# ---- display_mem_arbiter_flat ----
display_mem_arbiter_flat, met3 routing:
Scale bar: 50 um.
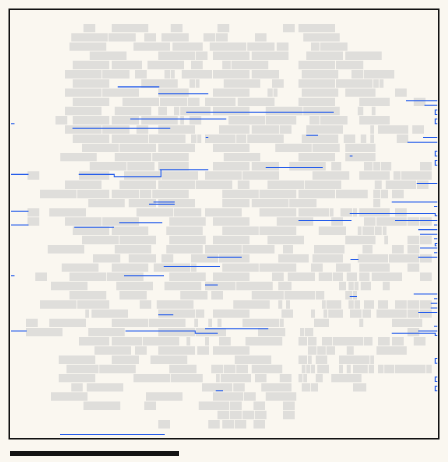

File: config.mk
export PLATFORM = sky130hd
export DESIGN_NAME = display_mem_arbiter_flat
export DESIGN_NICKNAME = d
export VERILOG_FILES = /design/src/rtl/display_mem_arbiter_if.sv /design/src/rtl/display_mem_arbiter.sv /design/src/flat_wrapper.sv
export SDC_FILE = /design/constraint.sdc
export NUM_CORES = 1
export LEC_CHECK = 0
export CELL_PAD_IN_SITES_DETAIL_PLACEMENT = 0
export CELL_PAD_IN_SITES_GLOBAL_PLACEMENT = 2
export CORE_MARGIN = 1.5
export CORE_UTILIZATION = 46
export CTS_CLUSTER_DIAMETER = 100
export CTS_CLUSTER_SIZE = 10
export DETAILED_ROUTE_END_ITERATION = 10
export GPL_ROUTABILITY_DRIVEN = 1
export PLACE_DENSITY = 0.84
export SYNTH_ARGS = -nofsm -noshare
export SYNTH_HDL_FRONTEND = slang
export SYNTH_SLANG_ARGS = --single-unit
File: constraint.sdc
create_clock -name clk -period 7.3 [get_ports clk]
set_input_delay 1.46 -clock clk [delete_from_list [all_inputs] [get_ports clk]]
set_output_delay 1.46 -clock clk [all_outputs]
set_load 0.02 [all_outputs]
File: src/rtl/display_mem_arbiter_if.sv
// rtl/display_mem_arbiter_if.sv - scanout read, writer and display memory signals of the arbiter
interface display_mem_arbiter_if #(
  parameter int ADDR_W = 10,
  parameter int DATA_W = 8
);
  logic              rd_req;
  logic [ADDR_W-1:0] rd_addr;
  logic [DATA_W-1:0] rd_data;
  logic              rd_valid;

  logic              wr_valid;
  logic [ADDR_W-1:0] wr_addr;
  logic [DATA_W-1:0] wr_data;
  logic              wr_ready;

  logic              mem_en;
  logic              mem_we;
  logic [ADDR_W-1:0] mem_addr;
  logic [DATA_W-1:0] mem_wdata;
  logic [DATA_W-1:0] mem_rdata;

  // slave is the arbiter's view; master is the requesters plus the RAM
  modport slave (
    input  rd_req, rd_addr, wr_valid, wr_addr, wr_data, mem_rdata,
    output rd_data, rd_valid, wr_ready, mem_en, mem_we, mem_addr, mem_wdata
  );

  modport master (
    output rd_req, rd_addr, wr_valid, wr_addr, wr_data, mem_rdata,
    input  rd_data, rd_valid, wr_ready, mem_en, mem_we, mem_addr, mem_wdata
  );
endinterface

File: src/rtl/display_mem_arbiter.sv
// rtl/display_mem_arbiter.sv - single-port display RAM arbiter: scanout reads win, buffered writes
// drain in idle cycles (only in vertical blanking when TEAR_FREE is set)
module display_mem_arbiter #(
  parameter int ADDR_W     = 10,
  parameter int DATA_W     = 8,
  parameter int FIFO_DEPTH = 8,
  parameter int TEAR_FREE  = 1
) (
  input  logic                         clk,
  input  logic                         resetn,
  input  logic                         de,
  input  logic                         vsync,
  display_mem_arbiter_if.slave         bus,
  output logic [$clog2(FIFO_DEPTH):0]  fifo_level,
  output logic                         commit_done
);
  localparam int PTR_W = $clog2(FIFO_DEPTH);
  localparam int LVL_W = PTR_W + 1;

  typedef enum logic [1:0] {WAIT_SYNC, VBLANK, SCAN} state_t;

  state_t                     state, state_nxt;
  logic                       vsync_q;
  logic                       vsync_fall;
  logic                       commit_nxt;
  logic                       window;
  logic                       fifo_empty;
  logic                       push;
  logic                       pop;
  logic [PTR_W-1:0]           wr_ptr;
  logic [PTR_W-1:0]           rd_ptr;
  logic [ADDR_W+DATA_W-1:0]   fifo_mem [FIFO_DEPTH];
  logic [ADDR_W+DATA_W-1:0]   head;
  logic [1:0]                 rd_pipe;

  // vsync is active-low, so the falling edge marks the start of vertical blanking
  assign vsync_fall = vsync_q & ~vsync;

  always_ff @(posedge clk or negedge resetn) begin
    if (!resetn) begin
      vsync_q <= 1'b0;
    end else begin
      vsync_q <= vsync;
    end
  end

  always_ff @(posedge clk or negedge resetn) begin
    if (!resetn) begin
      state       <= WAIT_SYNC;
      commit_done <= 1'b0;
    end else begin
      state       <= state_nxt;
      commit_done <= commit_nxt;
    end
  end

  always_comb begin
    state_nxt  = state;
    commit_nxt = 1'b0;
    case (state)
      WAIT_SYNC: if (vsync_fall) state_nxt = VBLANK;
      VBLANK: begin
        if (de) begin
          state_nxt  = SCAN;
          commit_nxt = (fifo_level == '0);
        end
      end
      SCAN:      if (vsync_fall) state_nxt = VBLANK;
      default:   state_nxt = WAIT_SYNC;
    endcase
  end

  assign window       = (TEAR_FREE != 0) ? (state == VBLANK) : (state != WAIT_SYNC);
  assign fifo_empty   = (fifo_level == '0);
  assign bus.wr_ready = (fifo_level != LVL_W'(FIFO_DEPTH));
  assign push         = bus.wr_valid & bus.wr_ready;
  // a read in the same cycle always takes the memory slot, so the write stays queued
  assign pop          = ~bus.rd_req & window & ~fifo_empty;
  assign head         = fifo_mem[rd_ptr];

  always_ff @(posedge clk) begin
    if (push) begin
      fifo_mem[wr_ptr] <= {bus.wr_addr, bus.wr_data};
    end
  end

  always_ff @(posedge clk or negedge resetn) begin
    if (!resetn) begin
      wr_ptr     <= '0;
      rd_ptr     <= '0;
      fifo_level <= '0;
    end else begin
      if (push) wr_ptr <= wr_ptr + PTR_W'(1);
      if (pop)  rd_ptr <= rd_ptr + PTR_W'(1);
      case ({push, pop})
        2'b10:   fifo_level <= fifo_level + LVL_W'(1);
        2'b01:   fifo_level <= fifo_level - LVL_W'(1);
        default: fifo_level <= fifo_level;
      endcase
    end
  end

  always_ff @(posedge clk or negedge resetn) begin
    if (!resetn) begin
      bus.mem_en    <= 1'b0;
      bus.mem_we    <= 1'b0;
      bus.mem_addr  <= '0;
      bus.mem_wdata <= '0;
    end else if (bus.rd_req) begin
      bus.mem_en    <= 1'b1;
      bus.mem_we    <= 1'b0;
      bus.mem_addr  <= bus.rd_addr;
    end else if (pop) begin
      bus.mem_en    <= 1'b1;
      bus.mem_we    <= 1'b1;
      bus.mem_addr  <= head[ADDR_W+DATA_W-1:DATA_W];
      bus.mem_wdata <= head[DATA_W-1:0];
    end else begin
      bus.mem_en    <= 1'b0;
      bus.mem_we    <= 1'b0;
    end
  end

  // one stage for the registered address, one for the RAM's synchronous read
  always_ff @(posedge clk or negedge resetn) begin
    if (!resetn) begin
      rd_pipe <= 2'b00;
    end else begin
      rd_pipe <= {rd_pipe[0], bus.rd_req};
    end
  end

  assign bus.rd_valid = rd_pipe[1];
  assign bus.rd_data  = bus.mem_rdata;
endmodule

File: src/flat_wrapper.sv
// flat-port wrapper written by rule: the top's interface ports become plain ports
module display_mem_arbiter_flat 
#(
  parameter int ADDR_W     = 10,
  parameter int DATA_W     = 8,
  parameter int FIFO_DEPTH = 8,
  parameter int TEAR_FREE  = 1
)
  (clk, resetn, de, vsync, fifo_level, commit_done, bus_rd_req, bus_rd_addr, bus_wr_valid, bus_wr_addr, bus_wr_data, bus_mem_rdata, bus_rd_data, bus_rd_valid, bus_wr_ready, bus_mem_en, bus_mem_we, bus_mem_addr, bus_mem_wdata);
  display_mem_arbiter_if #(.ADDR_W(ADDR_W), .DATA_W(DATA_W)) bus_i ();
  input  logic clk;
  input  logic resetn;
  input  logic de;
  input  logic vsync;
  output logic [$clog2(FIFO_DEPTH):0] fifo_level;
  output logic commit_done;
  input wire logic [$bits(bus_i.rd_req)-1:0] bus_rd_req;
  input wire logic [$bits(bus_i.rd_addr)-1:0] bus_rd_addr;
  input wire logic [$bits(bus_i.wr_valid)-1:0] bus_wr_valid;
  input wire logic [$bits(bus_i.wr_addr)-1:0] bus_wr_addr;
  input wire logic [$bits(bus_i.wr_data)-1:0] bus_wr_data;
  input wire logic [$bits(bus_i.mem_rdata)-1:0] bus_mem_rdata;
  output wire logic [$bits(bus_i.rd_data)-1:0] bus_rd_data;
  output wire logic [$bits(bus_i.rd_valid)-1:0] bus_rd_valid;
  output wire logic [$bits(bus_i.wr_ready)-1:0] bus_wr_ready;
  output wire logic [$bits(bus_i.mem_en)-1:0] bus_mem_en;
  output wire logic [$bits(bus_i.mem_we)-1:0] bus_mem_we;
  output wire logic [$bits(bus_i.mem_addr)-1:0] bus_mem_addr;
  output wire logic [$bits(bus_i.mem_wdata)-1:0] bus_mem_wdata;
  assign bus_i.rd_req = bus_rd_req;
  assign bus_i.rd_addr = bus_rd_addr;
  assign bus_i.wr_valid = bus_wr_valid;
  assign bus_i.wr_addr = bus_wr_addr;
  assign bus_i.wr_data = bus_wr_data;
  assign bus_i.mem_rdata = bus_mem_rdata;
  assign bus_rd_data = bus_i.rd_data;
  assign bus_rd_valid = bus_i.rd_valid;
  assign bus_wr_ready = bus_i.wr_ready;
  assign bus_mem_en = bus_i.mem_en;
  assign bus_mem_we = bus_i.mem_we;
  assign bus_mem_addr = bus_i.mem_addr;
  assign bus_mem_wdata = bus_i.mem_wdata;
  display_mem_arbiter #(.ADDR_W(ADDR_W), .DATA_W(DATA_W), .FIFO_DEPTH(FIFO_DEPTH), .TEAR_FREE(TEAR_FREE)) u_core (.clk(clk), .resetn(resetn), .de(de), .vsync(vsync), .bus(bus_i), .fifo_level(fifo_level), .commit_done(commit_done));
endmodule
# ---- vga_timing_controller ----
File: src/rtl/vga_timing_controller.sv
// VGA 640x480 timing generator running at the 50 MHz system clock (2 clocks
// per pixel). Owns the horizontal/vertical counters and decodes sync,
// active-video window and pixel coordinates. A stop request lets the current
// frame drain before returning to idle.
module vga_timing_controller #(
  parameter int unsigned H_TOTAL          = 1600,
  parameter int unsigned H_SYNC_HIGH_LAST = 1408,
  parameter int unsigned H_VIS_START      = 96,
  parameter int unsigned H_VIS_END        = 1376,
  parameter int unsigned V_TOTAL          = 521,
  parameter int unsigned V_SYNC_LINES     = 2,
  parameter int unsigned V_VIS_START      = 31,
  parameter int unsigned V_VIS_END        = 511
) (
  input  logic        clk,
  input  logic        reset,
  input  logic        enable,
  output logic [10:0] cntHorizontal,
  output logic [9:0]  cntVertical,
  output logic        HSync,
  output logic        VSync,
  output logic        videoOn,
  output logic        pixelTick,
  output logic [9:0]  pixelX,
  output logic [9:0]  pixelY,
  output logic        frameStart,
  output logic        lineEnd,
  output logic        busy
);

  // Sized copies of the timing parameters so every compare is width-matched.
  localparam logic [10:0] H_LAST  = 11'(H_TOTAL - 1);
  localparam logic [10:0] H_SYNC  = 11'(H_SYNC_HIGH_LAST);
  localparam logic [10:0] H_VS    = 11'(H_VIS_START);
  localparam logic [10:0] H_VE    = 11'(H_VIS_END);
  localparam logic [9:0]  V_LAST  = 10'(V_TOTAL - 1);
  localparam logic [9:0]  V_SYNC  = 10'(V_SYNC_LINES);
  localparam logic [9:0]  V_VS    = 10'(V_VIS_START);
  localparam logic [9:0]  V_VE    = 10'(V_VIS_END);

  typedef enum logic [1:0] {IDLE, RUN, DRAIN} state_t;

  state_t      state, state_nxt;
  logic [10:0] h_nxt, h_off;
  logic [9:0]  v_nxt;
  logic        last_h, last_v, run_nxt;
  logic        h_vis, v_vis;
  logic        hs_nxt, vs_nxt, vo_nxt, pt_nxt, fs_nxt, le_nxt;
  logic [9:0]  px_nxt, py_nxt;

  // Next state and next counter values; outputs are decoded from these so the
  // registered outputs always describe the registered counters.
  always_comb begin
    state_nxt = state;
    h_nxt     = '0;
    v_nxt     = '0;
    last_h    = (cntHorizontal == H_LAST);
    last_v    = (cntVertical == V_LAST);
    case (state)
      IDLE: if (enable) state_nxt = RUN;
      RUN, DRAIN: begin
        if (last_h) begin
          h_nxt = '0;
          v_nxt = last_v ? '0 : cntVertical + 10'd1;
        end else begin
          h_nxt = cntHorizontal + 11'd1;
          v_nxt = cntVertical;
        end
        // Only a draining frame may stop, and only on its very last clock.
        if (state == DRAIN && last_h && last_v && !enable) state_nxt = IDLE;
        else state_nxt = enable ? RUN : DRAIN;
      end
      default: state_nxt = IDLE;
    endcase
    run_nxt = (state_nxt != IDLE);
  end

  // Output decode of the next counter values; idle forces reset values.
  always_comb begin
    h_vis  = run_nxt && (h_nxt >= H_VS) && (h_nxt < H_VE);
    v_vis  = run_nxt && (v_nxt >= V_VS) && (v_nxt < V_VE);
    h_off  = h_nxt - H_VS;
    vo_nxt = h_vis && v_vis;
    hs_nxt = !run_nxt || ((h_nxt != '0) && (h_nxt <= H_SYNC));
    vs_nxt = !run_nxt || (v_nxt >= V_SYNC);
    pt_nxt = vo_nxt && !h_off[0];
    px_nxt = vo_nxt ? h_off[10:1] : '0;
    py_nxt = v_vis ? (v_nxt - V_VS) : '0;
    fs_nxt = run_nxt && (h_nxt == '0) && (v_nxt == '0);
    le_nxt = run_nxt && (h_nxt == H_LAST);
  end

  // State and output registers; reset wins over everything.
  always_ff @(posedge clk) begin
    if (reset) begin
      state         <= IDLE;
      cntHorizontal <= '0;
      cntVertical   <= '0;
      HSync         <= 1'b1;
      VSync         <= 1'b1;
      videoOn       <= 1'b0;
      pixelTick     <= 1'b0;
      pixelX        <= '0;
      pixelY        <= '0;
      frameStart    <= 1'b0;
      lineEnd       <= 1'b0;
      busy          <= 1'b0;
    end else begin
      state         <= state_nxt;
      cntHorizontal <= h_nxt;
      cntVertical   <= v_nxt;
      HSync         <= hs_nxt;
      VSync         <= vs_nxt;
      videoOn       <= vo_nxt;
      pixelTick     <= pt_nxt;
      pixelX        <= px_nxt;
      pixelY        <= py_nxt;
      frameStart    <= fs_nxt;
      lineEnd       <= le_nxt;
      busy          <= run_nxt;
    end
  end

endmodule

File: config.mk
export PLATFORM = sky130hd
export DESIGN_NAME = vga_timing_controller
export DESIGN_NICKNAME = d
export VERILOG_FILES = /design/src/rtl/vga_timing_controller.sv
export SDC_FILE = /design/constraint.sdc
export NUM_CORES = 1
export LEC_CHECK = 0
export CAP_MARGIN = 10
export CORE_MARGIN = 2
export CORE_UTILIZATION = 30
export CTS_CLUSTER_DIAMETER = 120
export DETAILED_ROUTE_END_ITERATION = 8
export PLACE_DENSITY = 0.51
export SYNTH_ARGS = -nofsm -noshare
export SYNTH_HDL_FRONTEND = slang
export SYNTH_SLANG_ARGS = --single-unit
File: constraint.sdc
create_clock -name clk -period 5.2 [get_ports clk]
set_input_delay 0.52 -clock clk [delete_from_list [all_inputs] [get_ports clk]]
set_output_delay 0.52 -clock clk [all_outputs]
set_load 0.02 [all_outputs]
vga_timing_controller, met3 routing:
Scale bar: 20 um.
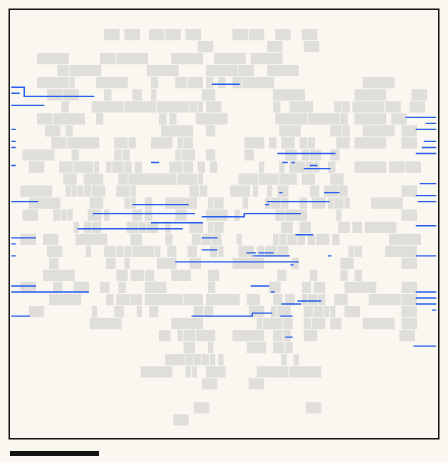
nets with wire on the layer	51
wire length on this layer	359 um
longest straight run	27.6 um
share of all routed wire	4.9%
main direction	horizontal
routed wire length: 7380 um
routed vias: 2,406
global routing usage on met3: 0.0340

==> out/qor.json, vga_timing_controller <==
{
  "slowest_stage_delay_cp_ns": 0.50,
  "h_tree_depth": 2,
  "seq_share": 0.306,
  "post-route-cell-area_sq_um": 3270,
  "fillers": 860,
  "synthMuxAreaShare": 0.00389,
  "post-synth-top-area-fraction": 0.389,
  "finalMaxSlewViolations": 0,
  "die_h_um": 96.7,
  "number_of_antenna_violations_at_the_first_check_in_global_routing": 0,
  "grt_start_max_net_pins": 25,
  "worst_r2r_path_depth": 11,
  "placed_cell_area_sq_um": 3160,
  "ir_drop_mv": 0.107,
  "yosys_warnings": 0,
  "drtIter0Drc": 88,
  "chip_width_um": 96.7,
  "crit_path_end": "pixelX[7]",
  "comb_power_share": 0.117,
  "total_design_power_mw": 0.765,
  "pwr-share-seq": 0.519,
  "finalClockSkew_ns": 0.0101,
  "crit-reg2reg-capture": "pixelX[7]",
  "run_status": "finished, final reports clean",
  "placed_cells": 441,
  "hold_depth": 2,
  "cts_setup_buffers": 0,
  "cts_max_path_buffers": 2,
  "synthXorXnorAreaFrac": 0.0510,
  "timing.final.crit_share": 0.689,
  "drt-wirelength-per-cell_um": 16.4
}
vga_timing_controller: layer usage:
layer  vias to the layer above  wire length, um  GRT usage
li1                       1180                -          -
met1                      1124             3320      0.207
met2                        86             3540      0.257
met3                        16              358     0.0340
met4                         0              160     0.0563
met5                         -                0          0
vga_timing_controller: worst max-delay path: cells and delay by family, from the launching register on:
family | cells | cell delay, ns
and+or+nand+nor | 5 | 1.43
AOI/OAI and AO/OA | 3 | 0.77
adders and majority gates | 2 | 0.55
DFF | 1 | 0.46
muxes | 1 | 0.23
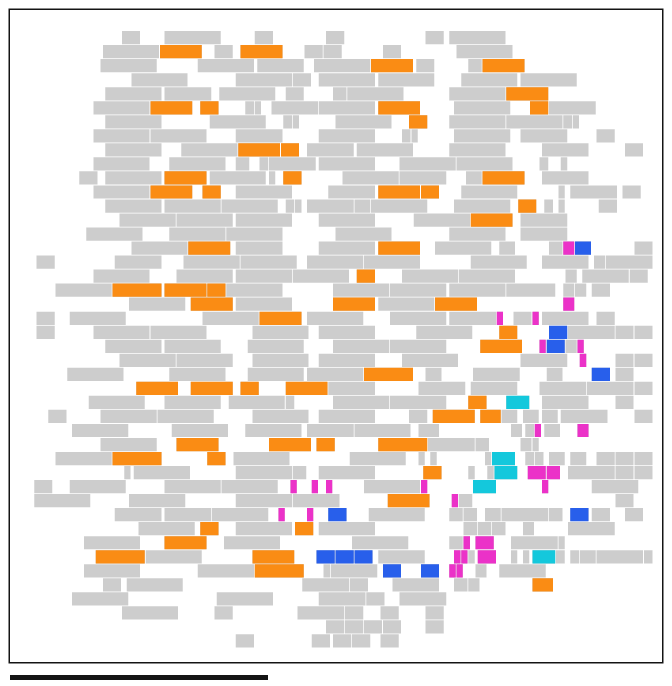
display_mem_arbiter_flat: logic cells by family
Scale bar: 50 um.
colour	family	cells	most used
orange	multiplexers	56	mux4_2
blue	AND-OR and OR-AND gates	11	a221o_1
cyan	adder and majority cells	5	ha_1
magenta	NOR gates	26	nor2_1
Final Non-Filler Cells: 616
logic gate fraction of the total cell area: 0.193
commonest non-fill, non-tap cell in the layout: sky130_fd_sc_hd__edfxtp_1

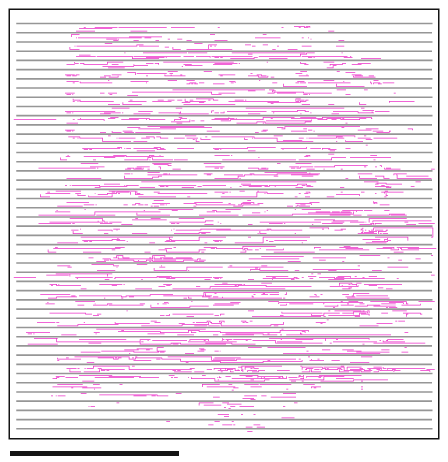
display_mem_arbiter_flat: signal wires on met1
Scale bar: 50 um. Supply wires on this layer in grey.
main direction	horizontal
share of all routed wire	43%
wire length on this layer	5,480 um
longest straight run	51.5 um
nets with wire on the layer	420
GR Layer Usage met1: 0.226
routed vias: 3,364

Notes on 'met3 routing' of display_mem_arbiter_flat above:
longest straight run	43.2 um
nets with wire on the layer	52
wire length on this layer	545 um
share of all routed wire	4.3%
global routing usage on met3: 0.0396
routed wire length: 12,700 um

==> out/qor.json, display_mem_arbiter_flat <==
{
  "area_share_nonclk_buffers": 0.0814,
  "n_clock_buffer": 17,
  "timing_worst_slew_pin_value_ns": 1.03,
  "crit_path_end": "u_core.fifo_level[2]",
  "type_of_the_tightest_min_delay_check": "reg -> reg",
  "pg_seq_mw": 1.38,
  "comb_power_share": 0.277,
  "cell_internal_pwr_mw": 2.23,
  "floorplan.core_area_sq_um": 14700,
  "regMostFlops": "u_core.fifo_mem",
  "reg2reg_setup_slack_ns": 3.92,
  "slowest_stage_delay_cp_ns": 0.88,
  "leakagePower_nw": 2.91,
  "powerClk_mw": 0.884,
  "ir_drop_mv": 0.191,
  "drc_violation_count_after_routing": 0,
  "worst_path_max_delay_cell": "sky130_fd_sc_hd__or3_1",
  "seq_share": 0.627,
  "criticalPathCategory": "in -> reg",
  "grt_start_max_net_pins": 39,
  "cp_data_required_time_ns": 7.59,
  "cts_setup_buffers": 0,
  "first_pass_grt_wire_length_um": 20100,
  "globalRouteTotalUtil": 0.173,
  "top_usage_layer": "met2",
  "syn_to_final_growth_pct": 18.9,
  "clock_slew_seen_by_the_registers_of_the_worst_setup_and_hold_paths_ns": 0.06,
  "fmax_ghz": 0.234,
  "run_status": "finished, final reports clean",
  "ys_cells": 354,
  "path_common_cell": "sky130_fd_sc_hd__xor2_1",
  "first_global_vias": 3543,
  "synth_async_sr_flop_share": 0.200,
  "n_antenna_cell": 0,
  "post_drt_via_cell_ratio": 5.46,
  "synth.cell_area_sq_um": 7010,
  "placementRows": 44,
  "synth.cellmix.adderShare": 0.00893,
  "grt.overflow.total": 0,
  "crit-reg2reg-capture": "u_core.fifo_level[2]",
  "synth-simple-area-share": 0.0359,
  "cp_num_buf_inv": 2,
  "cts_max_path_buffers": 2,
  "logic_area_sq_um": 1610
}
[display_mem_arbiter_flat: per-stage QoR]
stage | worst slack [ns] | hold slack [ns] | power, mW | instance area [sq um]
after floorplan | 3.72 | 0.331 | 2.01 | 7010
after global placement | 2.66 | 0.334 | 2.27 | 7750
after detailed placement | 2.59 | 0.335 | 2.29 | 7750
after CTS | 3.02 | 0.350 | 3.17 | 8330
after global routing | 2.73 | 0.358 | 3.29 | 8330
final | 3.03 | 0.351 | 3.13 | 8330

==> gallery <==
Congestion heat map.
picture 1
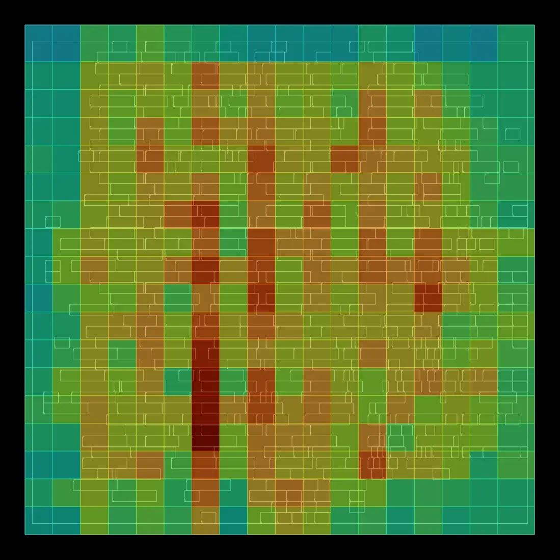
picture 2
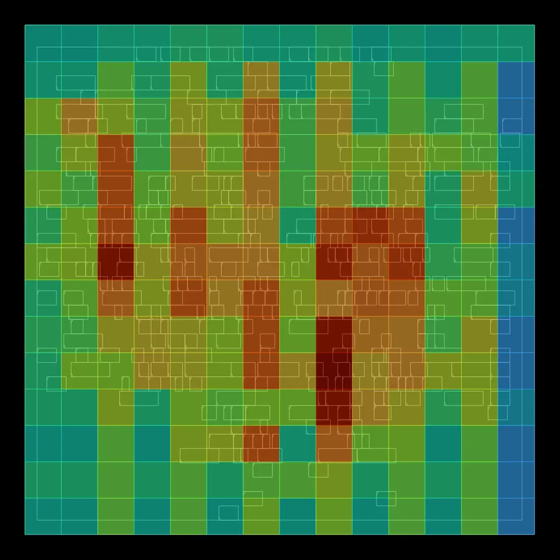
vga_timing_controller -> picture 2
display_mem_arbiter_flat -> picture 1


# ---- cnnout_reader ----
cnnout_reader, met3 routing:
Scale bar: 50 um.
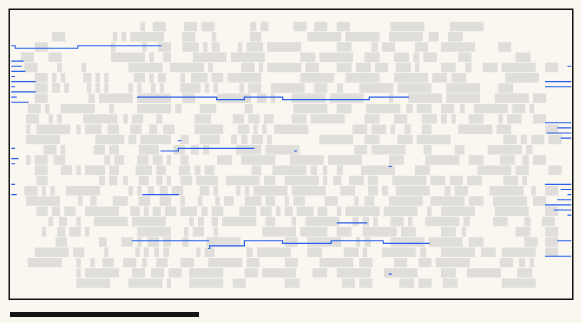

$ cat config.mk
export PLATFORM = sky130hd
export DESIGN_NAME = cnnout_reader
export DESIGN_NICKNAME = d
export VERILOG_FILES = /design/src/rtl/cnnout_reader.sv
export SDC_FILE = /design/constraint.sdc
export NUM_CORES = 1
export LEC_CHECK = 0
export CAP_MARGIN = 0
export CELL_PAD_IN_SITES_DETAIL_PLACEMENT = 1
export CELL_PAD_IN_SITES_GLOBAL_PLACEMENT = 1
export CORE_ASPECT_RATIO = 0.5
export CORE_MARGIN = 2
export CORE_UTILIZATION = 44
export CTS_BUF_LIST = sky130_fd_sc_hd__clkbuf_16
export CTS_CLUSTER_DIAMETER = 40
export DETAILED_ROUTE_END_ITERATION = 8
export MAX_ROUTING_LAYER = met4
export PLACE_DENSITY_LB_ADDON = 0.1
export SYNTH_ARGS = -nofsm -noshare
export SYNTH_HDL_FRONTEND = slang
export SYNTH_SLANG_ARGS = --single-unit
$ cat constraint.sdc
create_clock -name clk -period 3.3 [get_ports clk]
set_clock_uncertainty 0.2 [all_clocks]
set_input_delay 0.33 -clock clk [delete_from_list [all_inputs] [get_ports clk]]
set_output_delay 0.33 -clock clk [all_outputs]
set_load 0.03 [all_outputs]
$ cat src/rtl/cnnout_reader.sv
// Read side of the 8-channel CNN output bank: sweeps every channel/address after a layer
// and re-emits the words as a tagged valid/ready byte stream through a credit-limited skid FIFO.
module cnnout_reader #(
  parameter int NUM_CH = 8,
  parameter int ADDR_W = 11,
  parameter int DATA_W = 8,
  parameter int RD_LAT = 1,
  parameter int FIFO_D = RD_LAT + 2
) (
  input  logic              clk,
  input  logic              global_rst,
  input  logic              start,
  input  logic [ADDR_W-1:0] num_words,
  output logic              rd_en,
  output logic [5:0]        rd_sel,
  output logic [ADDR_W-1:0] rd_addr,
  input  logic [DATA_W-1:0] rd_data,
  output logic [DATA_W-1:0] m_data,
  output logic [5:0]        m_ch,
  output logic              m_valid,
  input  logic              m_ready,
  output logic              m_last,
  output logic              busy,
  output logic              done
);

  localparam int CW = $clog2(FIFO_D + 1);
  localparam int PW = (FIFO_D > 1) ? $clog2(FIFO_D) : 1;

  localparam logic [1:0] S_IDLE  = 2'd0;
  localparam logic [1:0] S_READ  = 2'd1;
  localparam logic [1:0] S_DRAIN = 2'd2;
  localparam logic [1:0] S_DONE  = 2'd3;

  logic [1:0]        state;
  logic [ADDR_W-1:0] addr;
  logic [5:0]        ch;
  logic [ADDR_W-1:0] nw_q;

  logic              tag_v    [RD_LAT];
  logic [5:0]        tag_ch   [RD_LAT];
  logic              tag_last [RD_LAT];
  logic [5:0]        sel_q;

  logic [DATA_W-1:0] f_data [FIFO_D];
  logic [5:0]        f_ch   [FIFO_D];
  logic              f_last [FIFO_D];
  logic [PW-1:0]     wr_ptr;
  logic [PW-1:0]     rd_ptr;
  logic [CW-1:0]     f_count;

  logic [CW-1:0]     inflight;
  logic              credit;
  logic              issue;
  logic              issue_last;
  logic              push;
  logic              pop;
  logic              drained;
  logic              accept;

  // NOTE: every variable assigned in always_comb gets a default first, so no path can infer a latch.
  always_comb begin
    inflight = '0;
    for (int i = 0; i < RD_LAT; i++) inflight = inflight + CW'(tag_v[i]);
  end

  // Reads already in the tag pipe hold a FIFO slot, so the FIFO can never overflow.
  assign credit     = ({1'b0, f_count} + {1'b0, inflight}) < (CW + 1)'(FIFO_D);
  assign issue      = (state == S_READ) && credit;
  assign issue_last = (ch == 6'(NUM_CH - 1)) && (addr == nw_q - 1'b1);
  assign push       = tag_v[RD_LAT-1];
  assign pop        = m_valid && m_ready;
  assign drained    = (inflight == '0) && (f_count == CW'(pop));
  assign accept     = (state == S_IDLE) && start;

  assign busy    = (state != S_IDLE);
  assign done    = (state == S_DONE);
  assign rd_en   = busy;
  assign rd_addr = addr;
  assign rd_sel  = push ? tag_ch[RD_LAT-1] : sel_q;

  assign m_valid = (f_count != '0);
  assign m_data  = f_data[rd_ptr];
  assign m_ch    = f_ch[rd_ptr];
  assign m_last  = f_last[rd_ptr];

  // NOTE: sequential state uses non-blocking assignments so every flop samples pre-edge values.
  always_ff @(posedge clk or posedge global_rst) begin
    if (global_rst) begin
      state <= S_IDLE;
    end else begin
      case (state)
        S_IDLE:  if (start) state <= (num_words == '0) ? S_DONE : S_READ;
        S_READ:  if (issue && issue_last) state <= S_DRAIN;
        S_DRAIN: if (drained) state <= S_DONE;
        default: state <= S_IDLE;
      endcase
    end
  end

  always_ff @(posedge clk or posedge global_rst) begin
    if (global_rst) begin
      addr <= '0;
      ch   <= '0;
      nw_q <= '0;
    end else if (accept) begin
      addr <= '0;
      ch   <= '0;
      nw_q <= num_words;
    end else if (issue) begin
      if (addr == nw_q - 1'b1) begin
        addr <= '0;
        if (!issue_last) ch <= ch + 6'd1;
      end else begin
        addr <= addr + 1'b1;
      end
    end
  end

  // Tag pipe mirrors the bank read latency so channel/last line up with returning data.
  always_ff @(posedge clk or posedge global_rst) begin
    if (global_rst) begin
      for (int i = 0; i < RD_LAT; i++) begin
        tag_v[i]    <= 1'b0;
        tag_ch[i]   <= '0;
        tag_last[i] <= 1'b0;
      end
      sel_q <= '0;
    end else begin
      tag_v[0]    <= issue;
      tag_ch[0]   <= ch;
      tag_last[0] <= issue_last;
      for (int i = 1; i < RD_LAT; i++) begin
        tag_v[i]    <= tag_v[i-1];
        tag_ch[i]   <= tag_ch[i-1];
        tag_last[i] <= tag_last[i-1];
      end
      if (push) sel_q <= tag_ch[RD_LAT-1];
    end
  end

  // NOTE: the FIFO storage is a handful of flops, so it is reset too; that keeps m_* at zero out of reset.
  always_ff @(posedge clk or posedge global_rst) begin
    if (global_rst) begin
      for (int i = 0; i < FIFO_D; i++) begin
        f_data[i] <= '0;
        f_ch[i]   <= '0;
        f_last[i] <= 1'b0;
      end
      wr_ptr  <= '0;
      rd_ptr  <= '0;
      f_count <= '0;
    end else begin
      if (push) begin
        f_data[wr_ptr] <= rd_data;
        f_ch[wr_ptr]   <= tag_ch[RD_LAT-1];
        f_last[wr_ptr] <= tag_last[RD_LAT-1];
        wr_ptr         <= (wr_ptr == PW'(FIFO_D - 1)) ? '0 : wr_ptr + 1'b1;
      end
      if (pop) rd_ptr <= (rd_ptr == PW'(FIFO_D - 1)) ? '0 : rd_ptr + 1'b1;
      case ({push, pop})
        2'b10:   f_count <= f_count + 1'b1;
        2'b01:   f_count <= f_count - 1'b1;
        default: f_count <= f_count;
      endcase
    end
  end

  a_no_overflow: assert property (@(posedge clk) disable iff (global_rst)
    !(push && !pop && (f_count == CW'(FIFO_D))));

endmodule
# ---- sumator_scazator_secvential ----
[src/rtl/sumator_pkg.sv]
// Shared types and sizing helpers for the digit-serial adder/subtractor.
package sumator_pkg;

   localparam int unsigned WIDTH_DEF = 8;
   localparam int unsigned DIGIT_DEF = 2;

   typedef enum logic [1:0] {
      IDLE = 2'd0,
      RUN  = 2'd1,
      DONE = 2'd2
   } state_t;

   function automatic int unsigned n_digits(input int unsigned w, input int unsigned d);
      return w / d;
   endfunction

   // A single-digit operation still needs a one-bit counter.
   function automatic int unsigned cnt_width(input int unsigned n);
      return (n > 1) ? $clog2(n) : 1;
   endfunction

endpackage

[src/rtl/fac.sv]
// One-bit full-adder cell.
module fac (
   input  logic a_i,
   input  logic b_i,
   input  logic c_i,
   output logic s_o,
   output logic c_o
);

   assign s_o = a_i ^ b_i ^ c_i;
   assign c_o = (a_i & b_i) | (a_i & c_i) | (b_i & c_i);

endmodule

[src/rtl/sumator_cifra.sv]
// DIGIT-bit ripple slice; also exposes the carry into its top bit for overflow.
module sumator_cifra #(
   parameter int unsigned DIGIT = 2
) (
   input  logic [DIGIT-1:0] a_i,
   input  logic [DIGIT-1:0] b_i,
   input  logic             c_i,
   output logic [DIGIT-1:0] s_o,
   output logic             c_o,
   output logic             c_msb_o
);

   logic [DIGIT:0] c;

   assign c[0] = c_i;

   for (genvar i = 0; i < DIGIT; i++) begin : g_fa
      fac u_fac (
         .a_i (a_i[i]),
         .b_i (b_i[i]),
         .c_i (c[i]),
         .s_o (s_o[i]),
         .c_o (c[i+1])
      );
   end

   assign c_o     = c[DIGIT];
   assign c_msb_o = c[DIGIT-1];

endmodule

[src/rtl/sumator_scazator_secvential.sv]
// Digit-serial two's-complement adder/subtractor, LSB first, start/done handshake.
module sumator_scazator_secvential
   import sumator_pkg::*;
#(
   parameter int unsigned WIDTH = WIDTH_DEF,
   parameter int unsigned DIGIT = DIGIT_DEF
) (
   input  logic             clk,
   input  logic             rst_n,
   input  logic             start,
   input  logic             sub,
   input  logic             acc,
   input  logic [WIDTH-1:0] in_1,
   input  logic [WIDTH-1:0] in_2,
   output logic             busy,
   output logic             done,
   output logic [WIDTH-1:0] s_mod,
   output logic             Cout,
   output logic             Ovf,
   output logic             Zero
);

   localparam int unsigned N  = n_digits(WIDTH, DIGIT);
   localparam int unsigned CW = cnt_width(N);

   state_t           state_q, state_d;
   logic [WIDTH-1:0] a_q, a_d, b_q, b_d, r_q, r_d, s_q, s_d;
   logic [CW-1:0]    cnt_q, cnt_d;
   logic             c_q, c_d;
   logic             cout_q, cout_d, ovf_q, ovf_d, zero_q, zero_d;
   logic             busy_q, busy_d, done_q, done_d;

   logic [DIGIT-1:0] dig_sum;
   logic             dig_cout, dig_cmsb;
   logic [WIDTH-1:0] r_shift;
   logic             last;

   sumator_cifra #(.DIGIT(DIGIT)) u_cifra (
      .a_i     (a_q[DIGIT-1:0]),
      .b_i     (b_q[DIGIT-1:0]),
      .c_i     (c_q),
      .s_o     (dig_sum),
      .c_o     (dig_cout),
      .c_msb_o (dig_cmsb)
   );

   // New sum digit enters at the MSB end so the finished word lands in place.
   assign r_shift = (r_q >> DIGIT) | (WIDTH'(dig_sum) << (WIDTH - DIGIT));
   assign last    = (cnt_q == CW'(N - 1));

   always_comb begin
      state_d = state_q;
      a_d     = a_q;
      b_d     = b_q;
      r_d     = r_q;
      s_d     = s_q;
      c_d     = c_q;
      cnt_d   = cnt_q;
      cout_d  = cout_q;
      ovf_d   = ovf_q;
      zero_d  = zero_q;

      case (state_q)
         IDLE, DONE: begin
            if (start) begin
               a_d     = acc ? s_q : in_1;
               b_d     = in_2 ^ {WIDTH{sub}};
               c_d     = sub;
               cnt_d   = '0;
               r_d     = '0;
               state_d = RUN;
            end else begin
               state_d = IDLE;
            end
         end
         RUN: begin
            a_d   = a_q >> DIGIT;
            b_d   = b_q >> DIGIT;
            r_d   = r_shift;
            c_d   = dig_cout;
            cnt_d = cnt_q + CW'(1);
            if (last) begin
               s_d     = r_shift;
               cout_d  = dig_cout;
               ovf_d   = dig_cout ^ dig_cmsb;
               zero_d  = (r_shift == '0);
               state_d = DONE;
            end
         end
         default: state_d = IDLE;
      endcase

      busy_d = (state_d == RUN);
      done_d = (state_d == DONE);
   end

   always_ff @(posedge clk) begin
      if (!rst_n) begin
         state_q <= IDLE;
         a_q     <= '0;
         b_q     <= '0;
         r_q     <= '0;
         s_q     <= '0;
         c_q     <= 1'b0;
         cnt_q   <= '0;
         cout_q  <= 1'b0;
         ovf_q   <= 1'b0;
         zero_q  <= 1'b0;
         busy_q  <= 1'b0;
         done_q  <= 1'b0;
      end else begin
         state_q <= state_d;
         a_q     <= a_d;
         b_q     <= b_d;
         r_q     <= r_d;
         s_q     <= s_d;
         c_q     <= c_d;
         cnt_q   <= cnt_d;
         cout_q  <= cout_d;
         ovf_q   <= ovf_d;
         zero_q  <= zero_d;
         busy_q  <= busy_d;
         done_q  <= done_d;
      end
   end

   assign busy  = busy_q;
   assign done  = done_q;
   assign s_mod = s_q;
   assign Cout  = cout_q;
   assign Ovf   = ovf_q;
   assign Zero  = zero_q;

endmodule

[config.mk]
export PLATFORM = sky130hd
export DESIGN_NAME = sumator_scazator_secvential
export DESIGN_NICKNAME = d
export VERILOG_FILES = /design/src/rtl/sumator_pkg.sv /design/src/rtl/fac.sv /design/src/rtl/sumator_cifra.sv /design/src/rtl/sumator_scazator_secvential.sv
export SDC_FILE = /design/constraint.sdc
export NUM_CORES = 1
export LEC_CHECK = 0
export ABC_CLOCK_PERIOD_IN_PS = 2400
export CORE_MARGIN = 4
export CORE_UTILIZATION = 30
export DETAILED_ROUTE_END_ITERATION = 10
export PLACE_DENSITY = 0.48
export SLEW_MARGIN = 15
export SYNTH_ARGS = -nofsm -noshare
export SYNTH_HDL_FRONTEND = slang
export SYNTH_SLANG_ARGS = --single-unit
[constraint.sdc]
create_clock -name clk -period 2.4 [get_ports clk]
set_input_delay 0.48 -clock clk [delete_from_list [all_inputs] [get_ports clk]]
set_output_delay 0.48 -clock clk [all_outputs]
set_load 0.01 [all_outputs]
# ---- pipe_ctrl ----
--- src/rtl/pipe_ctrl_pkg.sv ---
// Shared types and constants for the five-stage pipeline control unit.
package pipe_ctrl_pkg;

  typedef enum logic [1:0] {
    ST_RUN        = 2'd0,
    ST_MULDIV     = 2'd1,
    ST_KILL_FETCH = 2'd2
  } state_t;

  localparam logic [4:0] REG_ZERO = 5'd0;

  // Stage advance enables, PC first, in pipeline order.
  typedef struct packed {
    logic pc;
    logic fd;
    logic de;
    logic em;
    logic mw;
  } wren_t;

  typedef struct packed {
    logic fd;
    logic de;
    logic em;
  } flush_t;

endpackage

--- src/rtl/pipe_ctrl_hazard_detect.sv ---
// Combinational load-use hazard compare between ID/EX and IF/ID.
module hazard_detect
  import pipe_ctrl_pkg::*;
(
  input  logic       de_mem_read,
  input  logic [4:0] de_dst_reg,
  input  logic [4:0] id_rs,
  input  logic [4:0] id_rt,
  input  logic       id_uses_rt,
  output logic       load_use
);

  // A load into r0 produces nothing the next instruction can depend on.
  assign load_use = de_mem_read && (de_dst_reg != REG_ZERO) &&
                    ((de_dst_reg == id_rs) || (id_uses_rt && (de_dst_reg == id_rt)));

endmodule

--- src/rtl/pipe_ctrl.sv ---
// Pipeline control unit: per-cycle stage advance enables and bubble
// injection for dmem waits, MEM redirects, mult/div, load-use and imem waits.
module pipe_ctrl
  import pipe_ctrl_pkg::*;
#(
  parameter int MULDIV_CYCLES = 4
) (
  input  logic        clk,
  input  logic        reset_n,
  input  logic        imem_ready,
  input  logic        dmem_req,
  input  logic        dmem_ready,
  input  logic        em_redirect,
  input  logic        de_mem_read,
  input  logic [4:0]  de_dst_reg,
  input  logic [4:0]  id_rs,
  input  logic [4:0]  id_rt,
  input  logic        id_uses_rt,
  input  logic        de_muldiv,
  output logic        pc_wren,
  output logic        fd_wren,
  output logic        de_wren,
  output logic        em_wren,
  output logic        mw_wren,
  output logic        fd_flush,
  output logic        de_flush,
  output logic        em_flush,
  output logic [31:0] stall_cnt
);

  localparam int CW = $clog2(MULDIV_CYCLES);
  localparam logic [CW-1:0] CNT_LOAD = CW'(MULDIV_CYCLES - 2);

  state_t        state, state_nxt;
  logic [CW-1:0] cnt, cnt_nxt;
  wren_t         wr;
  flush_t        fl;
  logic          load_use;
  logic          dmem_stall;
  logic          kill;
  logic          muldiv_busy;

  hazard_detect u_hazard (
    .de_mem_read (de_mem_read),
    .de_dst_reg  (de_dst_reg),
    .id_rs       (id_rs),
    .id_rt       (id_rt),
    .id_uses_rt  (id_uses_rt),
    .load_use    (load_use)
  );

  assign dmem_stall = dmem_req && !dmem_ready;
  assign kill       = (state == ST_KILL_FETCH);
  // A counter reading 0 in MULDIV is the release cycle: the muldiv rule is off.
  assign muldiv_busy = (state == ST_MULDIV) ? (cnt != '0) : de_muldiv;

  always_comb begin
    // NOTE: every signal written here gets a default first so no latch is inferred.
    wr        = '1;
    fl        = '0;
    state_nxt = state;
    cnt_nxt   = cnt;
    if (!reset_n) begin
      wr = '0;
    end else if (dmem_stall) begin
      wr = '0;
    end else if (em_redirect) begin
      fl        = '1;
      cnt_nxt   = '0;
      state_nxt = imem_ready ? ST_RUN : ST_KILL_FETCH;
    end else begin
      // While killing a stale fetch, IF/ID keeps taking bubbles regardless of EX-side stalls.
      if (muldiv_busy) begin
        wr.pc = 1'b0;
        wr.fd = kill;
        fl.fd = kill;
        wr.de = 1'b0;
        fl.em = 1'b1;
      end else if (load_use) begin
        wr.pc = 1'b0;
        wr.fd = kill;
        fl.fd = kill;
        fl.de = 1'b1;
      end else if (!imem_ready || kill) begin
        wr.pc = 1'b0;
        fl.fd = 1'b1;
      end

      if (muldiv_busy) begin
        if (state == ST_MULDIV) begin
          cnt_nxt = cnt - CW'(1);
        end else if (!kill || imem_ready) begin
          state_nxt = ST_MULDIV;
          cnt_nxt   = CNT_LOAD;
        end
      end else begin
        state_nxt = (kill && !imem_ready) ? ST_KILL_FETCH : ST_RUN;
        cnt_nxt   = '0;
      end
    end
  end

  // NOTE: sequential state uses non-blocking assignments so all registers update together.
  always_ff @(posedge clk) begin
    if (!reset_n) begin
      state     <= ST_RUN;
      cnt       <= '0;
      stall_cnt <= '0;
    end else begin
      state <= state_nxt;
      cnt   <= cnt_nxt;
      if (!wr.pc && (stall_cnt != 32'hFFFF_FFFF)) begin
        stall_cnt <= stall_cnt + 32'd1;
      end
    end
  end

  assign pc_wren  = wr.pc;
  assign fd_wren  = wr.fd;
  assign de_wren  = wr.de;
  assign em_wren  = wr.em;
  assign mw_wren  = wr.mw;
  assign fd_flush = fl.fd;
  assign de_flush = fl.de;
  assign em_flush = fl.em;

endmodule
--- config.mk ---
export PLATFORM = sky130hd
export DESIGN_NAME = pipe_ctrl
export DESIGN_NICKNAME = d
export VERILOG_FILES = /design/src/rtl/pipe_ctrl_pkg.sv /design/src/rtl/pipe_ctrl_hazard_detect.sv /design/src/rtl/pipe_ctrl.sv
export SDC_FILE = /design/constraint.sdc
export NUM_CORES = 1
export LEC_CHECK = 0
export CORE_UTILIZATION = 48
export DETAILED_ROUTE_END_ITERATION = 6
export GPL_ROUTABILITY_DRIVEN = 0
export PLACE_DENSITY = 0.93
export SLEW_MARGIN = 20
export SYNTH_ARGS = -nofsm -noshare
export SYNTH_HDL_FRONTEND = slang
export SYNTH_HIERARCHICAL = 1
export SYNTH_SLANG_ARGS = --single-unit
--- constraint.sdc ---
create_clock -name clk -period 3.1 [get_ports clk]
set_input_delay 0.62 -clock clk [delete_from_list [all_inputs] [get_ports clk]]
set_output_delay 0.62 -clock clk [all_outputs]
set_load 0.02 [all_outputs]
cnnout_reader, a small window of the routed layout:
Scale bar: 10 um. Region (92, 0) to (132, 40) um. Cells in grey, sequential cells in the stronger grey; small squares are vias.
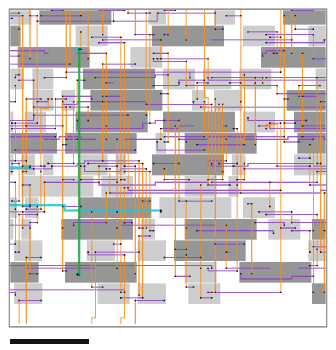
colour	layer
orange	met2
green	met4
cyan	met3
purple	met1
sequential cells in the window	20
cells with their middle in the window	64
netlist names of flops here include	f_data (14), f_ch (4), rd_ptr (2)
most frequent	dfrtp_1 (20), mux2_2 (15), nand2_1 (6)

Notes on 'met3 routing' of cnnout_reader above:
longest straight run	23.0 um
share of all routed wire	3.1%
wire length on this layer	343 um
routed wire length: 11,000 um
global routing usage on met3: 0.0581
routed vias: 3,295

==> out/qor.json, cnnout_reader <==
{
  "run_status": "finished, final reports clean",
  "ant_nets": 0,
  "synth.cellmix.adderShare": 0.0271,
  "ys_seq_frac": 0.515,
  "slowest_stage_delay_cp_ns": 0.72,
  "cts_hold_buf": 0,
  "drtPass1Iterations": 4,
  "ir_drop_mv": 0.362,
  "final_cell_count_no_fill": 617,
  "seq_share": 0.419,
  "first_global_vias": 3636,
  "placed_cell_area_sq_um": 5380,
  "cts_tree": "yes",
  "cp_num_buf_inv": 2,
  "placed_cells": 601,
  "comb_area_share": 0.374,
  "timing_worst_slew_pin_value_ns": 0.906,
  "total_design_power_mw": 5.86,
  "highest_layer": "met4",
  "fmax_ghz": 0.327,
  "clock_tree_cell_share_of_total_cell_area": 0.0494,
  "tritoncts_num_sinks": 95,
  "placementRows": 26,
  "globalRouteTotalUtil": 0.218,
  "grt.overflow.total": 0,
  "finalNetCount": 505,
  "cts_max_path_buffers": 2,
  "ioPinCount": 59,
  "post-route-cell-area_sq_um": 5670,
  "layout.non_clock_inverters": 15,
  "gp_congestion": 0.860,
  "grt_start_max_net_pins": 41,
  "m1WireLength_um": 4950,
  "n_antenna_cell": 0,
  "area_share_nonclk_buffers": 0.117,
  "synth_cell_types": 54,
  "cts-resized-gates": 0,
  "n_sequential_cell": 95,
  "cp_data_required_time_ns": 2.77,
  "final.min_clock_period_ns": 3.06,
  "syn_to_final_growth_pct": 22.7,
  "worst_path_max_delay_cell": "sky130_fd_sc_hd__dfrtp_1",
  "port_buffers": 58,
  "drive_above_1_share": 0.189,
  "dp.final_hpwl_um": 7930,
  "finalHoldViolations": 0,
  "layout_setup_ws_ns": 0.242,
  "reg2reg_setup_slack_ns": 0.27,
  "ys_seq_elements": 95,
  "tapcell.inserted": 140
}
[cnnout_reader: sequential cells by signal (all words and copies together), names as in the netlist, 3 cells and up]
signal   cells
nw_q        11
f_data      24
sel_q        6
tag_ch       6
f_ch        18
f_last       3
ch           6
rd_addr     11
[cnnout_reader: report_power, final]
group	total, mW	internal (mW)	leakage [nW]	switching (mW)
Sequential	2.10	1.64	1.12	0.468
Clock	0.982	0.520	0.138	0.462
Combinational	2.78	1.28	1.11	1.50
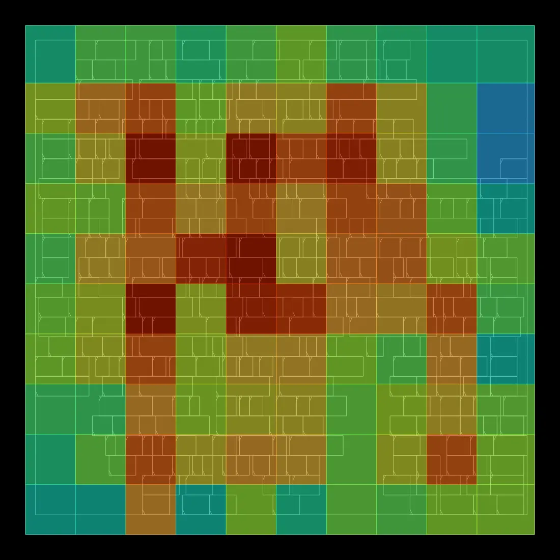
pipe_ctrl: congestion heat map
global routing usage on met3: 0.0548
met2 Track Usage GR: 0.412
GR Layer Usage met1: 0.299

==> out/qor.json, pipe_ctrl <==
{
  "run_status": "finished, final reports clean",
  "pg_seq_mw": 0.477,
  "mostFrequentLayoutCells": "sky130_fd_sc_hd__clkdlybuf4s50_1 (55), sky130_fd_sc_hd__dfxtp_1 (36), sky130_fd_sc_hd__a21oi_1 (29)",
  "openroad.warnings": 26,
  "synthXorXnorAreaFrac": 0.0394,
  "reg2reg_setup_slack_ns": 0.82,
  "cts_max_path_buffers": 2,
  "total_design_power_mw": 0.982,
  "tapcell.inserted": 52,
  "final_cell_count_no_fill": 389,
  "yosysTopAreaCell": "sky130_fd_sc_hd__dfxtp_1",
  "postSynthAreaPerCell_sq_um": 8.51,
  "m1WireLength_um": 2550,
  "dp.final_hpwl_um": 4170,
  "top_usage_layer": "met2",
  "final.min_clock_period_ns": 3.07,
  "port_buffers": 63,
  "drive_above_1_share": 0.136,
  "cts_bufs_inserted": 5,
  "clock_slew_seen_by_the_registers_of_the_worst_setup_and_hold_paths_ns": 0.07,
  "tns_ns": 0,
  "power.share.clock": 0.352
}
## pipe_ctrl: worst max-delay path: cells and delay by family
family          cells  cell delay, ns
compound gates      3            0.31
buf+inv             3            0.80
simple gates        2            0.71
## pipe_ctrl: path summary, 6_finish.rpt
kind                               startpoint            end
worst max-delay path            de_dst_reg[1]        pc_wren
worst min-delay path                   cnt[0]         cnt[0]
worst max register to register   stall_cnt[0]  stall_cnt[16]
worst min register to register         cnt[0]         cnt[0]
## pipe_ctrl: sequential cells by signal, indices dropped and copies added (netlist names)
register / count
state: 2
cnt: 2
stall_cnt: 32
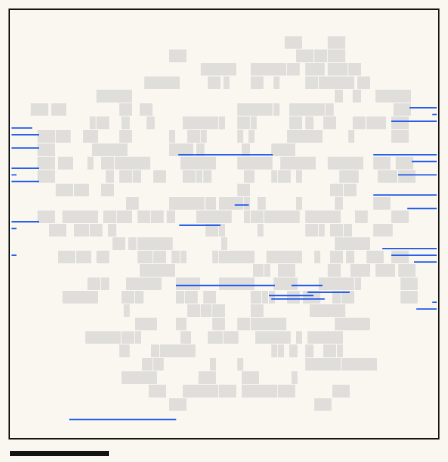
sumator_scazator_secvential: met3 routing
Scale bar: 20 um.
nets with wire on the layer	28
share of all routed wire	5.2%
global routing usage on met3: 0.0371
routed vias: 1,470

==> out/qor.json, sumator_scazator_secvential <==
{
  "syn-num-nets": 225,
  "synth.logic.top_family": "AND-OR/OR-AND gates",
  "ioPinCount": 34,
  "layout_setup_ws_ns": 0.571,
  "tns_ns": 0,
  "criticalPathCategory": "reg -> reg",
  "fin_util": 0.385,
  "critical_path_s_top_delay_family": "adder cells",
  "hold_path_startpoint": "b_q[6]",
  "total_design_power_mw": 1.32,
  "run_status": "finished, final reports clean",
  "placementRows": 28,
  "yosysChipArea_sq_um": 1860,
  "final_layout_top_logic_cell": "sky130_fd_sc_hd__dfxtp_1",
  "cap_viol_max_count": 0,
  "hold_depth": 2,
  "gp_congestion": 0.687,
  "n_all_buffers": 41,
  "first_pass_grt_wire_length_um": 7220,
  "netlist_top_cells_count": "sky130_fd_sc_hd__dfxtp_1 (40), sky130_fd_sc_hd__nand2_1 (26), sky130_fd_sc_hd__nand3_1 (23)",
  "r2r_start": "a_q[0]",
  "synth_async_sr_flop_share": 0,
  "postSynthAreaPerCell_sq_um": 9.28,
  "finalMaxSlewViolations": 0,
  "timing.final.crit_share": 0.762
}
## sumator_scazator_secvential: how the worst max path moves through the flow
stage	end	depth (start not counted)
2_1_floorplan	Ovf	6
5_1_grt	Ovf	6
3_3_place_gp	c_q	3
4_1_cts	Ovf	6
3_5_place_dp	a_q[3]	4
6_report	Ovf	6
## sumator_scazator_secvential: metal layers
| metal | routed length, um | global-route usage |
|---|---|---|
| met2 | 1900 | 0.197 |
| met3 | 223 | 0.0371 |
| met5 | 0 | 0 |
| met1 | 2110 | 0.160 |
| met4 | 66 | 0.0425 |

==> notes/layouts.md <==
Pictures saved along the way, in no particular order.

Logic cells by family.
shot_01.png
Scale bar: 50 um.
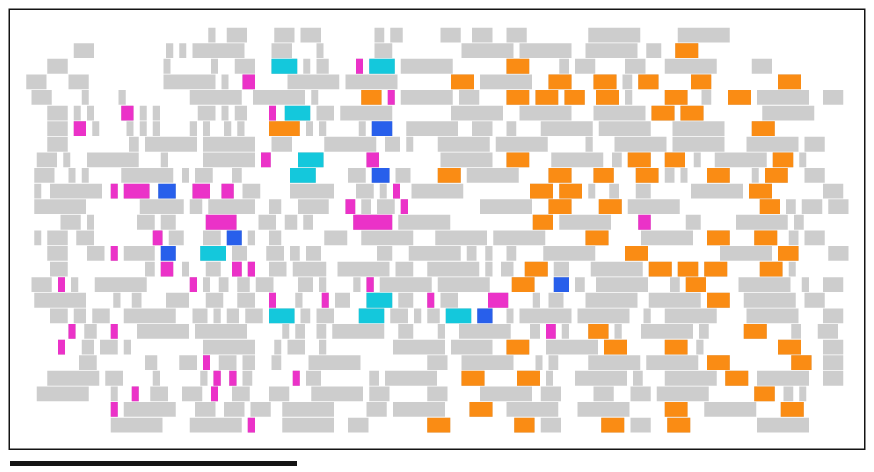
shot_02.png
Scale bar: 20 um.
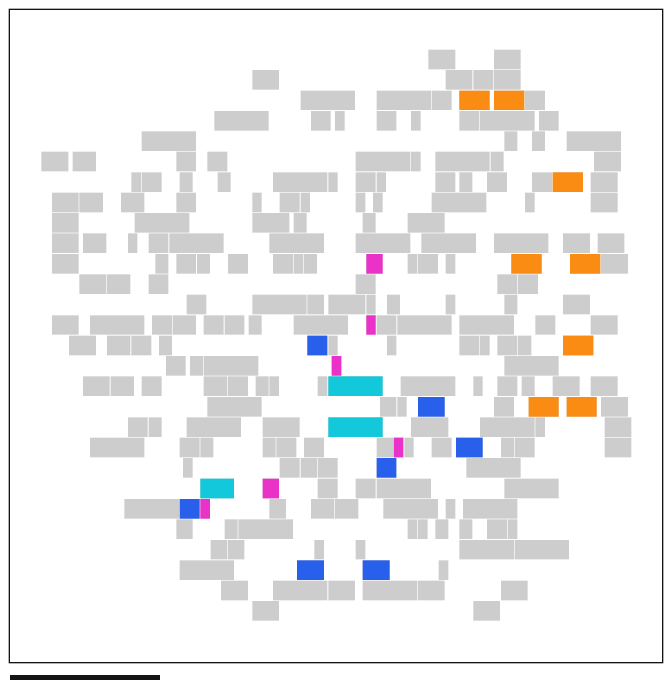
shot_03.png
Scale bar: 20 um.
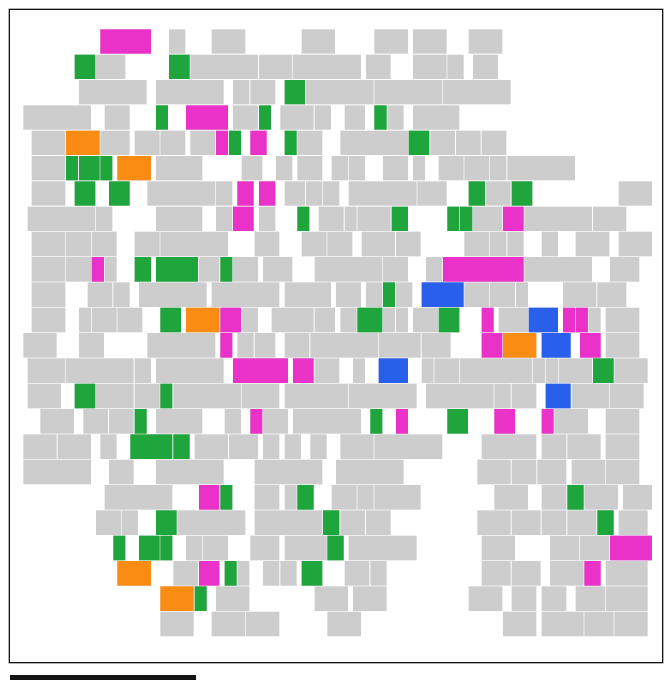
- most cells: shot_01.png
- largest die: shot_01.png
shot_03.png: pipe_ctrl
shot_01.png: cnnout_reader
shot_02.png: sumator_scazator_secvential

Key to shot_02.png:
colour	family	cells	most used
blue	AND-OR and OR-AND gates	7	o211a_1
cyan	adder and majority cells	3	fa_1
orange	multiplexers	8	mux2_2
magenta	NOR gates	6	nor2_1


# ---- pipe_hazard_ctrl ----
pipe_hazard_ctrl, congestion heat map:
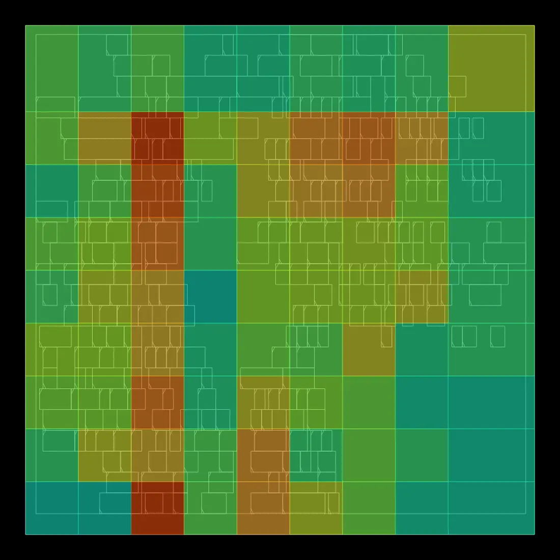

**src/rtl/pipe_hazard_ctrl_pkg.sv**
```systemverilog
// Shared types and constants for the pipeline hazard sequencer (package pipe_ctrl_pkg).
// Optional data-memory timeout is enabled with PIPE_HAZARD_CTRL_MEM_TIMEOUT_EN.
`ifndef REG_ADDR_BUS
`define REG_ADDR_BUS 4:0
`endif

package pipe_ctrl_pkg;

  typedef enum logic {
    RUN = 1'b0,
    MUL = 1'b1
  } ctrl_state_t;

  typedef enum logic [1:0] {
    FWD_RF = 2'b00,
    FWD_WB = 2'b01,
    FWD_DM = 2'b10
  } fwd_sel_t;

  localparam int MUL_LATENCY_MIN = 2;
  localparam int MUL_LATENCY_MAX = 16;
  localparam int MUL_CNT_W       = 4;
  localparam int TMO_CNT_W       = 8;

  typedef struct packed {
    logic f_stall;
    logic d_stall;
    logic e_stall;
    logic m_stall;
    logic d_flush;
    logic e_flush;
    logic m_flush;
    logic w_flush;
    logic mul_busy;
    logic mem_fault;
  } ctrl_out_t;

  // x0 is hardwired to zero, so it never creates a dependency.
  function automatic logic reg_match(input logic [`REG_ADDR_BUS] rd,
                                     input logic [`REG_ADDR_BUS] rs);
    return (rd != '0) && (rd == rs);
  endfunction

endpackage

```
**src/rtl/pipe_hazard_ctrl_fwd_select.sv**
```systemverilog
// Operand forwarding comparator for one EX source register; the DM stage
// result is younger than the WB result and therefore takes priority.
import pipe_ctrl_pkg::*;

module fwd_select (
  input  logic [`REG_ADDR_BUS] rs,
  input  logic [`REG_ADDR_BUS] m_rd,
  input  logic                 m_regwrite,
  input  logic [`REG_ADDR_BUS] w_rd,
  input  logic                 w_regwrite,
  output logic [1:0]           sel
);

  always_comb begin
    sel = FWD_RF;
    if (m_regwrite && reg_match(m_rd, rs)) begin
      sel = FWD_DM;
    end else if (w_regwrite && reg_match(w_rd, rs)) begin
      sel = FWD_WB;
    end
  end

endmodule

```
**src/rtl/pipe_hazard_ctrl.sv**
```systemverilog
// Pipeline stall/flush sequencer with EX operand forwarding for the five-stage core.
// Define PIPE_HAZARD_CTRL_MEM_TIMEOUT_EN to build the data-memory wait timeout.
import pipe_ctrl_pkg::*;

module pipe_hazard_ctrl #(
  parameter int MUL_LATENCY = 4,
  parameter int MEM_TIMEOUT = 255
) (
  input  logic                 clk,
  input  logic                 reset,
  input  logic [`REG_ADDR_BUS] d_rs1,
  input  logic [`REG_ADDR_BUS] d_rs2,
  input  logic [`REG_ADDR_BUS] e_rs1,
  input  logic [`REG_ADDR_BUS] e_rs2,
  input  logic [`REG_ADDR_BUS] e_rd,
  input  logic                 e_is_load,
  input  logic                 e_is_mul,
  input  logic                 e_pcsrc,
  input  logic [`REG_ADDR_BUS] m_rd,
  input  logic [`REG_ADDR_BUS] w_rd,
  input  logic                 m_regwrite,
  input  logic                 w_regwrite,
  input  logic                 m_mem_req,
  input  logic                 dmem_ack,
  output logic                 f_stall,
  output logic                 d_stall,
  output logic                 e_stall,
  output logic                 m_stall,
  output logic                 d_flush,
  output logic                 e_flush,
  output logic                 m_flush,
  output logic                 w_flush,
  output logic [1:0]           fwd_a,
  output logic [1:0]           fwd_b,
  output logic                 mul_busy,
  output logic                 mem_fault
);

  if (MUL_LATENCY < MUL_LATENCY_MIN || MUL_LATENCY > MUL_LATENCY_MAX ||
      MEM_TIMEOUT < 0 || MEM_TIMEOUT > 255) begin : g_param_error
    $error("pipe_hazard_ctrl: MUL_LATENCY or MEM_TIMEOUT out of range");
  end

  localparam logic [MUL_CNT_W-1:0] MUL_INIT = MUL_CNT_W'(MUL_LATENCY - 2);

  ctrl_state_t          state;
  ctrl_state_t          state_next;
  logic [MUL_CNT_W-1:0] mul_cnt;
  logic [MUL_CNT_W-1:0] mul_cnt_next;
  logic                 mem_stall_raw;
  logic                 mem_stall;
  logic                 tmo_hit;
  logic                 load_use;
  ctrl_out_t            ctl;

  fwd_select u_fwd_a (
    .rs         (e_rs1),
    .m_rd       (m_rd),
    .m_regwrite (m_regwrite),
    .w_rd       (w_rd),
    .w_regwrite (w_regwrite),
    .sel        (fwd_a)
  );

  fwd_select u_fwd_b (
    .rs         (e_rs2),
    .m_rd       (m_rd),
    .m_regwrite (m_regwrite),
    .w_rd       (w_rd),
    .w_regwrite (w_regwrite),
    .sel        (fwd_b)
  );

  assign mem_stall_raw = m_mem_req & ~dmem_ack;

`ifdef PIPE_HAZARD_CTRL_MEM_TIMEOUT_EN
  logic [TMO_CNT_W-1:0] tmo_cnt;

  assign tmo_hit = mem_stall_raw && (tmo_cnt == TMO_CNT_W'(MEM_TIMEOUT));

  // Counts consecutive wait cycles; the timeout cycle itself restarts the count.
  always_ff @(posedge clk or posedge reset) begin
    if (reset) begin
      tmo_cnt <= '0;
    end else if (mem_stall_raw && !tmo_hit) begin
      tmo_cnt <= tmo_cnt + 1'b1;
    end else begin
      tmo_cnt <= '0;
    end
  end
`else
  assign tmo_hit = 1'b0;
`endif

  // A timed-out access is abandoned, so the pipeline proceeds as if acked.
  assign mem_stall = mem_stall_raw & ~tmo_hit;

  assign load_use = e_is_load && (reg_match(e_rd, d_rs1) || reg_match(e_rd, d_rs2));

  always_ff @(posedge clk or posedge reset) begin
    if (reset) begin
      state   <= RUN;
      mul_cnt <= '0;
    end else begin
      state   <= state_next;
      mul_cnt <= mul_cnt_next;
    end
  end

  always_comb begin
    state_next   = state;
    mul_cnt_next = mul_cnt;
    ctl          = '0;

    if (state == MUL) begin
      ctl.mul_busy = 1'b1;
      mul_cnt_next = (mul_cnt != '0) ? mul_cnt - 1'b1 : '0;
    end

    if (mem_stall) begin
      ctl.f_stall = 1'b1;
      ctl.d_stall = 1'b1;
      ctl.e_stall = 1'b1;
      ctl.m_stall = 1'b1;
      ctl.w_flush = 1'b1;
    end else begin
      case (state)
        RUN: begin
          if (e_pcsrc) begin
            ctl.d_flush = 1'b1;
            ctl.e_flush = 1'b1;
          end else if (e_is_mul) begin
            ctl.f_stall  = 1'b1;
            ctl.d_stall  = 1'b1;
            ctl.e_stall  = 1'b1;
            ctl.m_flush  = 1'b1;
            state_next   = MUL;
            mul_cnt_next = MUL_INIT;
          end else if (load_use) begin
            ctl.f_stall = 1'b1;
            ctl.d_stall = 1'b1;
            ctl.e_flush = 1'b1;
          end
        end
        MUL: begin
          // On release the product flows into EX-DM and ID-EX takes the next instruction.
          if (mul_cnt != '0) begin
            ctl.f_stall = 1'b1;
            ctl.d_stall = 1'b1;
            ctl.e_stall = 1'b1;
            ctl.m_flush = 1'b1;
          end else begin
            state_next = RUN;
          end
        end
        default: state_next = RUN;
      endcase
    end

    if (tmo_hit) begin
      ctl.mem_fault = 1'b1;
      ctl.m_flush   = 1'b1;
      ctl.w_flush   = 1'b1;
    end
  end

  assign f_stall   = ctl.f_stall   & ~reset;
  assign d_stall   = ctl.d_stall   & ~reset;
  assign e_stall   = ctl.e_stall   & ~reset;
  assign m_stall   = ctl.m_stall   & ~reset;
  assign d_flush   = ctl.d_flush   & ~reset;
  assign e_flush   = ctl.e_flush   & ~reset;
  assign m_flush   = ctl.m_flush   & ~reset;
  assign w_flush   = ctl.w_flush   & ~reset;
  assign mul_busy  = ctl.mul_busy  & ~reset;
  assign mem_fault = ctl.mem_fault & ~reset;

endmodule
```
**config.mk**
```make
export PLATFORM = sky130hd
export DESIGN_NAME = pipe_hazard_ctrl
export DESIGN_NICKNAME = d
export VERILOG_FILES = /design/src/rtl/pipe_hazard_ctrl_pkg.sv /design/src/rtl/pipe_hazard_ctrl_fwd_select.sv /design/src/rtl/pipe_hazard_ctrl.sv
export SDC_FILE = /design/constraint.sdc
export NUM_CORES = 1
export LEC_CHECK = 0
export ABC_AREA = 1
export CAP_MARGIN = 20
export CELL_PAD_IN_SITES_DETAIL_PLACEMENT = 0
export CELL_PAD_IN_SITES_GLOBAL_PLACEMENT = 1
export CORE_UTILIZATION = 24
export DETAILED_ROUTE_END_ITERATION = 7
export HOLD_SLACK_MARGIN = 0.06
export PLACE_DENSITY = 0.86
export RECOVER_POWER = 25
export SETUP_SLACK_MARGIN = 0.4
export SYNTH_ARGS = -nofsm -noshare
export SYNTH_HDL_FRONTEND = slang
export SYNTH_HIERARCHICAL = 1
export SYNTH_SLANG_ARGS = --single-unit
```
**constraint.sdc**
```tcl
create_clock -name clk -period 2.1 [get_ports clk]
set_input_delay 0.525 -clock clk [delete_from_list [all_inputs] [get_ports clk]]
set_output_delay 0.525 -clock clk [all_outputs]
set_load 0.005 [all_outputs]
```
# ---- mic_2r1c ----
===== src/rtl/mic_2r1c.sv =====
// mic_2r1c: two-requester / one-completer packet interconnect.
//
// Request path: requester packets (R0I_*, R1I_*) are arbitrated onto the
// completer request port (C0O_*). The header beat (first beat of a packet) has
// TDATA[ROUTE_BIT] overwritten with the granted requester index. A 2-entry
// registered skid stage drives C0O_*.
// Response path: completer responses (C0I_*) are steered combinationally to
// R0O_* or R1O_* according to the echoed header TDATA[ROUTE_BIT].
//
// Ports:
//   clk, reset         clock, asynchronous active-low reset
//   R0I_*, R1I_*       requester request inputs  (TVALID/TREADY/TDATA/TLAST)
//   R0O_*, R1O_*       requester response outputs
//   C0O_*              completer request output (registered)
//   C0I_*              completer response input
//
// Configuration macro: MIC_2R1C_ROUNDROBIN_EN selects round-robin arbitration;
// when undefined, R0 has fixed priority.
module mic_2r1c #(
    parameter int unsigned ROUTE_BIT = 63
) (
    input  logic        clk,
    input  logic        reset,

    input  logic        R0I_TVALID,
    output logic        R0I_TREADY,
    input  logic [63:0] R0I_TDATA,
    input  logic        R0I_TLAST,

    output logic        R0O_TVALID,
    input  logic        R0O_TREADY,
    output logic [63:0] R0O_TDATA,
    output logic        R0O_TLAST,

    input  logic        R1I_TVALID,
    output logic        R1I_TREADY,
    input  logic [63:0] R1I_TDATA,
    input  logic        R1I_TLAST,

    output logic        R1O_TVALID,
    input  logic        R1O_TREADY,
    output logic [63:0] R1O_TDATA,
    output logic        R1O_TLAST,

    output logic        C0O_TVALID,
    input  logic        C0O_TREADY,
    output logic [63:0] C0O_TDATA,
    output logic        C0O_TLAST,

    input  logic        C0I_TVALID,
    output logic        C0I_TREADY,
    input  logic [63:0] C0I_TDATA,
    input  logic        C0I_TLAST
);

    localparam int unsigned DW = 64;

    localparam logic [1:0] IDLE   = 2'd0;
    localparam logic [1:0] GRANT0 = 2'd1;
    localparam logic [1:0] GRANT1 = 2'd2;

    localparam logic [1:0] RIDLE = 2'd0;
    localparam logic [1:0] RSP0  = 2'd1;
    localparam logic [1:0] RSP1  = 2'd2;

    // ---------------------------------------------------------------------
    // Request path state
    // ---------------------------------------------------------------------
    logic [1:0]    arb_q, arb_d;
    logic          hdr_q, hdr_d;
    logic          out_valid_q, out_valid_d;
    logic [DW-1:0] out_data_q, out_data_d;
    logic          out_last_q, out_last_d;
    logic          skid_valid_q, skid_valid_d;
    logic [DW-1:0] skid_data_q, skid_data_d;
    logic          skid_last_q, skid_last_d;
`ifdef MIC_2R1C_ROUNDROBIN_EN
    logic          rr_q, rr_d;
`endif

    logic          pick_c;
    logic          gnt_c;
    logic          gnt_act_c;
    logic          in_valid_c;
    logic [DW-1:0] in_data_c;
    logic          in_last_c;
    logic [DW-1:0] tag_data_c;
    logic          full_c;
    logic          in_ready_c;
    logic          push_c;
    logic          pop_c;
    logic          out_free_c;

    // Winner of a fresh arbitration in IDLE (only meaningful if any valid)
    always_comb begin : arb_pick
`ifdef MIC_2R1C_ROUNDROBIN_EN
        if (R0I_TVALID && R1I_TVALID) begin
            pick_c = rr_q;
        end else begin
            pick_c = R1I_TVALID;
        end
`else
        pick_c = !R0I_TVALID;
`endif
    end

    // Arbiter FSM next state plus request datapath selection and skid control
    always_comb begin : arb_fsm
        arb_d        = arb_q;
        hdr_d        = hdr_q;
        gnt_c        = 1'b0;
        gnt_act_c    = 1'b0;
        out_valid_d  = out_valid_q;
        out_data_d   = out_data_q;
        out_last_d   = out_last_q;
        skid_valid_d = skid_valid_q;
        skid_data_d  = skid_data_q;
        skid_last_d  = skid_last_q;
`ifdef MIC_2R1C_ROUNDROBIN_EN
        rr_d         = rr_q;
`endif

        case (arb_q)
            IDLE: begin
                gnt_c     = pick_c;
                gnt_act_c = R0I_TVALID || R1I_TVALID;
            end
            GRANT0: begin
                gnt_c     = 1'b0;
                gnt_act_c = 1'b1;
            end
            GRANT1: begin
                gnt_c     = 1'b1;
                gnt_act_c = 1'b1;
            end
            default: begin
                gnt_c     = 1'b0;
                gnt_act_c = 1'b0;
            end
        endcase

        in_valid_c = gnt_c ? R1I_TVALID : R0I_TVALID;
        in_data_c  = gnt_c ? R1I_TDATA  : R0I_TDATA;
        in_last_c  = gnt_c ? R1I_TLAST  : R0I_TLAST;

        // Header beat carries the granted index in the route bit
        tag_data_c = in_data_c;
        if (hdr_q) begin
            tag_data_c[ROUTE_BIT] = gnt_c;
        end

        full_c     = out_valid_q && skid_valid_q;
        in_ready_c = gnt_act_c && !full_c;
        push_c     = in_valid_c && in_ready_c;
        pop_c      = out_valid_q && C0O_TREADY;
        out_free_c = !out_valid_q || pop_c;

        // Skid entry is always older than the incoming beat
        if (out_free_c) begin
            if (skid_valid_q) begin
                out_valid_d  = 1'b1;
                out_data_d   = skid_data_q;
                out_last_d   = skid_last_q;
                skid_valid_d = push_c;
                if (push_c) begin
                    skid_data_d = tag_data_c;
                    skid_last_d = in_last_c;
                end
            end else begin
                out_valid_d = push_c;
                if (push_c) begin
                    out_data_d = tag_data_c;
                    out_last_d = in_last_c;
                end
            end
        end else if (push_c) begin
            skid_valid_d = 1'b1;
            skid_data_d  = tag_data_c;
            skid_last_d  = in_last_c;
        end

        if (push_c) begin
            hdr_d = in_last_c;
        end

        // Grant is held until the TLAST beat is accepted
        if (gnt_act_c) begin
            if (push_c && in_last_c) begin
                arb_d = IDLE;
`ifdef MIC_2R1C_ROUNDROBIN_EN
                rr_d  = !gnt_c;
`endif
            end else begin
                arb_d = gnt_c ? GRANT1 : GRANT0;
            end
        end
    end

    // ---------------------------------------------------------------------
    // Response path state
    // ---------------------------------------------------------------------
    logic [1:0] rsp_q, rsp_d;
    logic       rsp_sel_c;
    logic       rsp_act_c;
    logic       rsp_rdy_c;
    logic       rsp_hs_c;
    logic       r0o_valid_c;
    logic       r1o_valid_c;

    // Response steer FSM; header is steered in the same cycle it appears
    always_comb begin : rsp_fsm
        rsp_d     = rsp_q;
        rsp_sel_c = 1'b0;
        rsp_act_c = 1'b0;

        case (rsp_q)
            RIDLE: begin
                rsp_sel_c = C0I_TDATA[ROUTE_BIT];
                rsp_act_c = C0I_TVALID;
            end
            RSP0: begin
                rsp_sel_c = 1'b0;
                rsp_act_c = 1'b1;
            end
            RSP1: begin
                rsp_sel_c = 1'b1;
                rsp_act_c = 1'b1;
            end
            default: begin
                rsp_sel_c = 1'b0;
                rsp_act_c = 1'b0;
            end
        endcase

        rsp_rdy_c = rsp_sel_c ? R1O_TREADY : R0O_TREADY;
        rsp_hs_c  = rsp_act_c && C0I_TVALID && rsp_rdy_c;

        if (rsp_act_c && C0I_TVALID) begin
            if (rsp_hs_c && C0I_TLAST) begin
                rsp_d = RIDLE;
            end else begin
                rsp_d = rsp_sel_c ? RSP1 : RSP0;
            end
        end
    end

    // State registers
    always_ff @(posedge clk or negedge reset) begin
        if (!reset) begin
            arb_q        <= IDLE;
            hdr_q        <= 1'b1;
            out_valid_q  <= 1'b0;
            out_data_q   <= '0;
            out_last_q   <= 1'b0;
            skid_valid_q <= 1'b0;
            skid_data_q  <= '0;
            skid_last_q  <= 1'b0;
            rsp_q        <= RIDLE;
`ifdef MIC_2R1C_ROUNDROBIN_EN
            rr_q         <= 1'b0;
`endif
        end else begin
            arb_q        <= arb_d;
            hdr_q        <= hdr_d;
            out_valid_q  <= out_valid_d;
            out_data_q   <= out_data_d;
            out_last_q   <= out_last_d;
            skid_valid_q <= skid_valid_d;
            skid_data_q  <= skid_data_d;
            skid_last_q  <= skid_last_d;
            rsp_q        <= rsp_d;
`ifdef MIC_2R1C_ROUNDROBIN_EN
            rr_q         <= rr_d;
`endif
        end
    end

    // Combinational outputs are forced low while reset is asserted
    assign R0I_TREADY = reset && in_ready_c && !gnt_c;
    assign R1I_TREADY = reset && in_ready_c &&  gnt_c;

    assign C0O_TVALID = out_valid_q;
    assign C0O_TDATA  = out_data_q;
    assign C0O_TLAST  = out_last_q;

    assign r0o_valid_c = reset && rsp_act_c && C0I_TVALID && !rsp_sel_c;
    assign r1o_valid_c = reset && rsp_act_c && C0I_TVALID &&  rsp_sel_c;

    assign R0O_TVALID = r0o_valid_c;
    assign R0O_TDATA  = r0o_valid_c ? C0I_TDATA : '0;
    assign R0O_TLAST  = r0o_valid_c && C0I_TLAST;

    assign R1O_TVALID = r1o_valid_c;
    assign R1O_TDATA  = r1o_valid_c ? C0I_TDATA : '0;
    assign R1O_TLAST  = r1o_valid_c && C0I_TLAST;

    assign C0I_TREADY = reset && rsp_act_c && rsp_rdy_c;

endmodule


===== config.mk =====
export PLATFORM = sky130hd
export DESIGN_NAME = mic_2r1c
export DESIGN_NICKNAME = d
export VERILOG_FILES = /design/src/rtl/mic_2r1c.sv
export SDC_FILE = /design/constraint.sdc
export NUM_CORES = 1
export LEC_CHECK = 0
export ABC_AREA = 1
export ABC_CLOCK_PERIOD_IN_PS = 2600
export CAP_MARGIN = 30
export CORE_AREA = 2 2 158 160
export DETAILED_ROUTE_END_ITERATION = 8
export DIE_AREA = 0 0 160 162
export GPL_ROUTABILITY_DRIVEN = 0
export PLACE_DENSITY_LB_ADDON = 0.08
export RECOVER_POWER = 100
export SETUP_SLACK_MARGIN = 0.15
export SYNTH_ARGS = -nofsm -noshare
export SYNTH_HDL_FRONTEND = slang
export SYNTH_SLANG_ARGS = --single-unit
export TNS_END_PERCENT = 5

===== constraint.sdc =====
create_clock -name clk -period 2.6 [get_ports clk]
set_input_delay 0.52 -clock clk [delete_from_list [all_inputs] [get_ports clk]]
set_output_delay 0.52 -clock clk [all_outputs]
set_load 0.005 [all_outputs]

# ---- fill_engine ----
==> src/rtl/fill_engine.sv <==
// fill_engine: fills a frame buffer with one RGB colour via a ready/valid
// write port.
// Optional build macro: FILL_CHECKER_EN alternates colour and its complement
// in an 8x8 checkerboard.
module fill_engine #(
  parameter int          H_RES = 800,
  parameter int          V_RES = 600,
  parameter logic [31:0] BASE0 = 32'h1080_0000,
  parameter logic [31:0] BASE1 = 32'h1040_0000
) (
  input  logic        clock,
  input  logic        reset,
  input  logic        start,
  output logic        start_ack,
  output logic        done,
  input  logic        done_ack,
  input  logic        frame_sel,
  input  logic [23:0] color,
  output logic        wr_valid,
  input  logic        wr_ready,
  output logic [31:0] wr_addr,
  output logic [31:0] wr_data
);

  localparam int XW = (H_RES > 1) ? $clog2(H_RES) : 1;
  localparam int YW = (V_RES > 1) ? $clog2(V_RES) : 1;
  localparam logic [XW-1:0] X_LAST = XW'(H_RES - 1);
  localparam logic [YW-1:0] Y_LAST = YW'(V_RES - 1);

  typedef enum logic [1:0] {IDLE, FILL, DONE, RELEASE} state_t;

  state_t        state_q, state_d;
  logic [XW-1:0] x_q, x_d;
  logic [YW-1:0] y_q, y_d;
  logic [31:0]   addr_q, addr_d;
  logic [31:0]   data_q, data_d;

`ifdef FILL_CHECKER_EN
  logic [23:0]   color_q, color_d;

  // Pixel word for a coordinate: bit 3 of x and y selects colour or complement.
  function automatic logic [31:0] pixel(input logic [XW-1:0] px,
                                        input logic [YW-1:0] py,
                                        input logic [23:0]   col);
    logic [31:0] xe;
    logic [31:0] ye;
    xe = 32'(px);
    ye = 32'(py);
    return (xe[3] ^ ye[3]) ? {8'h00, ~col} : {8'h00, col};
  endfunction
`endif

  // Next-state, counter/address stepping and handshake outputs.
  always_comb begin
    state_d   = state_q;
    x_d       = x_q;
    y_d       = y_q;
    addr_d    = addr_q;
    data_d    = data_q;
`ifdef FILL_CHECKER_EN
    color_d   = color_q;
`endif
    start_ack = 1'b0;
    done      = 1'b0;
    wr_valid  = 1'b0;
    case (state_q)
      IDLE: begin
        if (start && !done_ack && !reset) begin
          start_ack = 1'b1;
          x_d       = '0;
          y_d       = '0;
          addr_d    = frame_sel ? BASE1 : BASE0;
          data_d    = {8'h00, color};
`ifdef FILL_CHECKER_EN
          color_d   = color;
`endif
          state_d   = FILL;
        end
      end
      FILL: begin
        wr_valid = 1'b1;
        if (wr_ready) begin
          addr_d = addr_q + 32'd4;
          if (x_q == X_LAST) begin
            x_d = '0;
            if (y_q == Y_LAST) begin
              state_d = DONE;
            end else begin
              y_d = y_q + YW'(1);
            end
          end else begin
            x_d = x_q + XW'(1);
          end
`ifdef FILL_CHECKER_EN
          data_d = pixel(x_d, y_d, color_q);
`endif
        end
      end
      DONE: begin
        done = 1'b1;
        if (done_ack) begin
          state_d = RELEASE;
        end
      end
      RELEASE: begin
        if (!done_ack) begin
          state_d = IDLE;
        end
      end
      default: state_d = IDLE;
    endcase
  end

  // State, coordinate and write-word registers; reset abandons any fill.
  always_ff @(posedge clock or posedge reset) begin
    if (reset) begin
      state_q <= IDLE;
      x_q     <= '0;
      y_q     <= '0;
      addr_q  <= '0;
      data_q  <= '0;
`ifdef FILL_CHECKER_EN
      color_q <= '0;
`endif
    end else begin
      state_q <= state_d;
      x_q     <= x_d;
      y_q     <= y_d;
      addr_q  <= addr_d;
      data_q  <= data_d;
`ifdef FILL_CHECKER_EN
      color_q <= color_d;
`endif
    end
  end

  assign wr_addr = addr_q;
  assign wr_data = data_q;

endmodule

==> config.mk <==
export PLATFORM = sky130hd
export DESIGN_NAME = fill_engine
export DESIGN_NICKNAME = d
export VERILOG_FILES = /design/src/rtl/fill_engine.sv
export SDC_FILE = /design/constraint.sdc
export NUM_CORES = 1
export LEC_CHECK = 0
export ABC_AREA = 1
export CAP_MARGIN = 15
export CORE_MARGIN = 8
export CORE_UTILIZATION = 55
export DETAILED_ROUTE_END_ITERATION = 16
export GPL_ROUTABILITY_DRIVEN = 0
export GPL_TIMING_DRIVEN = 0
export PLACE_DENSITY = 0.9
export SYNTH_ARGS = -nofsm -noshare
export SYNTH_HDL_FRONTEND = slang
export SYNTH_SLANG_ARGS = --single-unit
==> constraint.sdc <==
create_clock -name clock -period 10.7 [get_ports clock]
set_input_delay 1.605 -clock clock [delete_from_list [all_inputs] [get_ports clock]]
set_output_delay 1.605 -clock clock [all_outputs]
set_load 0.05 [all_outputs]
# ---- reg_share_arb ----
<file path="src/rtl/reg_share_arb_pkg.sv">
// Shared definitions for the shared-register arbiter: FSM encoding, lock cap, defaults.
// The optional hold-grant feature is enabled by defining ARB_LOCK_EN.
package reg_share_arb_pkg;

  localparam int DEF_N_REQ = 4;
  localparam int DEF_DW    = 8;
  localparam int MAX_REQ   = 8;
  localparam int LOCK_MAX  = 8;

  typedef enum logic {
    ST_IDLE  = 1'b0,
    ST_GRANT = 1'b1
  } state_t;

  // Index of the set bit in a one-hot vector (zero when the vector is empty).
  function automatic logic [2:0] onehot_to_idx(input logic [MAX_REQ-1:0] oh);
    logic [2:0] idx;
    idx = '0;
    for (int i = 0; i < MAX_REQ; i++) begin
      if (oh[i]) idx = 3'(i);
    end
    return idx;
  endfunction

endpackage

</file>
<file path="src/rtl/reg_share_arb_rr_pick.sv">
// Combinational round-robin picker: search starts one past ptr and wraps,
// first set request wins; winner is one-hot, any_req flags a non-empty request vector.
module rr_pick #(
  parameter int N_REQ = 4,
  parameter int PW    = 2
) (
  input  logic [N_REQ-1:0] req_i,
  input  logic [PW-1:0]    ptr_i,
  output logic [N_REQ-1:0] winner_o,
  output logic             any_req_o
);

  logic [PW-1:0] idx;
  logic          found;
  int            pos;

  always_comb begin
    winner_o = '0;
    found    = 1'b0;
    idx      = '0;
    pos      = 0;
    for (int k = 1; k <= N_REQ; k++) begin
      pos = (int'(ptr_i) + k) % N_REQ;
      idx = PW'(pos);
      if (!found && req_i[idx]) begin
        winner_o[idx] = 1'b1;
        found         = 1'b1;
      end
    end
  end

  assign any_req_o = |req_i;

endmodule

</file>
<file path="src/rtl/reg_share_arb.sv">
// Round-robin arbiter granting N_REQ writers access to one shared DW-bit register.
// Optional ARB_LOCK_EN macro adds a lock port that holds the grant for up to LOCK_MAX writes.
module reg_share_arb
  import reg_share_arb_pkg::*;
#(
  parameter int N_REQ = DEF_N_REQ,
  parameter int DW    = DEF_DW
) (
  input  logic               clk,
  input  logic               clr,
  input  logic [N_REQ-1:0]   req,
  input  logic [N_REQ*DW-1:0] wr_data,
`ifdef ARB_LOCK_EN
  input  logic [N_REQ-1:0]   lock,
`endif
  output logic [N_REQ-1:0]   gnt,
  output logic [DW-1:0]      q,
  output logic               q_vld,
  output logic               busy
);

  localparam int PW  = (N_REQ > 1) ? $clog2(N_REQ) : 1;
  localparam int LCW = $clog2(LOCK_MAX);

  state_t           state_q;
  logic [N_REQ-1:0] gnt_q;
  logic [DW-1:0]    q_q;
  logic             q_vld_q;
  logic [PW-1:0]    ptr_q;
  logic [LCW-1:0]   lock_cnt_q;

  logic [N_REQ-1:0] win_d;
  logic             any_req_d;
  logic [DW-1:0]    wr_dat_d;
  logic [PW-1:0]    win_idx_d;
  logic             wr_ok_d;
  logic             hold_d;
  logic [N_REQ-1:0] lock_eff;

`ifdef ARB_LOCK_EN
  assign lock_eff = lock;
`else
  assign lock_eff = '0;
`endif

  rr_pick #(
    .N_REQ (N_REQ),
    .PW    (PW)
  ) u_pick (
    .req_i     (req),
    .ptr_i     (ptr_q),
    .winner_o  (win_d),
    .any_req_o (any_req_d)
  );

  // Data mux driven by the registered grant, so it only selects the current winner.
  always_comb begin
    wr_dat_d = '0;
    for (int i = 0; i < N_REQ; i++) begin
      if (gnt_q[i]) wr_dat_d = wr_data[i*DW +: DW];
    end
  end

  assign win_idx_d = PW'(onehot_to_idx(MAX_REQ'(gnt_q)));
  assign wr_ok_d   = |(req & gnt_q);
  assign hold_d    = (|(lock_eff & gnt_q)) && (lock_cnt_q < LCW'(LOCK_MAX - 1));

  always_ff @(posedge clk) begin
    if (clr) begin
      state_q    <= ST_IDLE;
      gnt_q      <= '0;
      q_q        <= '0;
      q_vld_q    <= 1'b0;
      ptr_q      <= PW'(N_REQ - 1);
      lock_cnt_q <= '0;
    end else begin
      case (state_q)
        ST_IDLE: begin
          q_vld_q    <= 1'b0;
          lock_cnt_q <= '0;
          if (any_req_d) begin
            gnt_q   <= win_d;
            state_q <= ST_GRANT;
          end
        end
        ST_GRANT: begin
          if (wr_ok_d) begin
            q_q     <= wr_dat_d;
            ptr_q   <= win_idx_d;
            q_vld_q <= 1'b1;
            if (hold_d) begin
              lock_cnt_q <= lock_cnt_q + 1'b1;
            end else begin
              lock_cnt_q <= '0;
              gnt_q      <= '0;
              state_q    <= ST_IDLE;
            end
          end else begin
            // Winner withdrew: nothing written, pointer left where it was.
            q_vld_q    <= 1'b0;
            lock_cnt_q <= '0;
            gnt_q      <= '0;
            state_q    <= ST_IDLE;
          end
        end
        default: begin
          q_vld_q    <= 1'b0;
          lock_cnt_q <= '0;
          gnt_q      <= '0;
          state_q    <= ST_IDLE;
        end
      endcase
    end
  end

  assign gnt   = gnt_q;
  assign q     = q_q;
  assign q_vld = q_vld_q;
  assign busy  = (state_q != ST_IDLE);

endmodule

</file>
<file path="config.mk">
export PLATFORM = sky130hd
export DESIGN_NAME = reg_share_arb
export DESIGN_NICKNAME = d
export VERILOG_FILES = /design/src/rtl/reg_share_arb_pkg.sv /design/src/rtl/reg_share_arb_rr_pick.sv /design/src/rtl/reg_share_arb.sv
export SDC_FILE = /design/constraint.sdc
export NUM_CORES = 1
export LEC_CHECK = 0
export CORE_ASPECT_RATIO = 0.75
export CORE_MARGIN = 2
export CORE_UTILIZATION = 45
export DETAILED_ROUTE_END_ITERATION = 8
export PLACE_DENSITY = 0.85
export SETUP_SLACK_MARGIN = 0.5
export SLEW_MARGIN = 10
export SYNTH_ARGS = -nofsm -noshare
export SYNTH_HDL_FRONTEND = slang
export SYNTH_SLANG_ARGS = --single-unit
export TNS_END_PERCENT = 20
</file>
<file path="constraint.sdc">
create_clock -name clk -period 6 [get_ports clk]
set_input_delay 0.6 -clock clk [delete_from_list [all_inputs] [get_ports clk]]
set_output_delay 0.6 -clock clk [all_outputs]
set_load 0.01 [all_outputs]
</file>
pipe_hazard_ctrl, signal wires on met1:
Scale bar: 20 um. Supply wires on this layer in grey.
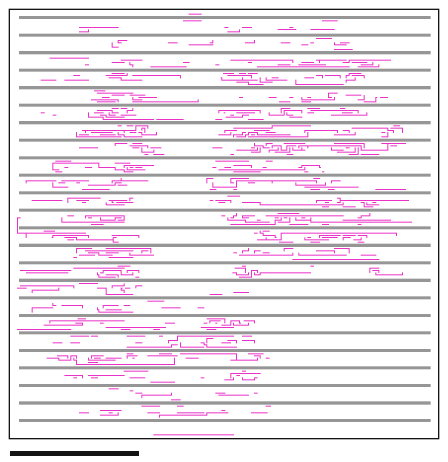
nets with wire on the layer	286
wire length on this layer	1,390 um
routed vias: 1,448
GR Layer Usage met1: 0.177

About 'congestion heat map' of pipe_hazard_ctrl:
core utilization of the finished layout: 0.481
highest-utilization routing layer at the global route stage: met2
global routing usage on met3: 0.0342
met2 Track Usage GR: 0.249
post-DR wirelength/cell: 9.65 um

==> out/qor.json, pipe_hazard_ctrl <==
{
  "cts_hold_buf": 0,
  "combinational_power_mw": 0.532,
  "grt_start_max_net_pins": 7,
  "postRouteWirelength_um": 3240,
  "cts_tree": "yes",
  "cts-resized-gates": 271,
  "cts_setup_buffers": 9,
  "clock_slew_seen_by_the_registers_of_the_worst_setup_and_hold_paths_ns": 0.04,
  "placed_cell_area_sq_um": 1640,
  "synth-edff-count": 0,
  "aoi_share": 0.0841,
  "synthXorXnorAreaFrac": 0.0176,
  "critical_path_s_top_delay_family": "buffers and inverters",
  "openroad.warnings": 29,
  "seq_area_sq_um": 125,
  "power.share.clock": 0.204,
  "floorplan.core_area_sq_um": 4000,
  "run_status": "finished, final reports clean",
  "regMostFlops": "mul_cnt",
  "ys_seq_frac": 0.125,
  "setup_violations": 0,
  "cap_viol_max_count": 0,
  "comb_power_share": 0.615,
  "routed-wl-met3_um": 204,
  "placementRows": 23,
  "layout_setup_ws_ns": 0.250,
  "chip_area_sq_um": 4420,
  "crit-reg2reg-capture": "mul_cnt[0]",
  "synth_async_sr_flop_share": 1.00,
  "setup_repair_after_global_routing_missed_its_margin": "yes",
  "crit_path_max_fanout": 3,
  "chip_width_um": 66.5,
  "logic_area_sq_um": 806,
  "ys_cells": 212,
  "r2r_start": "state",
  "synth.cellmix.adderShare": 0,
  "post_drt_via_cell_ratio": 4.31,
  "syn_to_final_growth_pct": 92.8,
  "drtIter0Drc": 50,
  "final.min_clock_period_ns": 1.85,
  "powerClk_mw": 0.176,
  "post-route-cell-area_sq_um": 1920,
  "switching_portion_of_total_power": 0.391,
  "timing.final.crit_share": 0.881,
  "leakagePower_nw": 1.07,
  "tns_ns": 0,
  "gp_congestion": 0.769
}
[pipe_hazard_ctrl: area by class of cell]
| class | count | share of cell area |
|---|---|---|
| Clock buffer | 4 | 0.0234 |
| Inverter | 48 | 0.109 |
| Multi-Input combinational cell | 155 | 0.419 |
| Sequential cell | 5 | 0.0651 |
| Tap cell | 50 | 0.0325 |
| Timing Repair Buffer | 74 | 0.351 |
[pipe_hazard_ctrl: tightest hold or removal path: stages]
cell and delay [ns]:
sky130_fd_sc_hd__clkdlybuf4s25_1 0.26, sky130_fd_sc_hd__inv_1 0.10, sky130_fd_sc_hd__buf_4 0.16
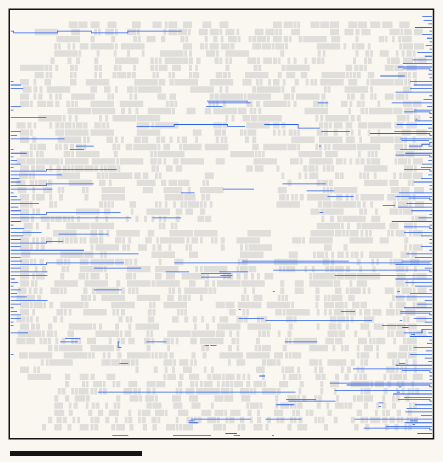
mic_2r1c: met3 routing
Scale bar: 50 um.
longest straight run	96.6 um
nets with wire on the layer	218
routed vias: 8,888
routed wire length: 32,800 um
global routing usage on met3: 0.0764

==> out/qor.json, mic_2r1c <==
{
  "run_status": "finished with violations",
  "violations": "max-capacitance violations, max-slew violations, negative setup slack",
  "timing.critical_path.from": "rsp_q[1]",
  "finalHoldViolations": 0,
  "netlist_top_cells_count": "sky130_fd_sc_hd__nand2_1 (416), sky130_fd_sc_hd__inv_1 (146), sky130_fd_sc_hd__dfrtp_1 (136), sky130_fd_sc_hd__nor2_1 (136), sky130_fd_sc_hd__o21ai_0 (92)",
  "yosysMostFrequentCell": "sky130_fd_sc_hd__nand2_1",
  "setup_violations": 44,
  "clock_tree_cell_share_of_total_cell_area": 0.0429,
  "syn_to_final_growth_pct": 56.3,
  "cap_viol_max_count": 2,
  "finalMaxSlewViolations": 139,
  "critical_path_s_top_delay_family": "buffers and inverters",
  "timing.final.crit_share": 1.04,
  "hold_path_startpoint": "C0O_TDATA[33]",
  "grt.overflow.total": 0,
  "layout.non_clock_inverters": 150,
  "slew-limit-headroom": -0.151,
  "layout_setup_ws_ns": -0.107,
  "ant_nets": 0,
  "tritoncts_num_sinks": 137
}
==> mic_2r1c: report_power, final <==
part | switching, mW | leakage [nW] | internal [mW] | total, mW
registers | 0.510 | 1.70 | 3.22 | 3.73
logic | 4.51 | 4.70 | 3.04 | 7.54
clock network | 0.988 | 0.258 | 1.28 | 2.26
total | 6.01 | 6.66 | 7.53 | 13.5
==> mic_2r1c: worst min-delay path: cells and delay by family (launching register included) <==
kind,cells,cell delay (ns)
flip-flops,1,0.34
AND/OR/NAND/NOR,2,0.09
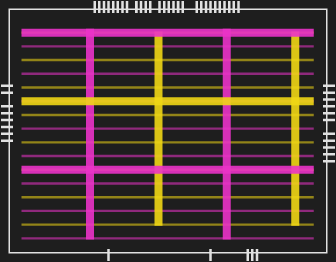
reg_share_arb: power grid
Pins as bars on the die edge.
colour	net
magenta	VSS
yellow	VDD
signal pins	52
met5 straps	3
rows	15
met4 straps	4
met1 rails	16
Worst IR Drop VDD: 0.107 mV
Std-Cell Core Area: 2360 sq um
Die Ht: 48.0 um
chip width: 62.7 um

==> out/qor.json, reg_share_arb <==
{
  "run_status": "finished, final reports clean",
  "post-synth-top-area-fraction": 0.276,
  "criticalPathCategory": "in -> reg",
  "largest_class": "multi-input combinational cells",
  "layout.non_clock_inverters": 3,
  "clock_slew_seen_by_the_registers_of_the_worst_setup_and_hold_paths_ns": 0.10,
  "post-route-cell-area_sq_um": 1690,
  "chip_area_sq_um": 3010,
  "logic_area_sq_um": 769,
  "yosys_warnings": 0,
  "placementRows": 15,
  "cp-start-kind": "primary input",
  "slowest_stage_delay_cp_ns": 0.81,
  "final_layout_top_logic_cell": "sky130_fd_sc_hd__clkdlybuf4s50_1",
  "cp_data_required_time_ns": 6.18,
  "synth.cell_area_sq_um": 1160,
  "synthXorXnorAreaFrac": 0,
  "slew-limit-headroom": 0.353,
  "tritoncts_num_sinks": 16,
  "openroad.warnings": 33,
  "postSynthAreaPerCell_sq_um": 8.13,
  "gp_congestion": 0.947,
  "grt.overflow.total": 0,
  "worst_ep_arrival_time_ns": 2.74,
  "hold_path_startpoint": "q[5]",
  "syn_inst": 143,
  "setup_repair_after_global_routing_missed_its_margin": "no",
  "comb_area_share": 0.455,
  "finalMaxSlewViolations": 0,
  "yosysMostFrequentCell": "sky130_fd_sc_hd__nor2_1",
  "mostFrequentLayoutCells": "sky130_fd_sc_hd__clkdlybuf4s50_1 (51), sky130_fd_sc_hd__nor2_1 (21), sky130_fd_sc_hd__o21ai_0 (16), sky130_fd_sc_hd__dfxtp_1 (16), sky130_fd_sc_hd__nand2_1 (10)"
}
## reg_share_arb: power breakdown
group          internal [mW]  switching, mW
sequential             0.117         0.0207
clock                 0.0370         0.0379
combinational         0.0694         0.0550
total                  0.224          0.114
## reg_share_arb: stage by stage
| stage | cells | utilization | setup slack [ns] |
|---|---|---|---|
| final | 220 | 0.715 | 3.44 |
| after global routing | 220 | 0.715 | 3.15 |
| after CTS | 220 | 0.715 | 3.46 |
| after detailed placement | 216 | 0.699 | 3.14 |
| after global placement | 216 | 0.699 | 3.31 |
| after floorplan | 143 | - | 3.87 |
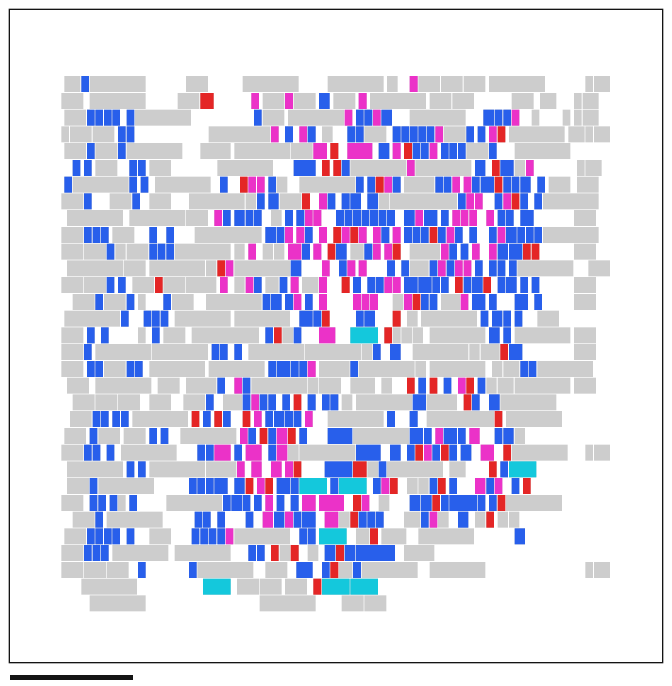
fill_engine: logic cells by family
Scale bar: 20 um.
colour	family	cells	most used
blue	NAND gates	326	nand2_1
cyan	adder and majority cells	8	ha_1
magenta	NOR gates	104	nor2_1
red	inverters	63	inv_1
Final Non-Filler Cells: 857
logic gate fraction of the total cell area: 0.379
commonest non-fill, non-tap cell in the layout: sky130_fd_sc_hd__nand2_1

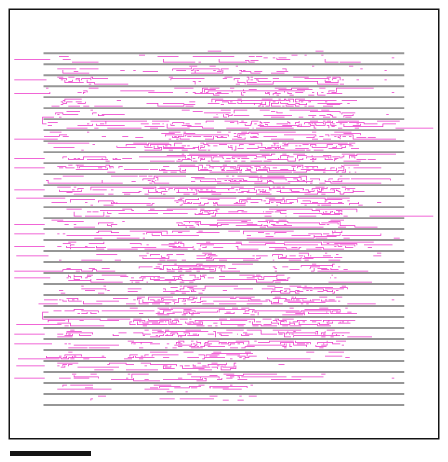
fill_engine: signal wires on met1
Scale bar: 20 um. Supply wires on this layer in grey.
share of all routed wire	38%
longest straight run	23.9 um
nets with wire on the layer	708
main direction	horizontal
wire length on this layer	4,640 um
GR Layer Usage met1: 0.244
routed vias: 4,648

==> out/qor.json, fill_engine <==
{
  "hold_depth": 2,
  "n_sequential_cell": 76,
  "switching_portion_of_total_power": 0.465,
  "cp_data_required_time_ns": 9.10,
  "run_status": "finished, final reports clean",
  "first_global_vias": 4530,
  "ioPinCount": 97,
  "cap_viol_max_count": 0,
  "crit_path_end": "start_ack",
  "grt_start_max_net_pins": 58,
  "tapcell.inserted": 102,
  "dpl_worst_slack_ns": 4.76,
  "postSynth.topFlopCell": "sky130_fd_sc_hd__dfrtp_1",
  "fmax_ghz": 0.169,
  "syn_to_final_growth_pct": 29.5,
  "postRouteWirelength_um": 12300,
  "initial_utilization": 0.572,
  "worst_r2r_path_depth": 11
}
fill_engine: metrics by stage:
| step | hold WS [ns] | std cells | power (mW) |
|---|---|---|---|
| 3_5_place_dp | 0.462 | 842 | 1.09 |
| 3_3_place_gp | 0.453 | 841 | 1.07 |
| 4_1_cts | 0.484 | 857 | 1.38 |
| 5_1_grt | 0.508 | 857 | 1.45 |
| 2_1_floorplan | 0.463 | 653 | 0.868 |
| 6_report | 0.480 | 857 | 1.38 |
fill_engine: critical path: cells and delay by family:
kind / cells / cell delay [ns]
buffers and inverters: 5 / 2.11
and+or+nand+nor: 2 / 0.54

## Gallery

A small window of the routed layout.
Plate I
Scale bar: 10 um. Region (100, 20) to (140, 60) um. Cells in grey, sequential cells in the stronger grey; small squares are vias.
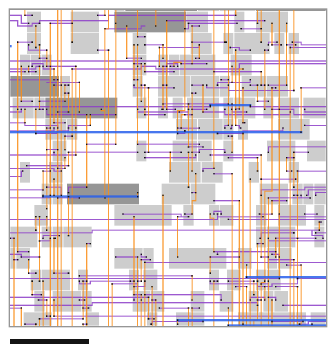
Plate II
Scale bar: 10 um. Region (59, 6) to (99, 46) um. Cells in grey, sequential cells in the stronger grey; small squares are vias.
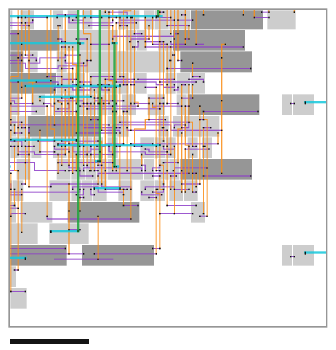
Plate III
Scale bar: 10 um. Region (26, 0) to (66, 40) um. Cells in grey, sequential cells in the stronger grey; small squares are vias.
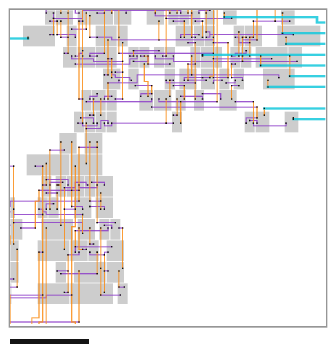
The one with the smallest die is Plate III.
The one with the largest die is Plate I.
For fill_engine, see Plate II.
For pipe_hazard_ctrl, see Plate III.
For mic_2r1c, see Plate I.

Key to Plate III:
colour	layer
purple	met1
cyan	met3
orange	met2
cells with their middle in the window	88
sequential cells in the window	0
most frequent	nand2_1 (25), nand2_2 (10), buf_6 (8)


# ---- aes_ahb_stream ----
### src/rtl/aes_pkg.sv
// Shared definitions for the AES128 AHB-Lite streaming front-end.
// Contents:
//   - the block width and the ECB/CTR mode constants
//   - word-offset constants for HADDR[6:2], plus the CTRL and EVENTS bit indices
//   - the sequencer FSM state encoding
//   - helpers to read or replace one 32-bit word of a 128-bit value (word0 = bits[127:96])
package aes_pkg;

  localparam int unsigned BLK_W = 128;

  localparam logic MODE_ECB = 1'b0;
  localparam logic MODE_CTR = 1'b1;

  // Word offsets (HADDR[6:2]) of the scalar registers
  localparam logic [4:0] ADDR_CTRL   = 5'h00;
  localparam logic [4:0] ADDR_STATUS = 5'h01;
  localparam logic [4:0] ADDR_EVENTS = 5'h02;

  // Upper three word-offset bits of the four-word banks; bits [1:0] select the word
  localparam logic [2:0] BANK_KEY  = 3'b001;
  localparam logic [2:0] BANK_DIN  = 3'b010;
  localparam logic [2:0] BANK_DOUT = 3'b011;
  localparam logic [2:0] BANK_CTR  = 3'b100;

  localparam int unsigned CTRL_EN     = 0;
  localparam int unsigned CTRL_MODE   = 1;
  localparam int unsigned CTRL_IRQ_EN = 2;
  localparam int unsigned CTRL_FLUSH  = 3;

  localparam int unsigned EV_DONE    = 0;
  localparam int unsigned EV_OVF     = 1;
  localparam int unsigned EV_UNF     = 2;
  localparam int unsigned EV_KEY_ERR = 3;

  typedef enum logic [1:0] {
    StIdle,
    StIssue,
    StWait,
    StWb
  } fsm_e;

  function automatic logic [31:0] word_of(input logic [BLK_W-1:0] v, input logic [1:0] idx);
    logic [31:0] w;
    case (idx)
      2'd0:    w = v[127:96];
      2'd1:    w = v[95:64];
      2'd2:    w = v[63:32];
      default: w = v[31:0];
    endcase
    return w;
  endfunction

  function automatic logic [BLK_W-1:0] set_word(input logic [BLK_W-1:0] v,
                                                input logic [1:0]       idx,
                                                input logic [31:0]      w);
    logic [BLK_W-1:0] r;
    r = v;
    case (idx)
      2'd0:    r[127:96] = w;
      2'd1:    r[95:64]  = w;
      2'd2:    r[63:32]  = w;
      default: r[31:0]   = w;
    endcase
    return r;
  endfunction

endpackage

### src/rtl/aes_blk_fifo.sv
// Synchronous block FIFO with a first-word-fall-through head.
// Ports:
//   clk, rst_n     clock, asynchronous active-low reset
//   push, wdata    write request and data; dropped while full
//   pop            read request; ignored while empty
//   flush          empties the FIFO, takes priority over push and pop
//   rdata          current head (valid when !empty)
//   full, empty    status flags
//   count          number of stored entries, 0..DEPTH
module aes_blk_fifo #(
  parameter int unsigned WIDTH = 128,
  parameter int unsigned DEPTH = 4
) (
  input  logic                     clk,
  input  logic                     rst_n,
  input  logic                     push,
  input  logic [WIDTH-1:0]         wdata,
  input  logic                     pop,
  input  logic                     flush,
  output logic [WIDTH-1:0]         rdata,
  output logic                     full,
  output logic                     empty,
  output logic [$clog2(DEPTH):0]   count
);

  localparam int unsigned AW = $clog2(DEPTH);
  localparam int unsigned CW = AW + 1;

  logic [WIDTH-1:0] mem_q [DEPTH];
  logic [AW-1:0]    wptr_q, rptr_q;
  logic [CW-1:0]    cnt_q;
  logic             do_push, do_pop;

  assign full    = (cnt_q == CW'(DEPTH));
  assign empty   = (cnt_q == '0);
  assign do_push = push & ~full;
  assign do_pop  = pop & ~empty;
  assign rdata   = mem_q[rptr_q];
  assign count   = cnt_q;

  // DEPTH is a power of two, so the pointers wrap naturally
  always_ff @(posedge clk or negedge rst_n) begin
    if (!rst_n) begin
      for (int i = 0; i < DEPTH; i++) mem_q[i] <= '0;
      wptr_q <= '0;
      rptr_q <= '0;
      cnt_q  <= '0;
    end else if (flush) begin
      wptr_q <= '0;
      rptr_q <= '0;
      cnt_q  <= '0;
    end else begin
      if (do_push) begin
        mem_q[wptr_q] <= wdata;
        wptr_q        <= wptr_q + 1'b1;
      end
      if (do_pop) rptr_q <= rptr_q + 1'b1;
      if (do_push != do_pop) cnt_q <= do_push ? cnt_q + 1'b1 : cnt_q - 1'b1;
    end
  end

endmodule

### src/rtl/aes_ahb_stream.sv
// AHB-Lite slave front-end that streams queued blocks through one AES128 core.
// Ports:
//   HCLK, HRESETn           clock, asynchronous active-low reset
//   HSEL..HWDATA            AHB-Lite slave inputs (zero wait state)
//   HRDATA                  read data, driven in the data phase
//   HREADYOUT, HRESP        constant 1 / OKAY
//   core_start              one-cycle start pulse to the core
//   core_key, core_block    key and block presented to the core
//   core_done, core_result  core result strobe and data
//   irq                     registered level interrupt
module aes_ahb_stream #(
  parameter int unsigned BLK_W      = 128,
  parameter int unsigned FIFO_DEPTH = 4,
  parameter bit          CTR_EN     = 1'b1
) (
  input  logic             HCLK,
  input  logic             HRESETn,
  input  logic             HSEL,
  input  logic [31:0]      HADDR,
  input  logic [1:0]       HTRANS,
  input  logic             HWRITE,
  input  logic             HREADY,
  input  logic [31:0]      HWDATA,
  output logic [31:0]      HRDATA,
  output logic             HREADYOUT,
  output logic             HRESP,
  output logic             core_start,
  output logic [BLK_W-1:0] core_key,
  output logic [BLK_W-1:0] core_block,
  input  logic             core_done,
  input  logic [BLK_W-1:0] core_result,
  output logic             irq
);

  import aes_pkg::*;

  localparam int unsigned CW = $clog2(FIFO_DEPTH) + 1;

  // Bus address/data phase
  logic       accept;
  logic [4:0] addr_q;
  logic       wr_q, rd_q;
  logic [1:0] widx;
  logic       wr_ctrl, wr_events, wr_key, wr_din, wr_ctr, flush, din_push, rd_pop;
  logic       unused_ok;

  // Control/status state
  fsm_e             state_q, state_d;
  logic             en_q, mode_q, irq_en_q, irq_q, discard_q, cur_ctr_q;
  logic [3:0]       events_q, events_d, ev_set;
  logic [BLK_W-1:0] key_q, din_q, ctr_q, hold_q, blk_q, res_q, wb_result;
  logic             issue_ctr, in_pop, out_push, done_set;

  // FIFO interface
  logic [BLK_W-1:0] in_head, out_head;
  logic             in_full, in_empty, out_full, out_empty;
  logic [CW-1:0]    in_cnt, out_cnt;

  assign accept    = HSEL & HREADY & HTRANS[1];
  assign unused_ok = ^{HADDR[31:7], HADDR[1:0], HTRANS[0]};
  assign HREADYOUT = 1'b1;
  assign HRESP     = 1'b0;

  always_ff @(posedge HCLK or negedge HRESETn) begin
    if (!HRESETn) begin
      addr_q <= '0;
      wr_q   <= 1'b0;
      rd_q   <= 1'b0;
    end else begin
      if (accept) addr_q <= HADDR[6:2];
      wr_q <= accept & HWRITE;
      rd_q <= accept & ~HWRITE;
    end
  end

  assign widx      = addr_q[1:0];
  assign wr_ctrl   = wr_q && (addr_q == ADDR_CTRL);
  assign wr_events = wr_q && (addr_q == ADDR_EVENTS);
  assign wr_key    = wr_q && (addr_q[4:2] == BANK_KEY);
  assign wr_din    = wr_q && (addr_q[4:2] == BANK_DIN);
  assign wr_ctr    = wr_q && (addr_q[4:2] == BANK_CTR);
  assign flush     = wr_ctrl && HWDATA[CTRL_FLUSH];
  assign din_push  = wr_din && (widx == 2'd3);
  assign rd_pop    = rd_q && (addr_q == {BANK_DOUT, 2'd3});

  aes_blk_fifo #(
    .WIDTH (BLK_W),
    .DEPTH (FIFO_DEPTH)
  ) u_in_fifo (
    .clk   (HCLK),
    .rst_n (HRESETn),
    .push  (din_push),
    .wdata ({din_q[BLK_W-1:32], HWDATA}),
    .pop   (in_pop),
    .flush (flush),
    .rdata (in_head),
    .full  (in_full),
    .empty (in_empty),
    .count (in_cnt)
  );

  aes_blk_fifo #(
    .WIDTH (BLK_W),
    .DEPTH (FIFO_DEPTH)
  ) u_out_fifo (
    .clk   (HCLK),
    .rst_n (HRESETn),
    .push  (out_push),
    .wdata (wb_result),
    .pop   (rd_pop & ~out_empty),
    .flush (flush),
    .rdata (out_head),
    .full  (out_full),
    .empty (out_empty),
    .count (out_cnt)
  );

  assign issue_ctr  = CTR_EN && (mode_q == MODE_CTR);
  assign wb_result  = cur_ctr_q ? (res_q ^ hold_q) : res_q;
  assign core_key   = key_q;
  // The issue value is live only during ISSUE; afterwards the latched copy stays on the bus
  assign core_block = (state_q == StIssue) ? (issue_ctr ? ctr_q : in_head) : blk_q;
  assign irq        = irq_q;

  always_comb begin
    state_d    = state_q;
    core_start = 1'b0;
    in_pop     = 1'b0;
    out_push   = 1'b0;
    done_set   = 1'b0;
    case (state_q)
      StIdle: begin
        if (en_q && !in_empty && !out_full) state_d = StIssue;
      end
      StIssue: begin
        core_start = 1'b1;
        in_pop     = 1'b1;
        state_d    = StWait;
      end
      StWait: begin
        // A block flushed while in flight is still waited for, then dropped
        if (core_done) state_d = (discard_q || flush) ? StIdle : StWb;
      end
      StWb: begin
        out_push = ~flush;
        done_set = ~flush;
        state_d  = StIdle;
      end
      default: state_d = StIdle;
    endcase
  end

  always_comb begin
    ev_set              = '0;
    ev_set[EV_DONE]     = done_set;
    ev_set[EV_OVF]      = din_push & in_full;
    ev_set[EV_UNF]      = rd_pop & out_empty;
    ev_set[EV_KEY_ERR]  = (wr_key | wr_ctr) & (state_q != StIdle);
    // Set wins over a same-cycle W1C
    events_d = events_q;
    if (wr_events) events_d = events_d & ~HWDATA[3:0];
    events_d = events_d | ev_set;
  end

  always_ff @(posedge HCLK or negedge HRESETn) begin
    if (!HRESETn) begin
      state_q   <= StIdle;
      en_q      <= 1'b0;
      mode_q    <= MODE_ECB;
      irq_en_q  <= 1'b0;
      irq_q     <= 1'b0;
      discard_q <= 1'b0;
      cur_ctr_q <= 1'b0;
      events_q  <= '0;
      key_q     <= '0;
      din_q     <= '0;
      ctr_q     <= '0;
      hold_q    <= '0;
      blk_q     <= '0;
      res_q     <= '0;
    end else begin
      state_q  <= state_d;
      events_q <= events_d;
      irq_q    <= irq_en_q & (|events_q);
      if (wr_ctrl) begin
        en_q     <= HWDATA[CTRL_EN];
        mode_q   <= CTR_EN ? HWDATA[CTRL_MODE] : MODE_ECB;
        irq_en_q <= HWDATA[CTRL_IRQ_EN];
      end
      if (wr_key && state_q == StIdle) key_q <= set_word(key_q, widx, HWDATA);
      if (wr_din) din_q <= set_word(din_q, widx, HWDATA);
      if (state_q == StIssue) begin
        hold_q    <= in_head;
        blk_q     <= issue_ctr ? ctr_q : in_head;
        cur_ctr_q <= issue_ctr;
        if (issue_ctr) ctr_q <= ctr_q + BLK_W'(1);
      end else if (CTR_EN && wr_ctr && state_q == StIdle) begin
        ctr_q <= set_word(ctr_q, widx, HWDATA);
      end
      if (state_q == StWait && core_done) res_q <= core_result;
      if (state_q == StIdle) discard_q <= 1'b0;
      else if (flush)        discard_q <= 1'b1;
    end
  end

  always_comb begin
    HRDATA = '0;
    if (rd_q) begin
      if (addr_q == ADDR_CTRL) begin
        HRDATA[CTRL_EN]     = en_q;
        HRDATA[CTRL_MODE]   = mode_q;
        HRDATA[CTRL_IRQ_EN] = irq_en_q;
      end else if (addr_q == ADDR_STATUS) begin
        HRDATA[0]    = (state_q != StIdle);
        HRDATA[1]    = in_full;
        HRDATA[2]    = out_empty;
        HRDATA[7:4]  = 4'(in_cnt);
        HRDATA[11:8] = 4'(out_cnt);
      end else if (addr_q == ADDR_EVENTS) begin
        HRDATA[3:0] = events_q;
      end else begin
        case (addr_q[4:2])
          BANK_KEY:  HRDATA = word_of(key_q, widx);
          BANK_DIN:  HRDATA = word_of(din_q, widx);
          BANK_DOUT: HRDATA = out_empty ? 32'd0 : word_of(out_head, widx);
          BANK_CTR:  HRDATA = word_of(ctr_q, widx);
          default:   HRDATA = '0;
        endcase
      end
    end
  end

endmodule
### config.mk
export PLATFORM = sky130hd
export DESIGN_NAME = aes_ahb_stream
export DESIGN_NICKNAME = d
export VERILOG_FILES = /design/src/rtl/aes_pkg.sv /design/src/rtl/aes_blk_fifo.sv /design/src/rtl/aes_ahb_stream.sv
export SDC_FILE = /design/constraint.sdc
export NUM_CORES = 2
export LEC_CHECK = 0
export CAP_MARGIN = 15
export CORE_MARGIN = 1
export CORE_UTILIZATION = 25
export CTS_CLUSTER_DIAMETER = 150
export DETAILED_ROUTE_END_ITERATION = 7
export PLACE_DENSITY = 0.41
export SYNTH_ARGS = -nofsm -noshare
export SYNTH_HDL_FRONTEND = slang
export SYNTH_SLANG_ARGS = --single-unit
export TNS_END_PERCENT = 20
### constraint.sdc
create_clock -name HCLK -period 5.09 [get_ports HCLK]
set_clock_uncertainty 0.2 [all_clocks]
set_input_delay 1.018 -clock HCLK [delete_from_list [all_inputs] [get_ports HCLK]]
set_output_delay 1.018 -clock HCLK [all_outputs]
set_load 0.03 [all_outputs]
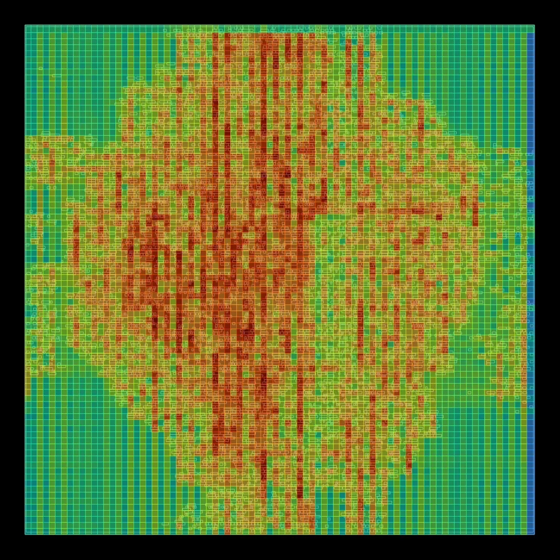
aes_ahb_stream: congestion heat map
core utilization of the finished layout: 0.309
total routing usage reported by global routing: 0.214
met2 Track Usage GR: 0.343

flip-flops by register name, indices dropped and copies added (netlist names), 3 cells and up:
signal,count
u_in_fifo.mem_q,512
u_out_fifo.mem_q,512
blk_q,128
core_key,128
ctr_q,128
din_q,128
hold_q,128
res_q,128
addr_q,5
events_q,4
u_in_fifo.count,3
u_out_fifo.count,3
timing repair:
| action | CTS | global route |
|---|---|---|
| pin swaps | 1 | 1 |
| resized | 80 | 14 |
| setup endpoints to repair | 80 | 41 |
| hold buffers | 1 | 0 |
| gates cloned | 2 | 0 |
| buffers inserted | 19 | 9 |
| endpoints found under the hold margin | 39 | 0 |
==> out/qor.json <==
{
  "run_status": "finished, final reports clean",
  "drt-wirelength-per-cell_um": 30.6,
  "hold_path_startpoint": "u_out_fifo.mem_q[417]",
  "final.min_clock_period_ns": 5.07,
  "synth.cell_area_sq_um": 83900,
  "postSynth.topFlopCell": "sky130_fd_sc_hd__dfrtp_1",
  "tapcell.inserted": 4387,
  "n_sequential_cell": 1825,
  "synth.cellmix.adderShare": 0.00182,
  "powerClk_mw": 16.0,
  "dr_wl_met2_um": 172000,
  "combinational_power_mw": 21.9,
  "tritoncts_num_sinks": 1825,
  "post-route-cell-area_sq_um": 103000,
  "ioPinCount": 492,
  "cap_viol_max_count": 0,
  "fillers": 33918,
  "n_clock_buffer": 326,
  "chip_width_um": 581,
  "worst_ep_arrival_time_ns": 3.85,
  "seq_share": 0.443,
  "cell_internal_pwr_mw": 36.3,
  "m1WireLength_um": 159000
}


==> notes/layouts.md <==
Pictures saved along the way, in no particular order.

Logic cells by family.
(a)
Scale bar: 20 um.
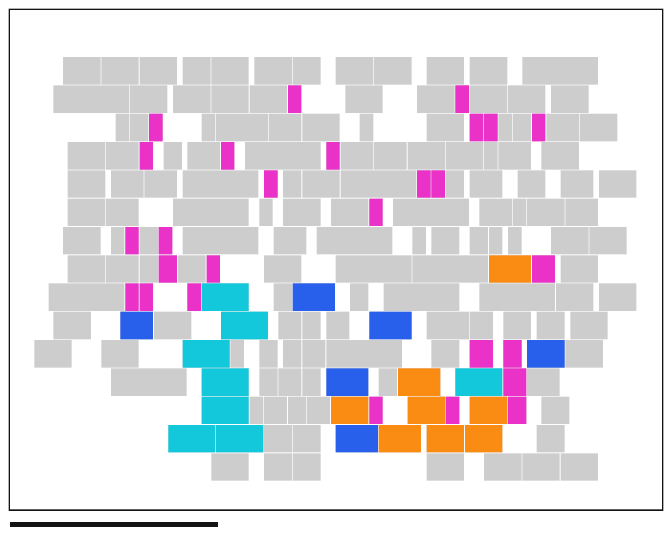
(b)
Scale bar: 20 um.
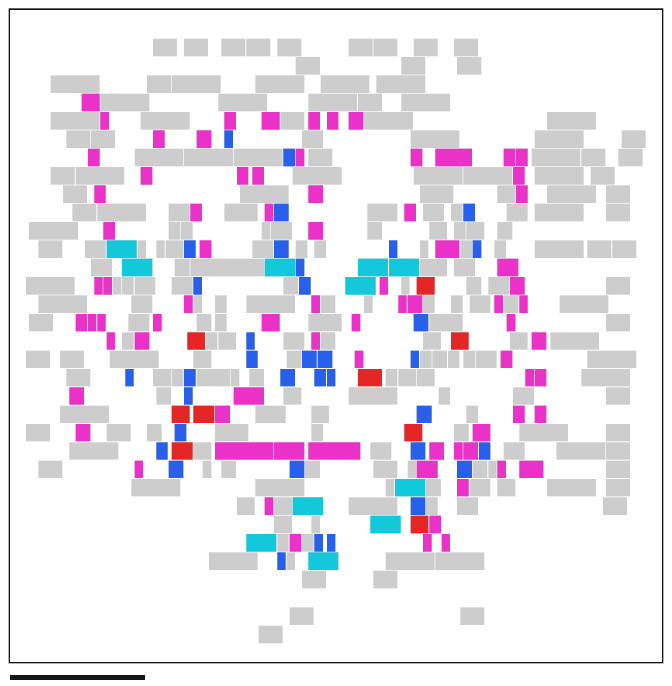
(c)
Scale bar: 50 um.
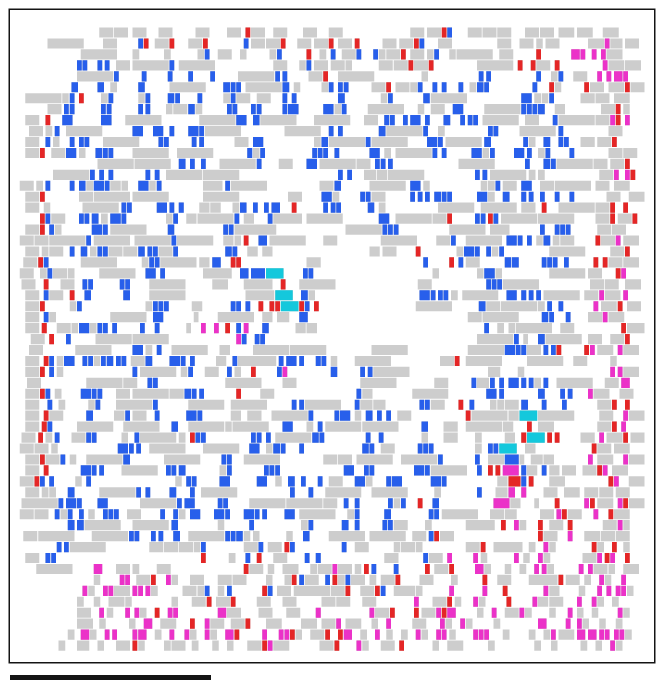
(d)
Scale bar: 20 um.
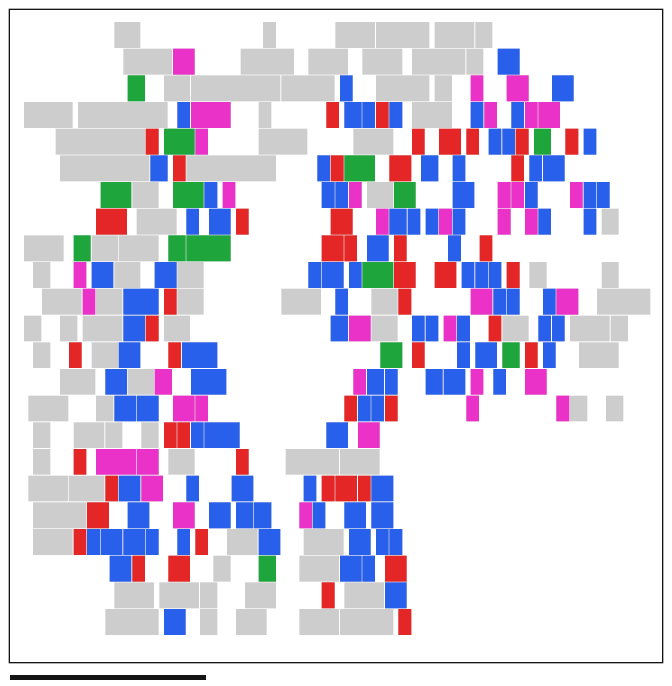
- largest die: (c)
- most cells: (c)
reg_share_arb: (a)
vga_timing_controller: (b)
pipe_hazard_ctrl: (d)
mic_2r1c: (c)

Key to (b):
colour	family	cells
magenta	NOR gates	78
cyan	adder and majority cells	11
red	AND-OR and OR-AND gates	9
blue	NAND gates	35


==> layout pictures side by side <==
Signal wires on met1.
image #1
Scale bar: 20 um. Supply wires on this layer in grey.
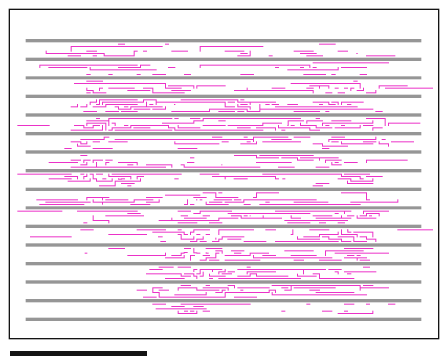
image #2
Scale bar: 20 um. Supply wires on this layer in grey.
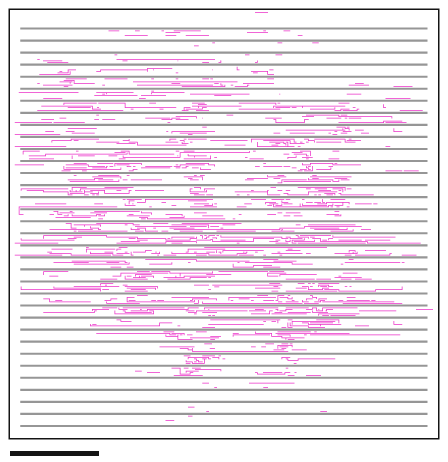
image #3
Scale bar: 20 um. Supply wires on this layer in grey.
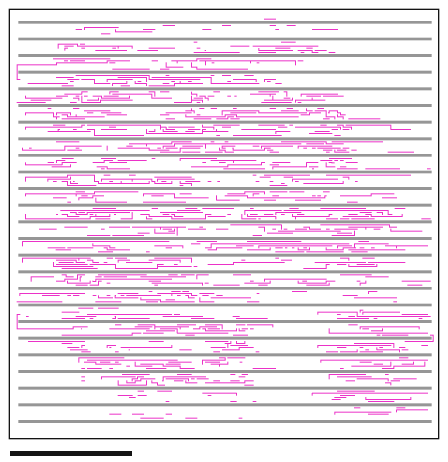
image #4
Scale bar: 20 um. Supply wires on this layer in grey.
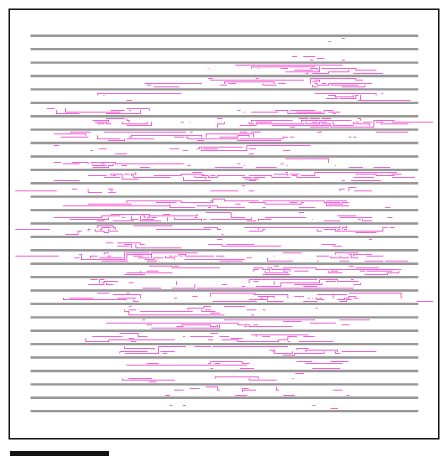
image #5
Scale bar: 200 um. Supply wires on this layer in grey.
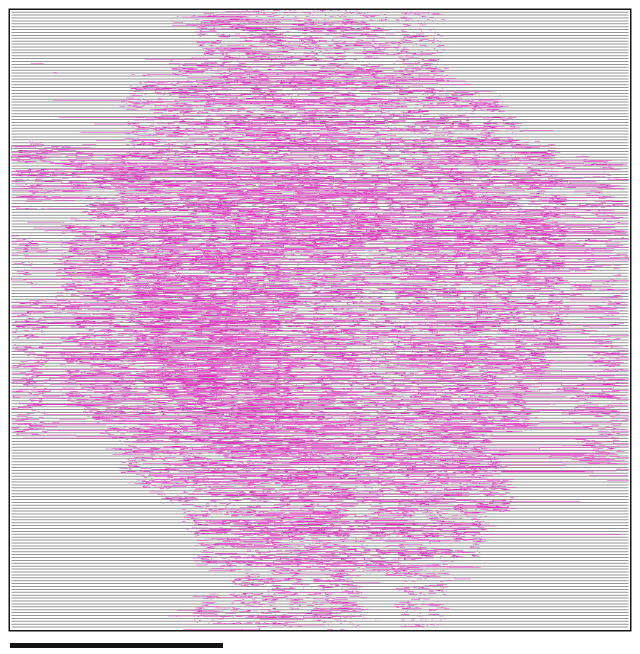
image #6
Scale bar: 50 um. Supply wires on this layer in grey.
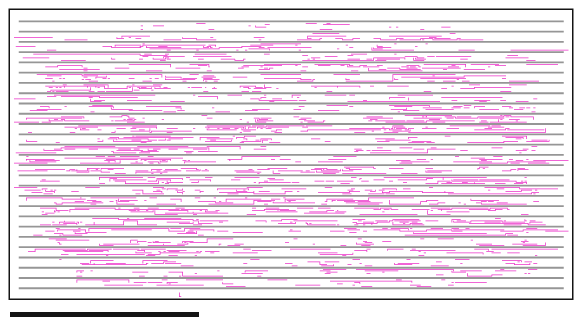
aes_ahb_stream is image #5.
vga_timing_controller is image #2.
pipe_ctrl is image #3.
sumator_scazator_secvential is image #4.
cnnout_reader is image #6.
reg_share_arb is image #1.

Power figures rest on the tool's default switching activity, not on a simulated workload.
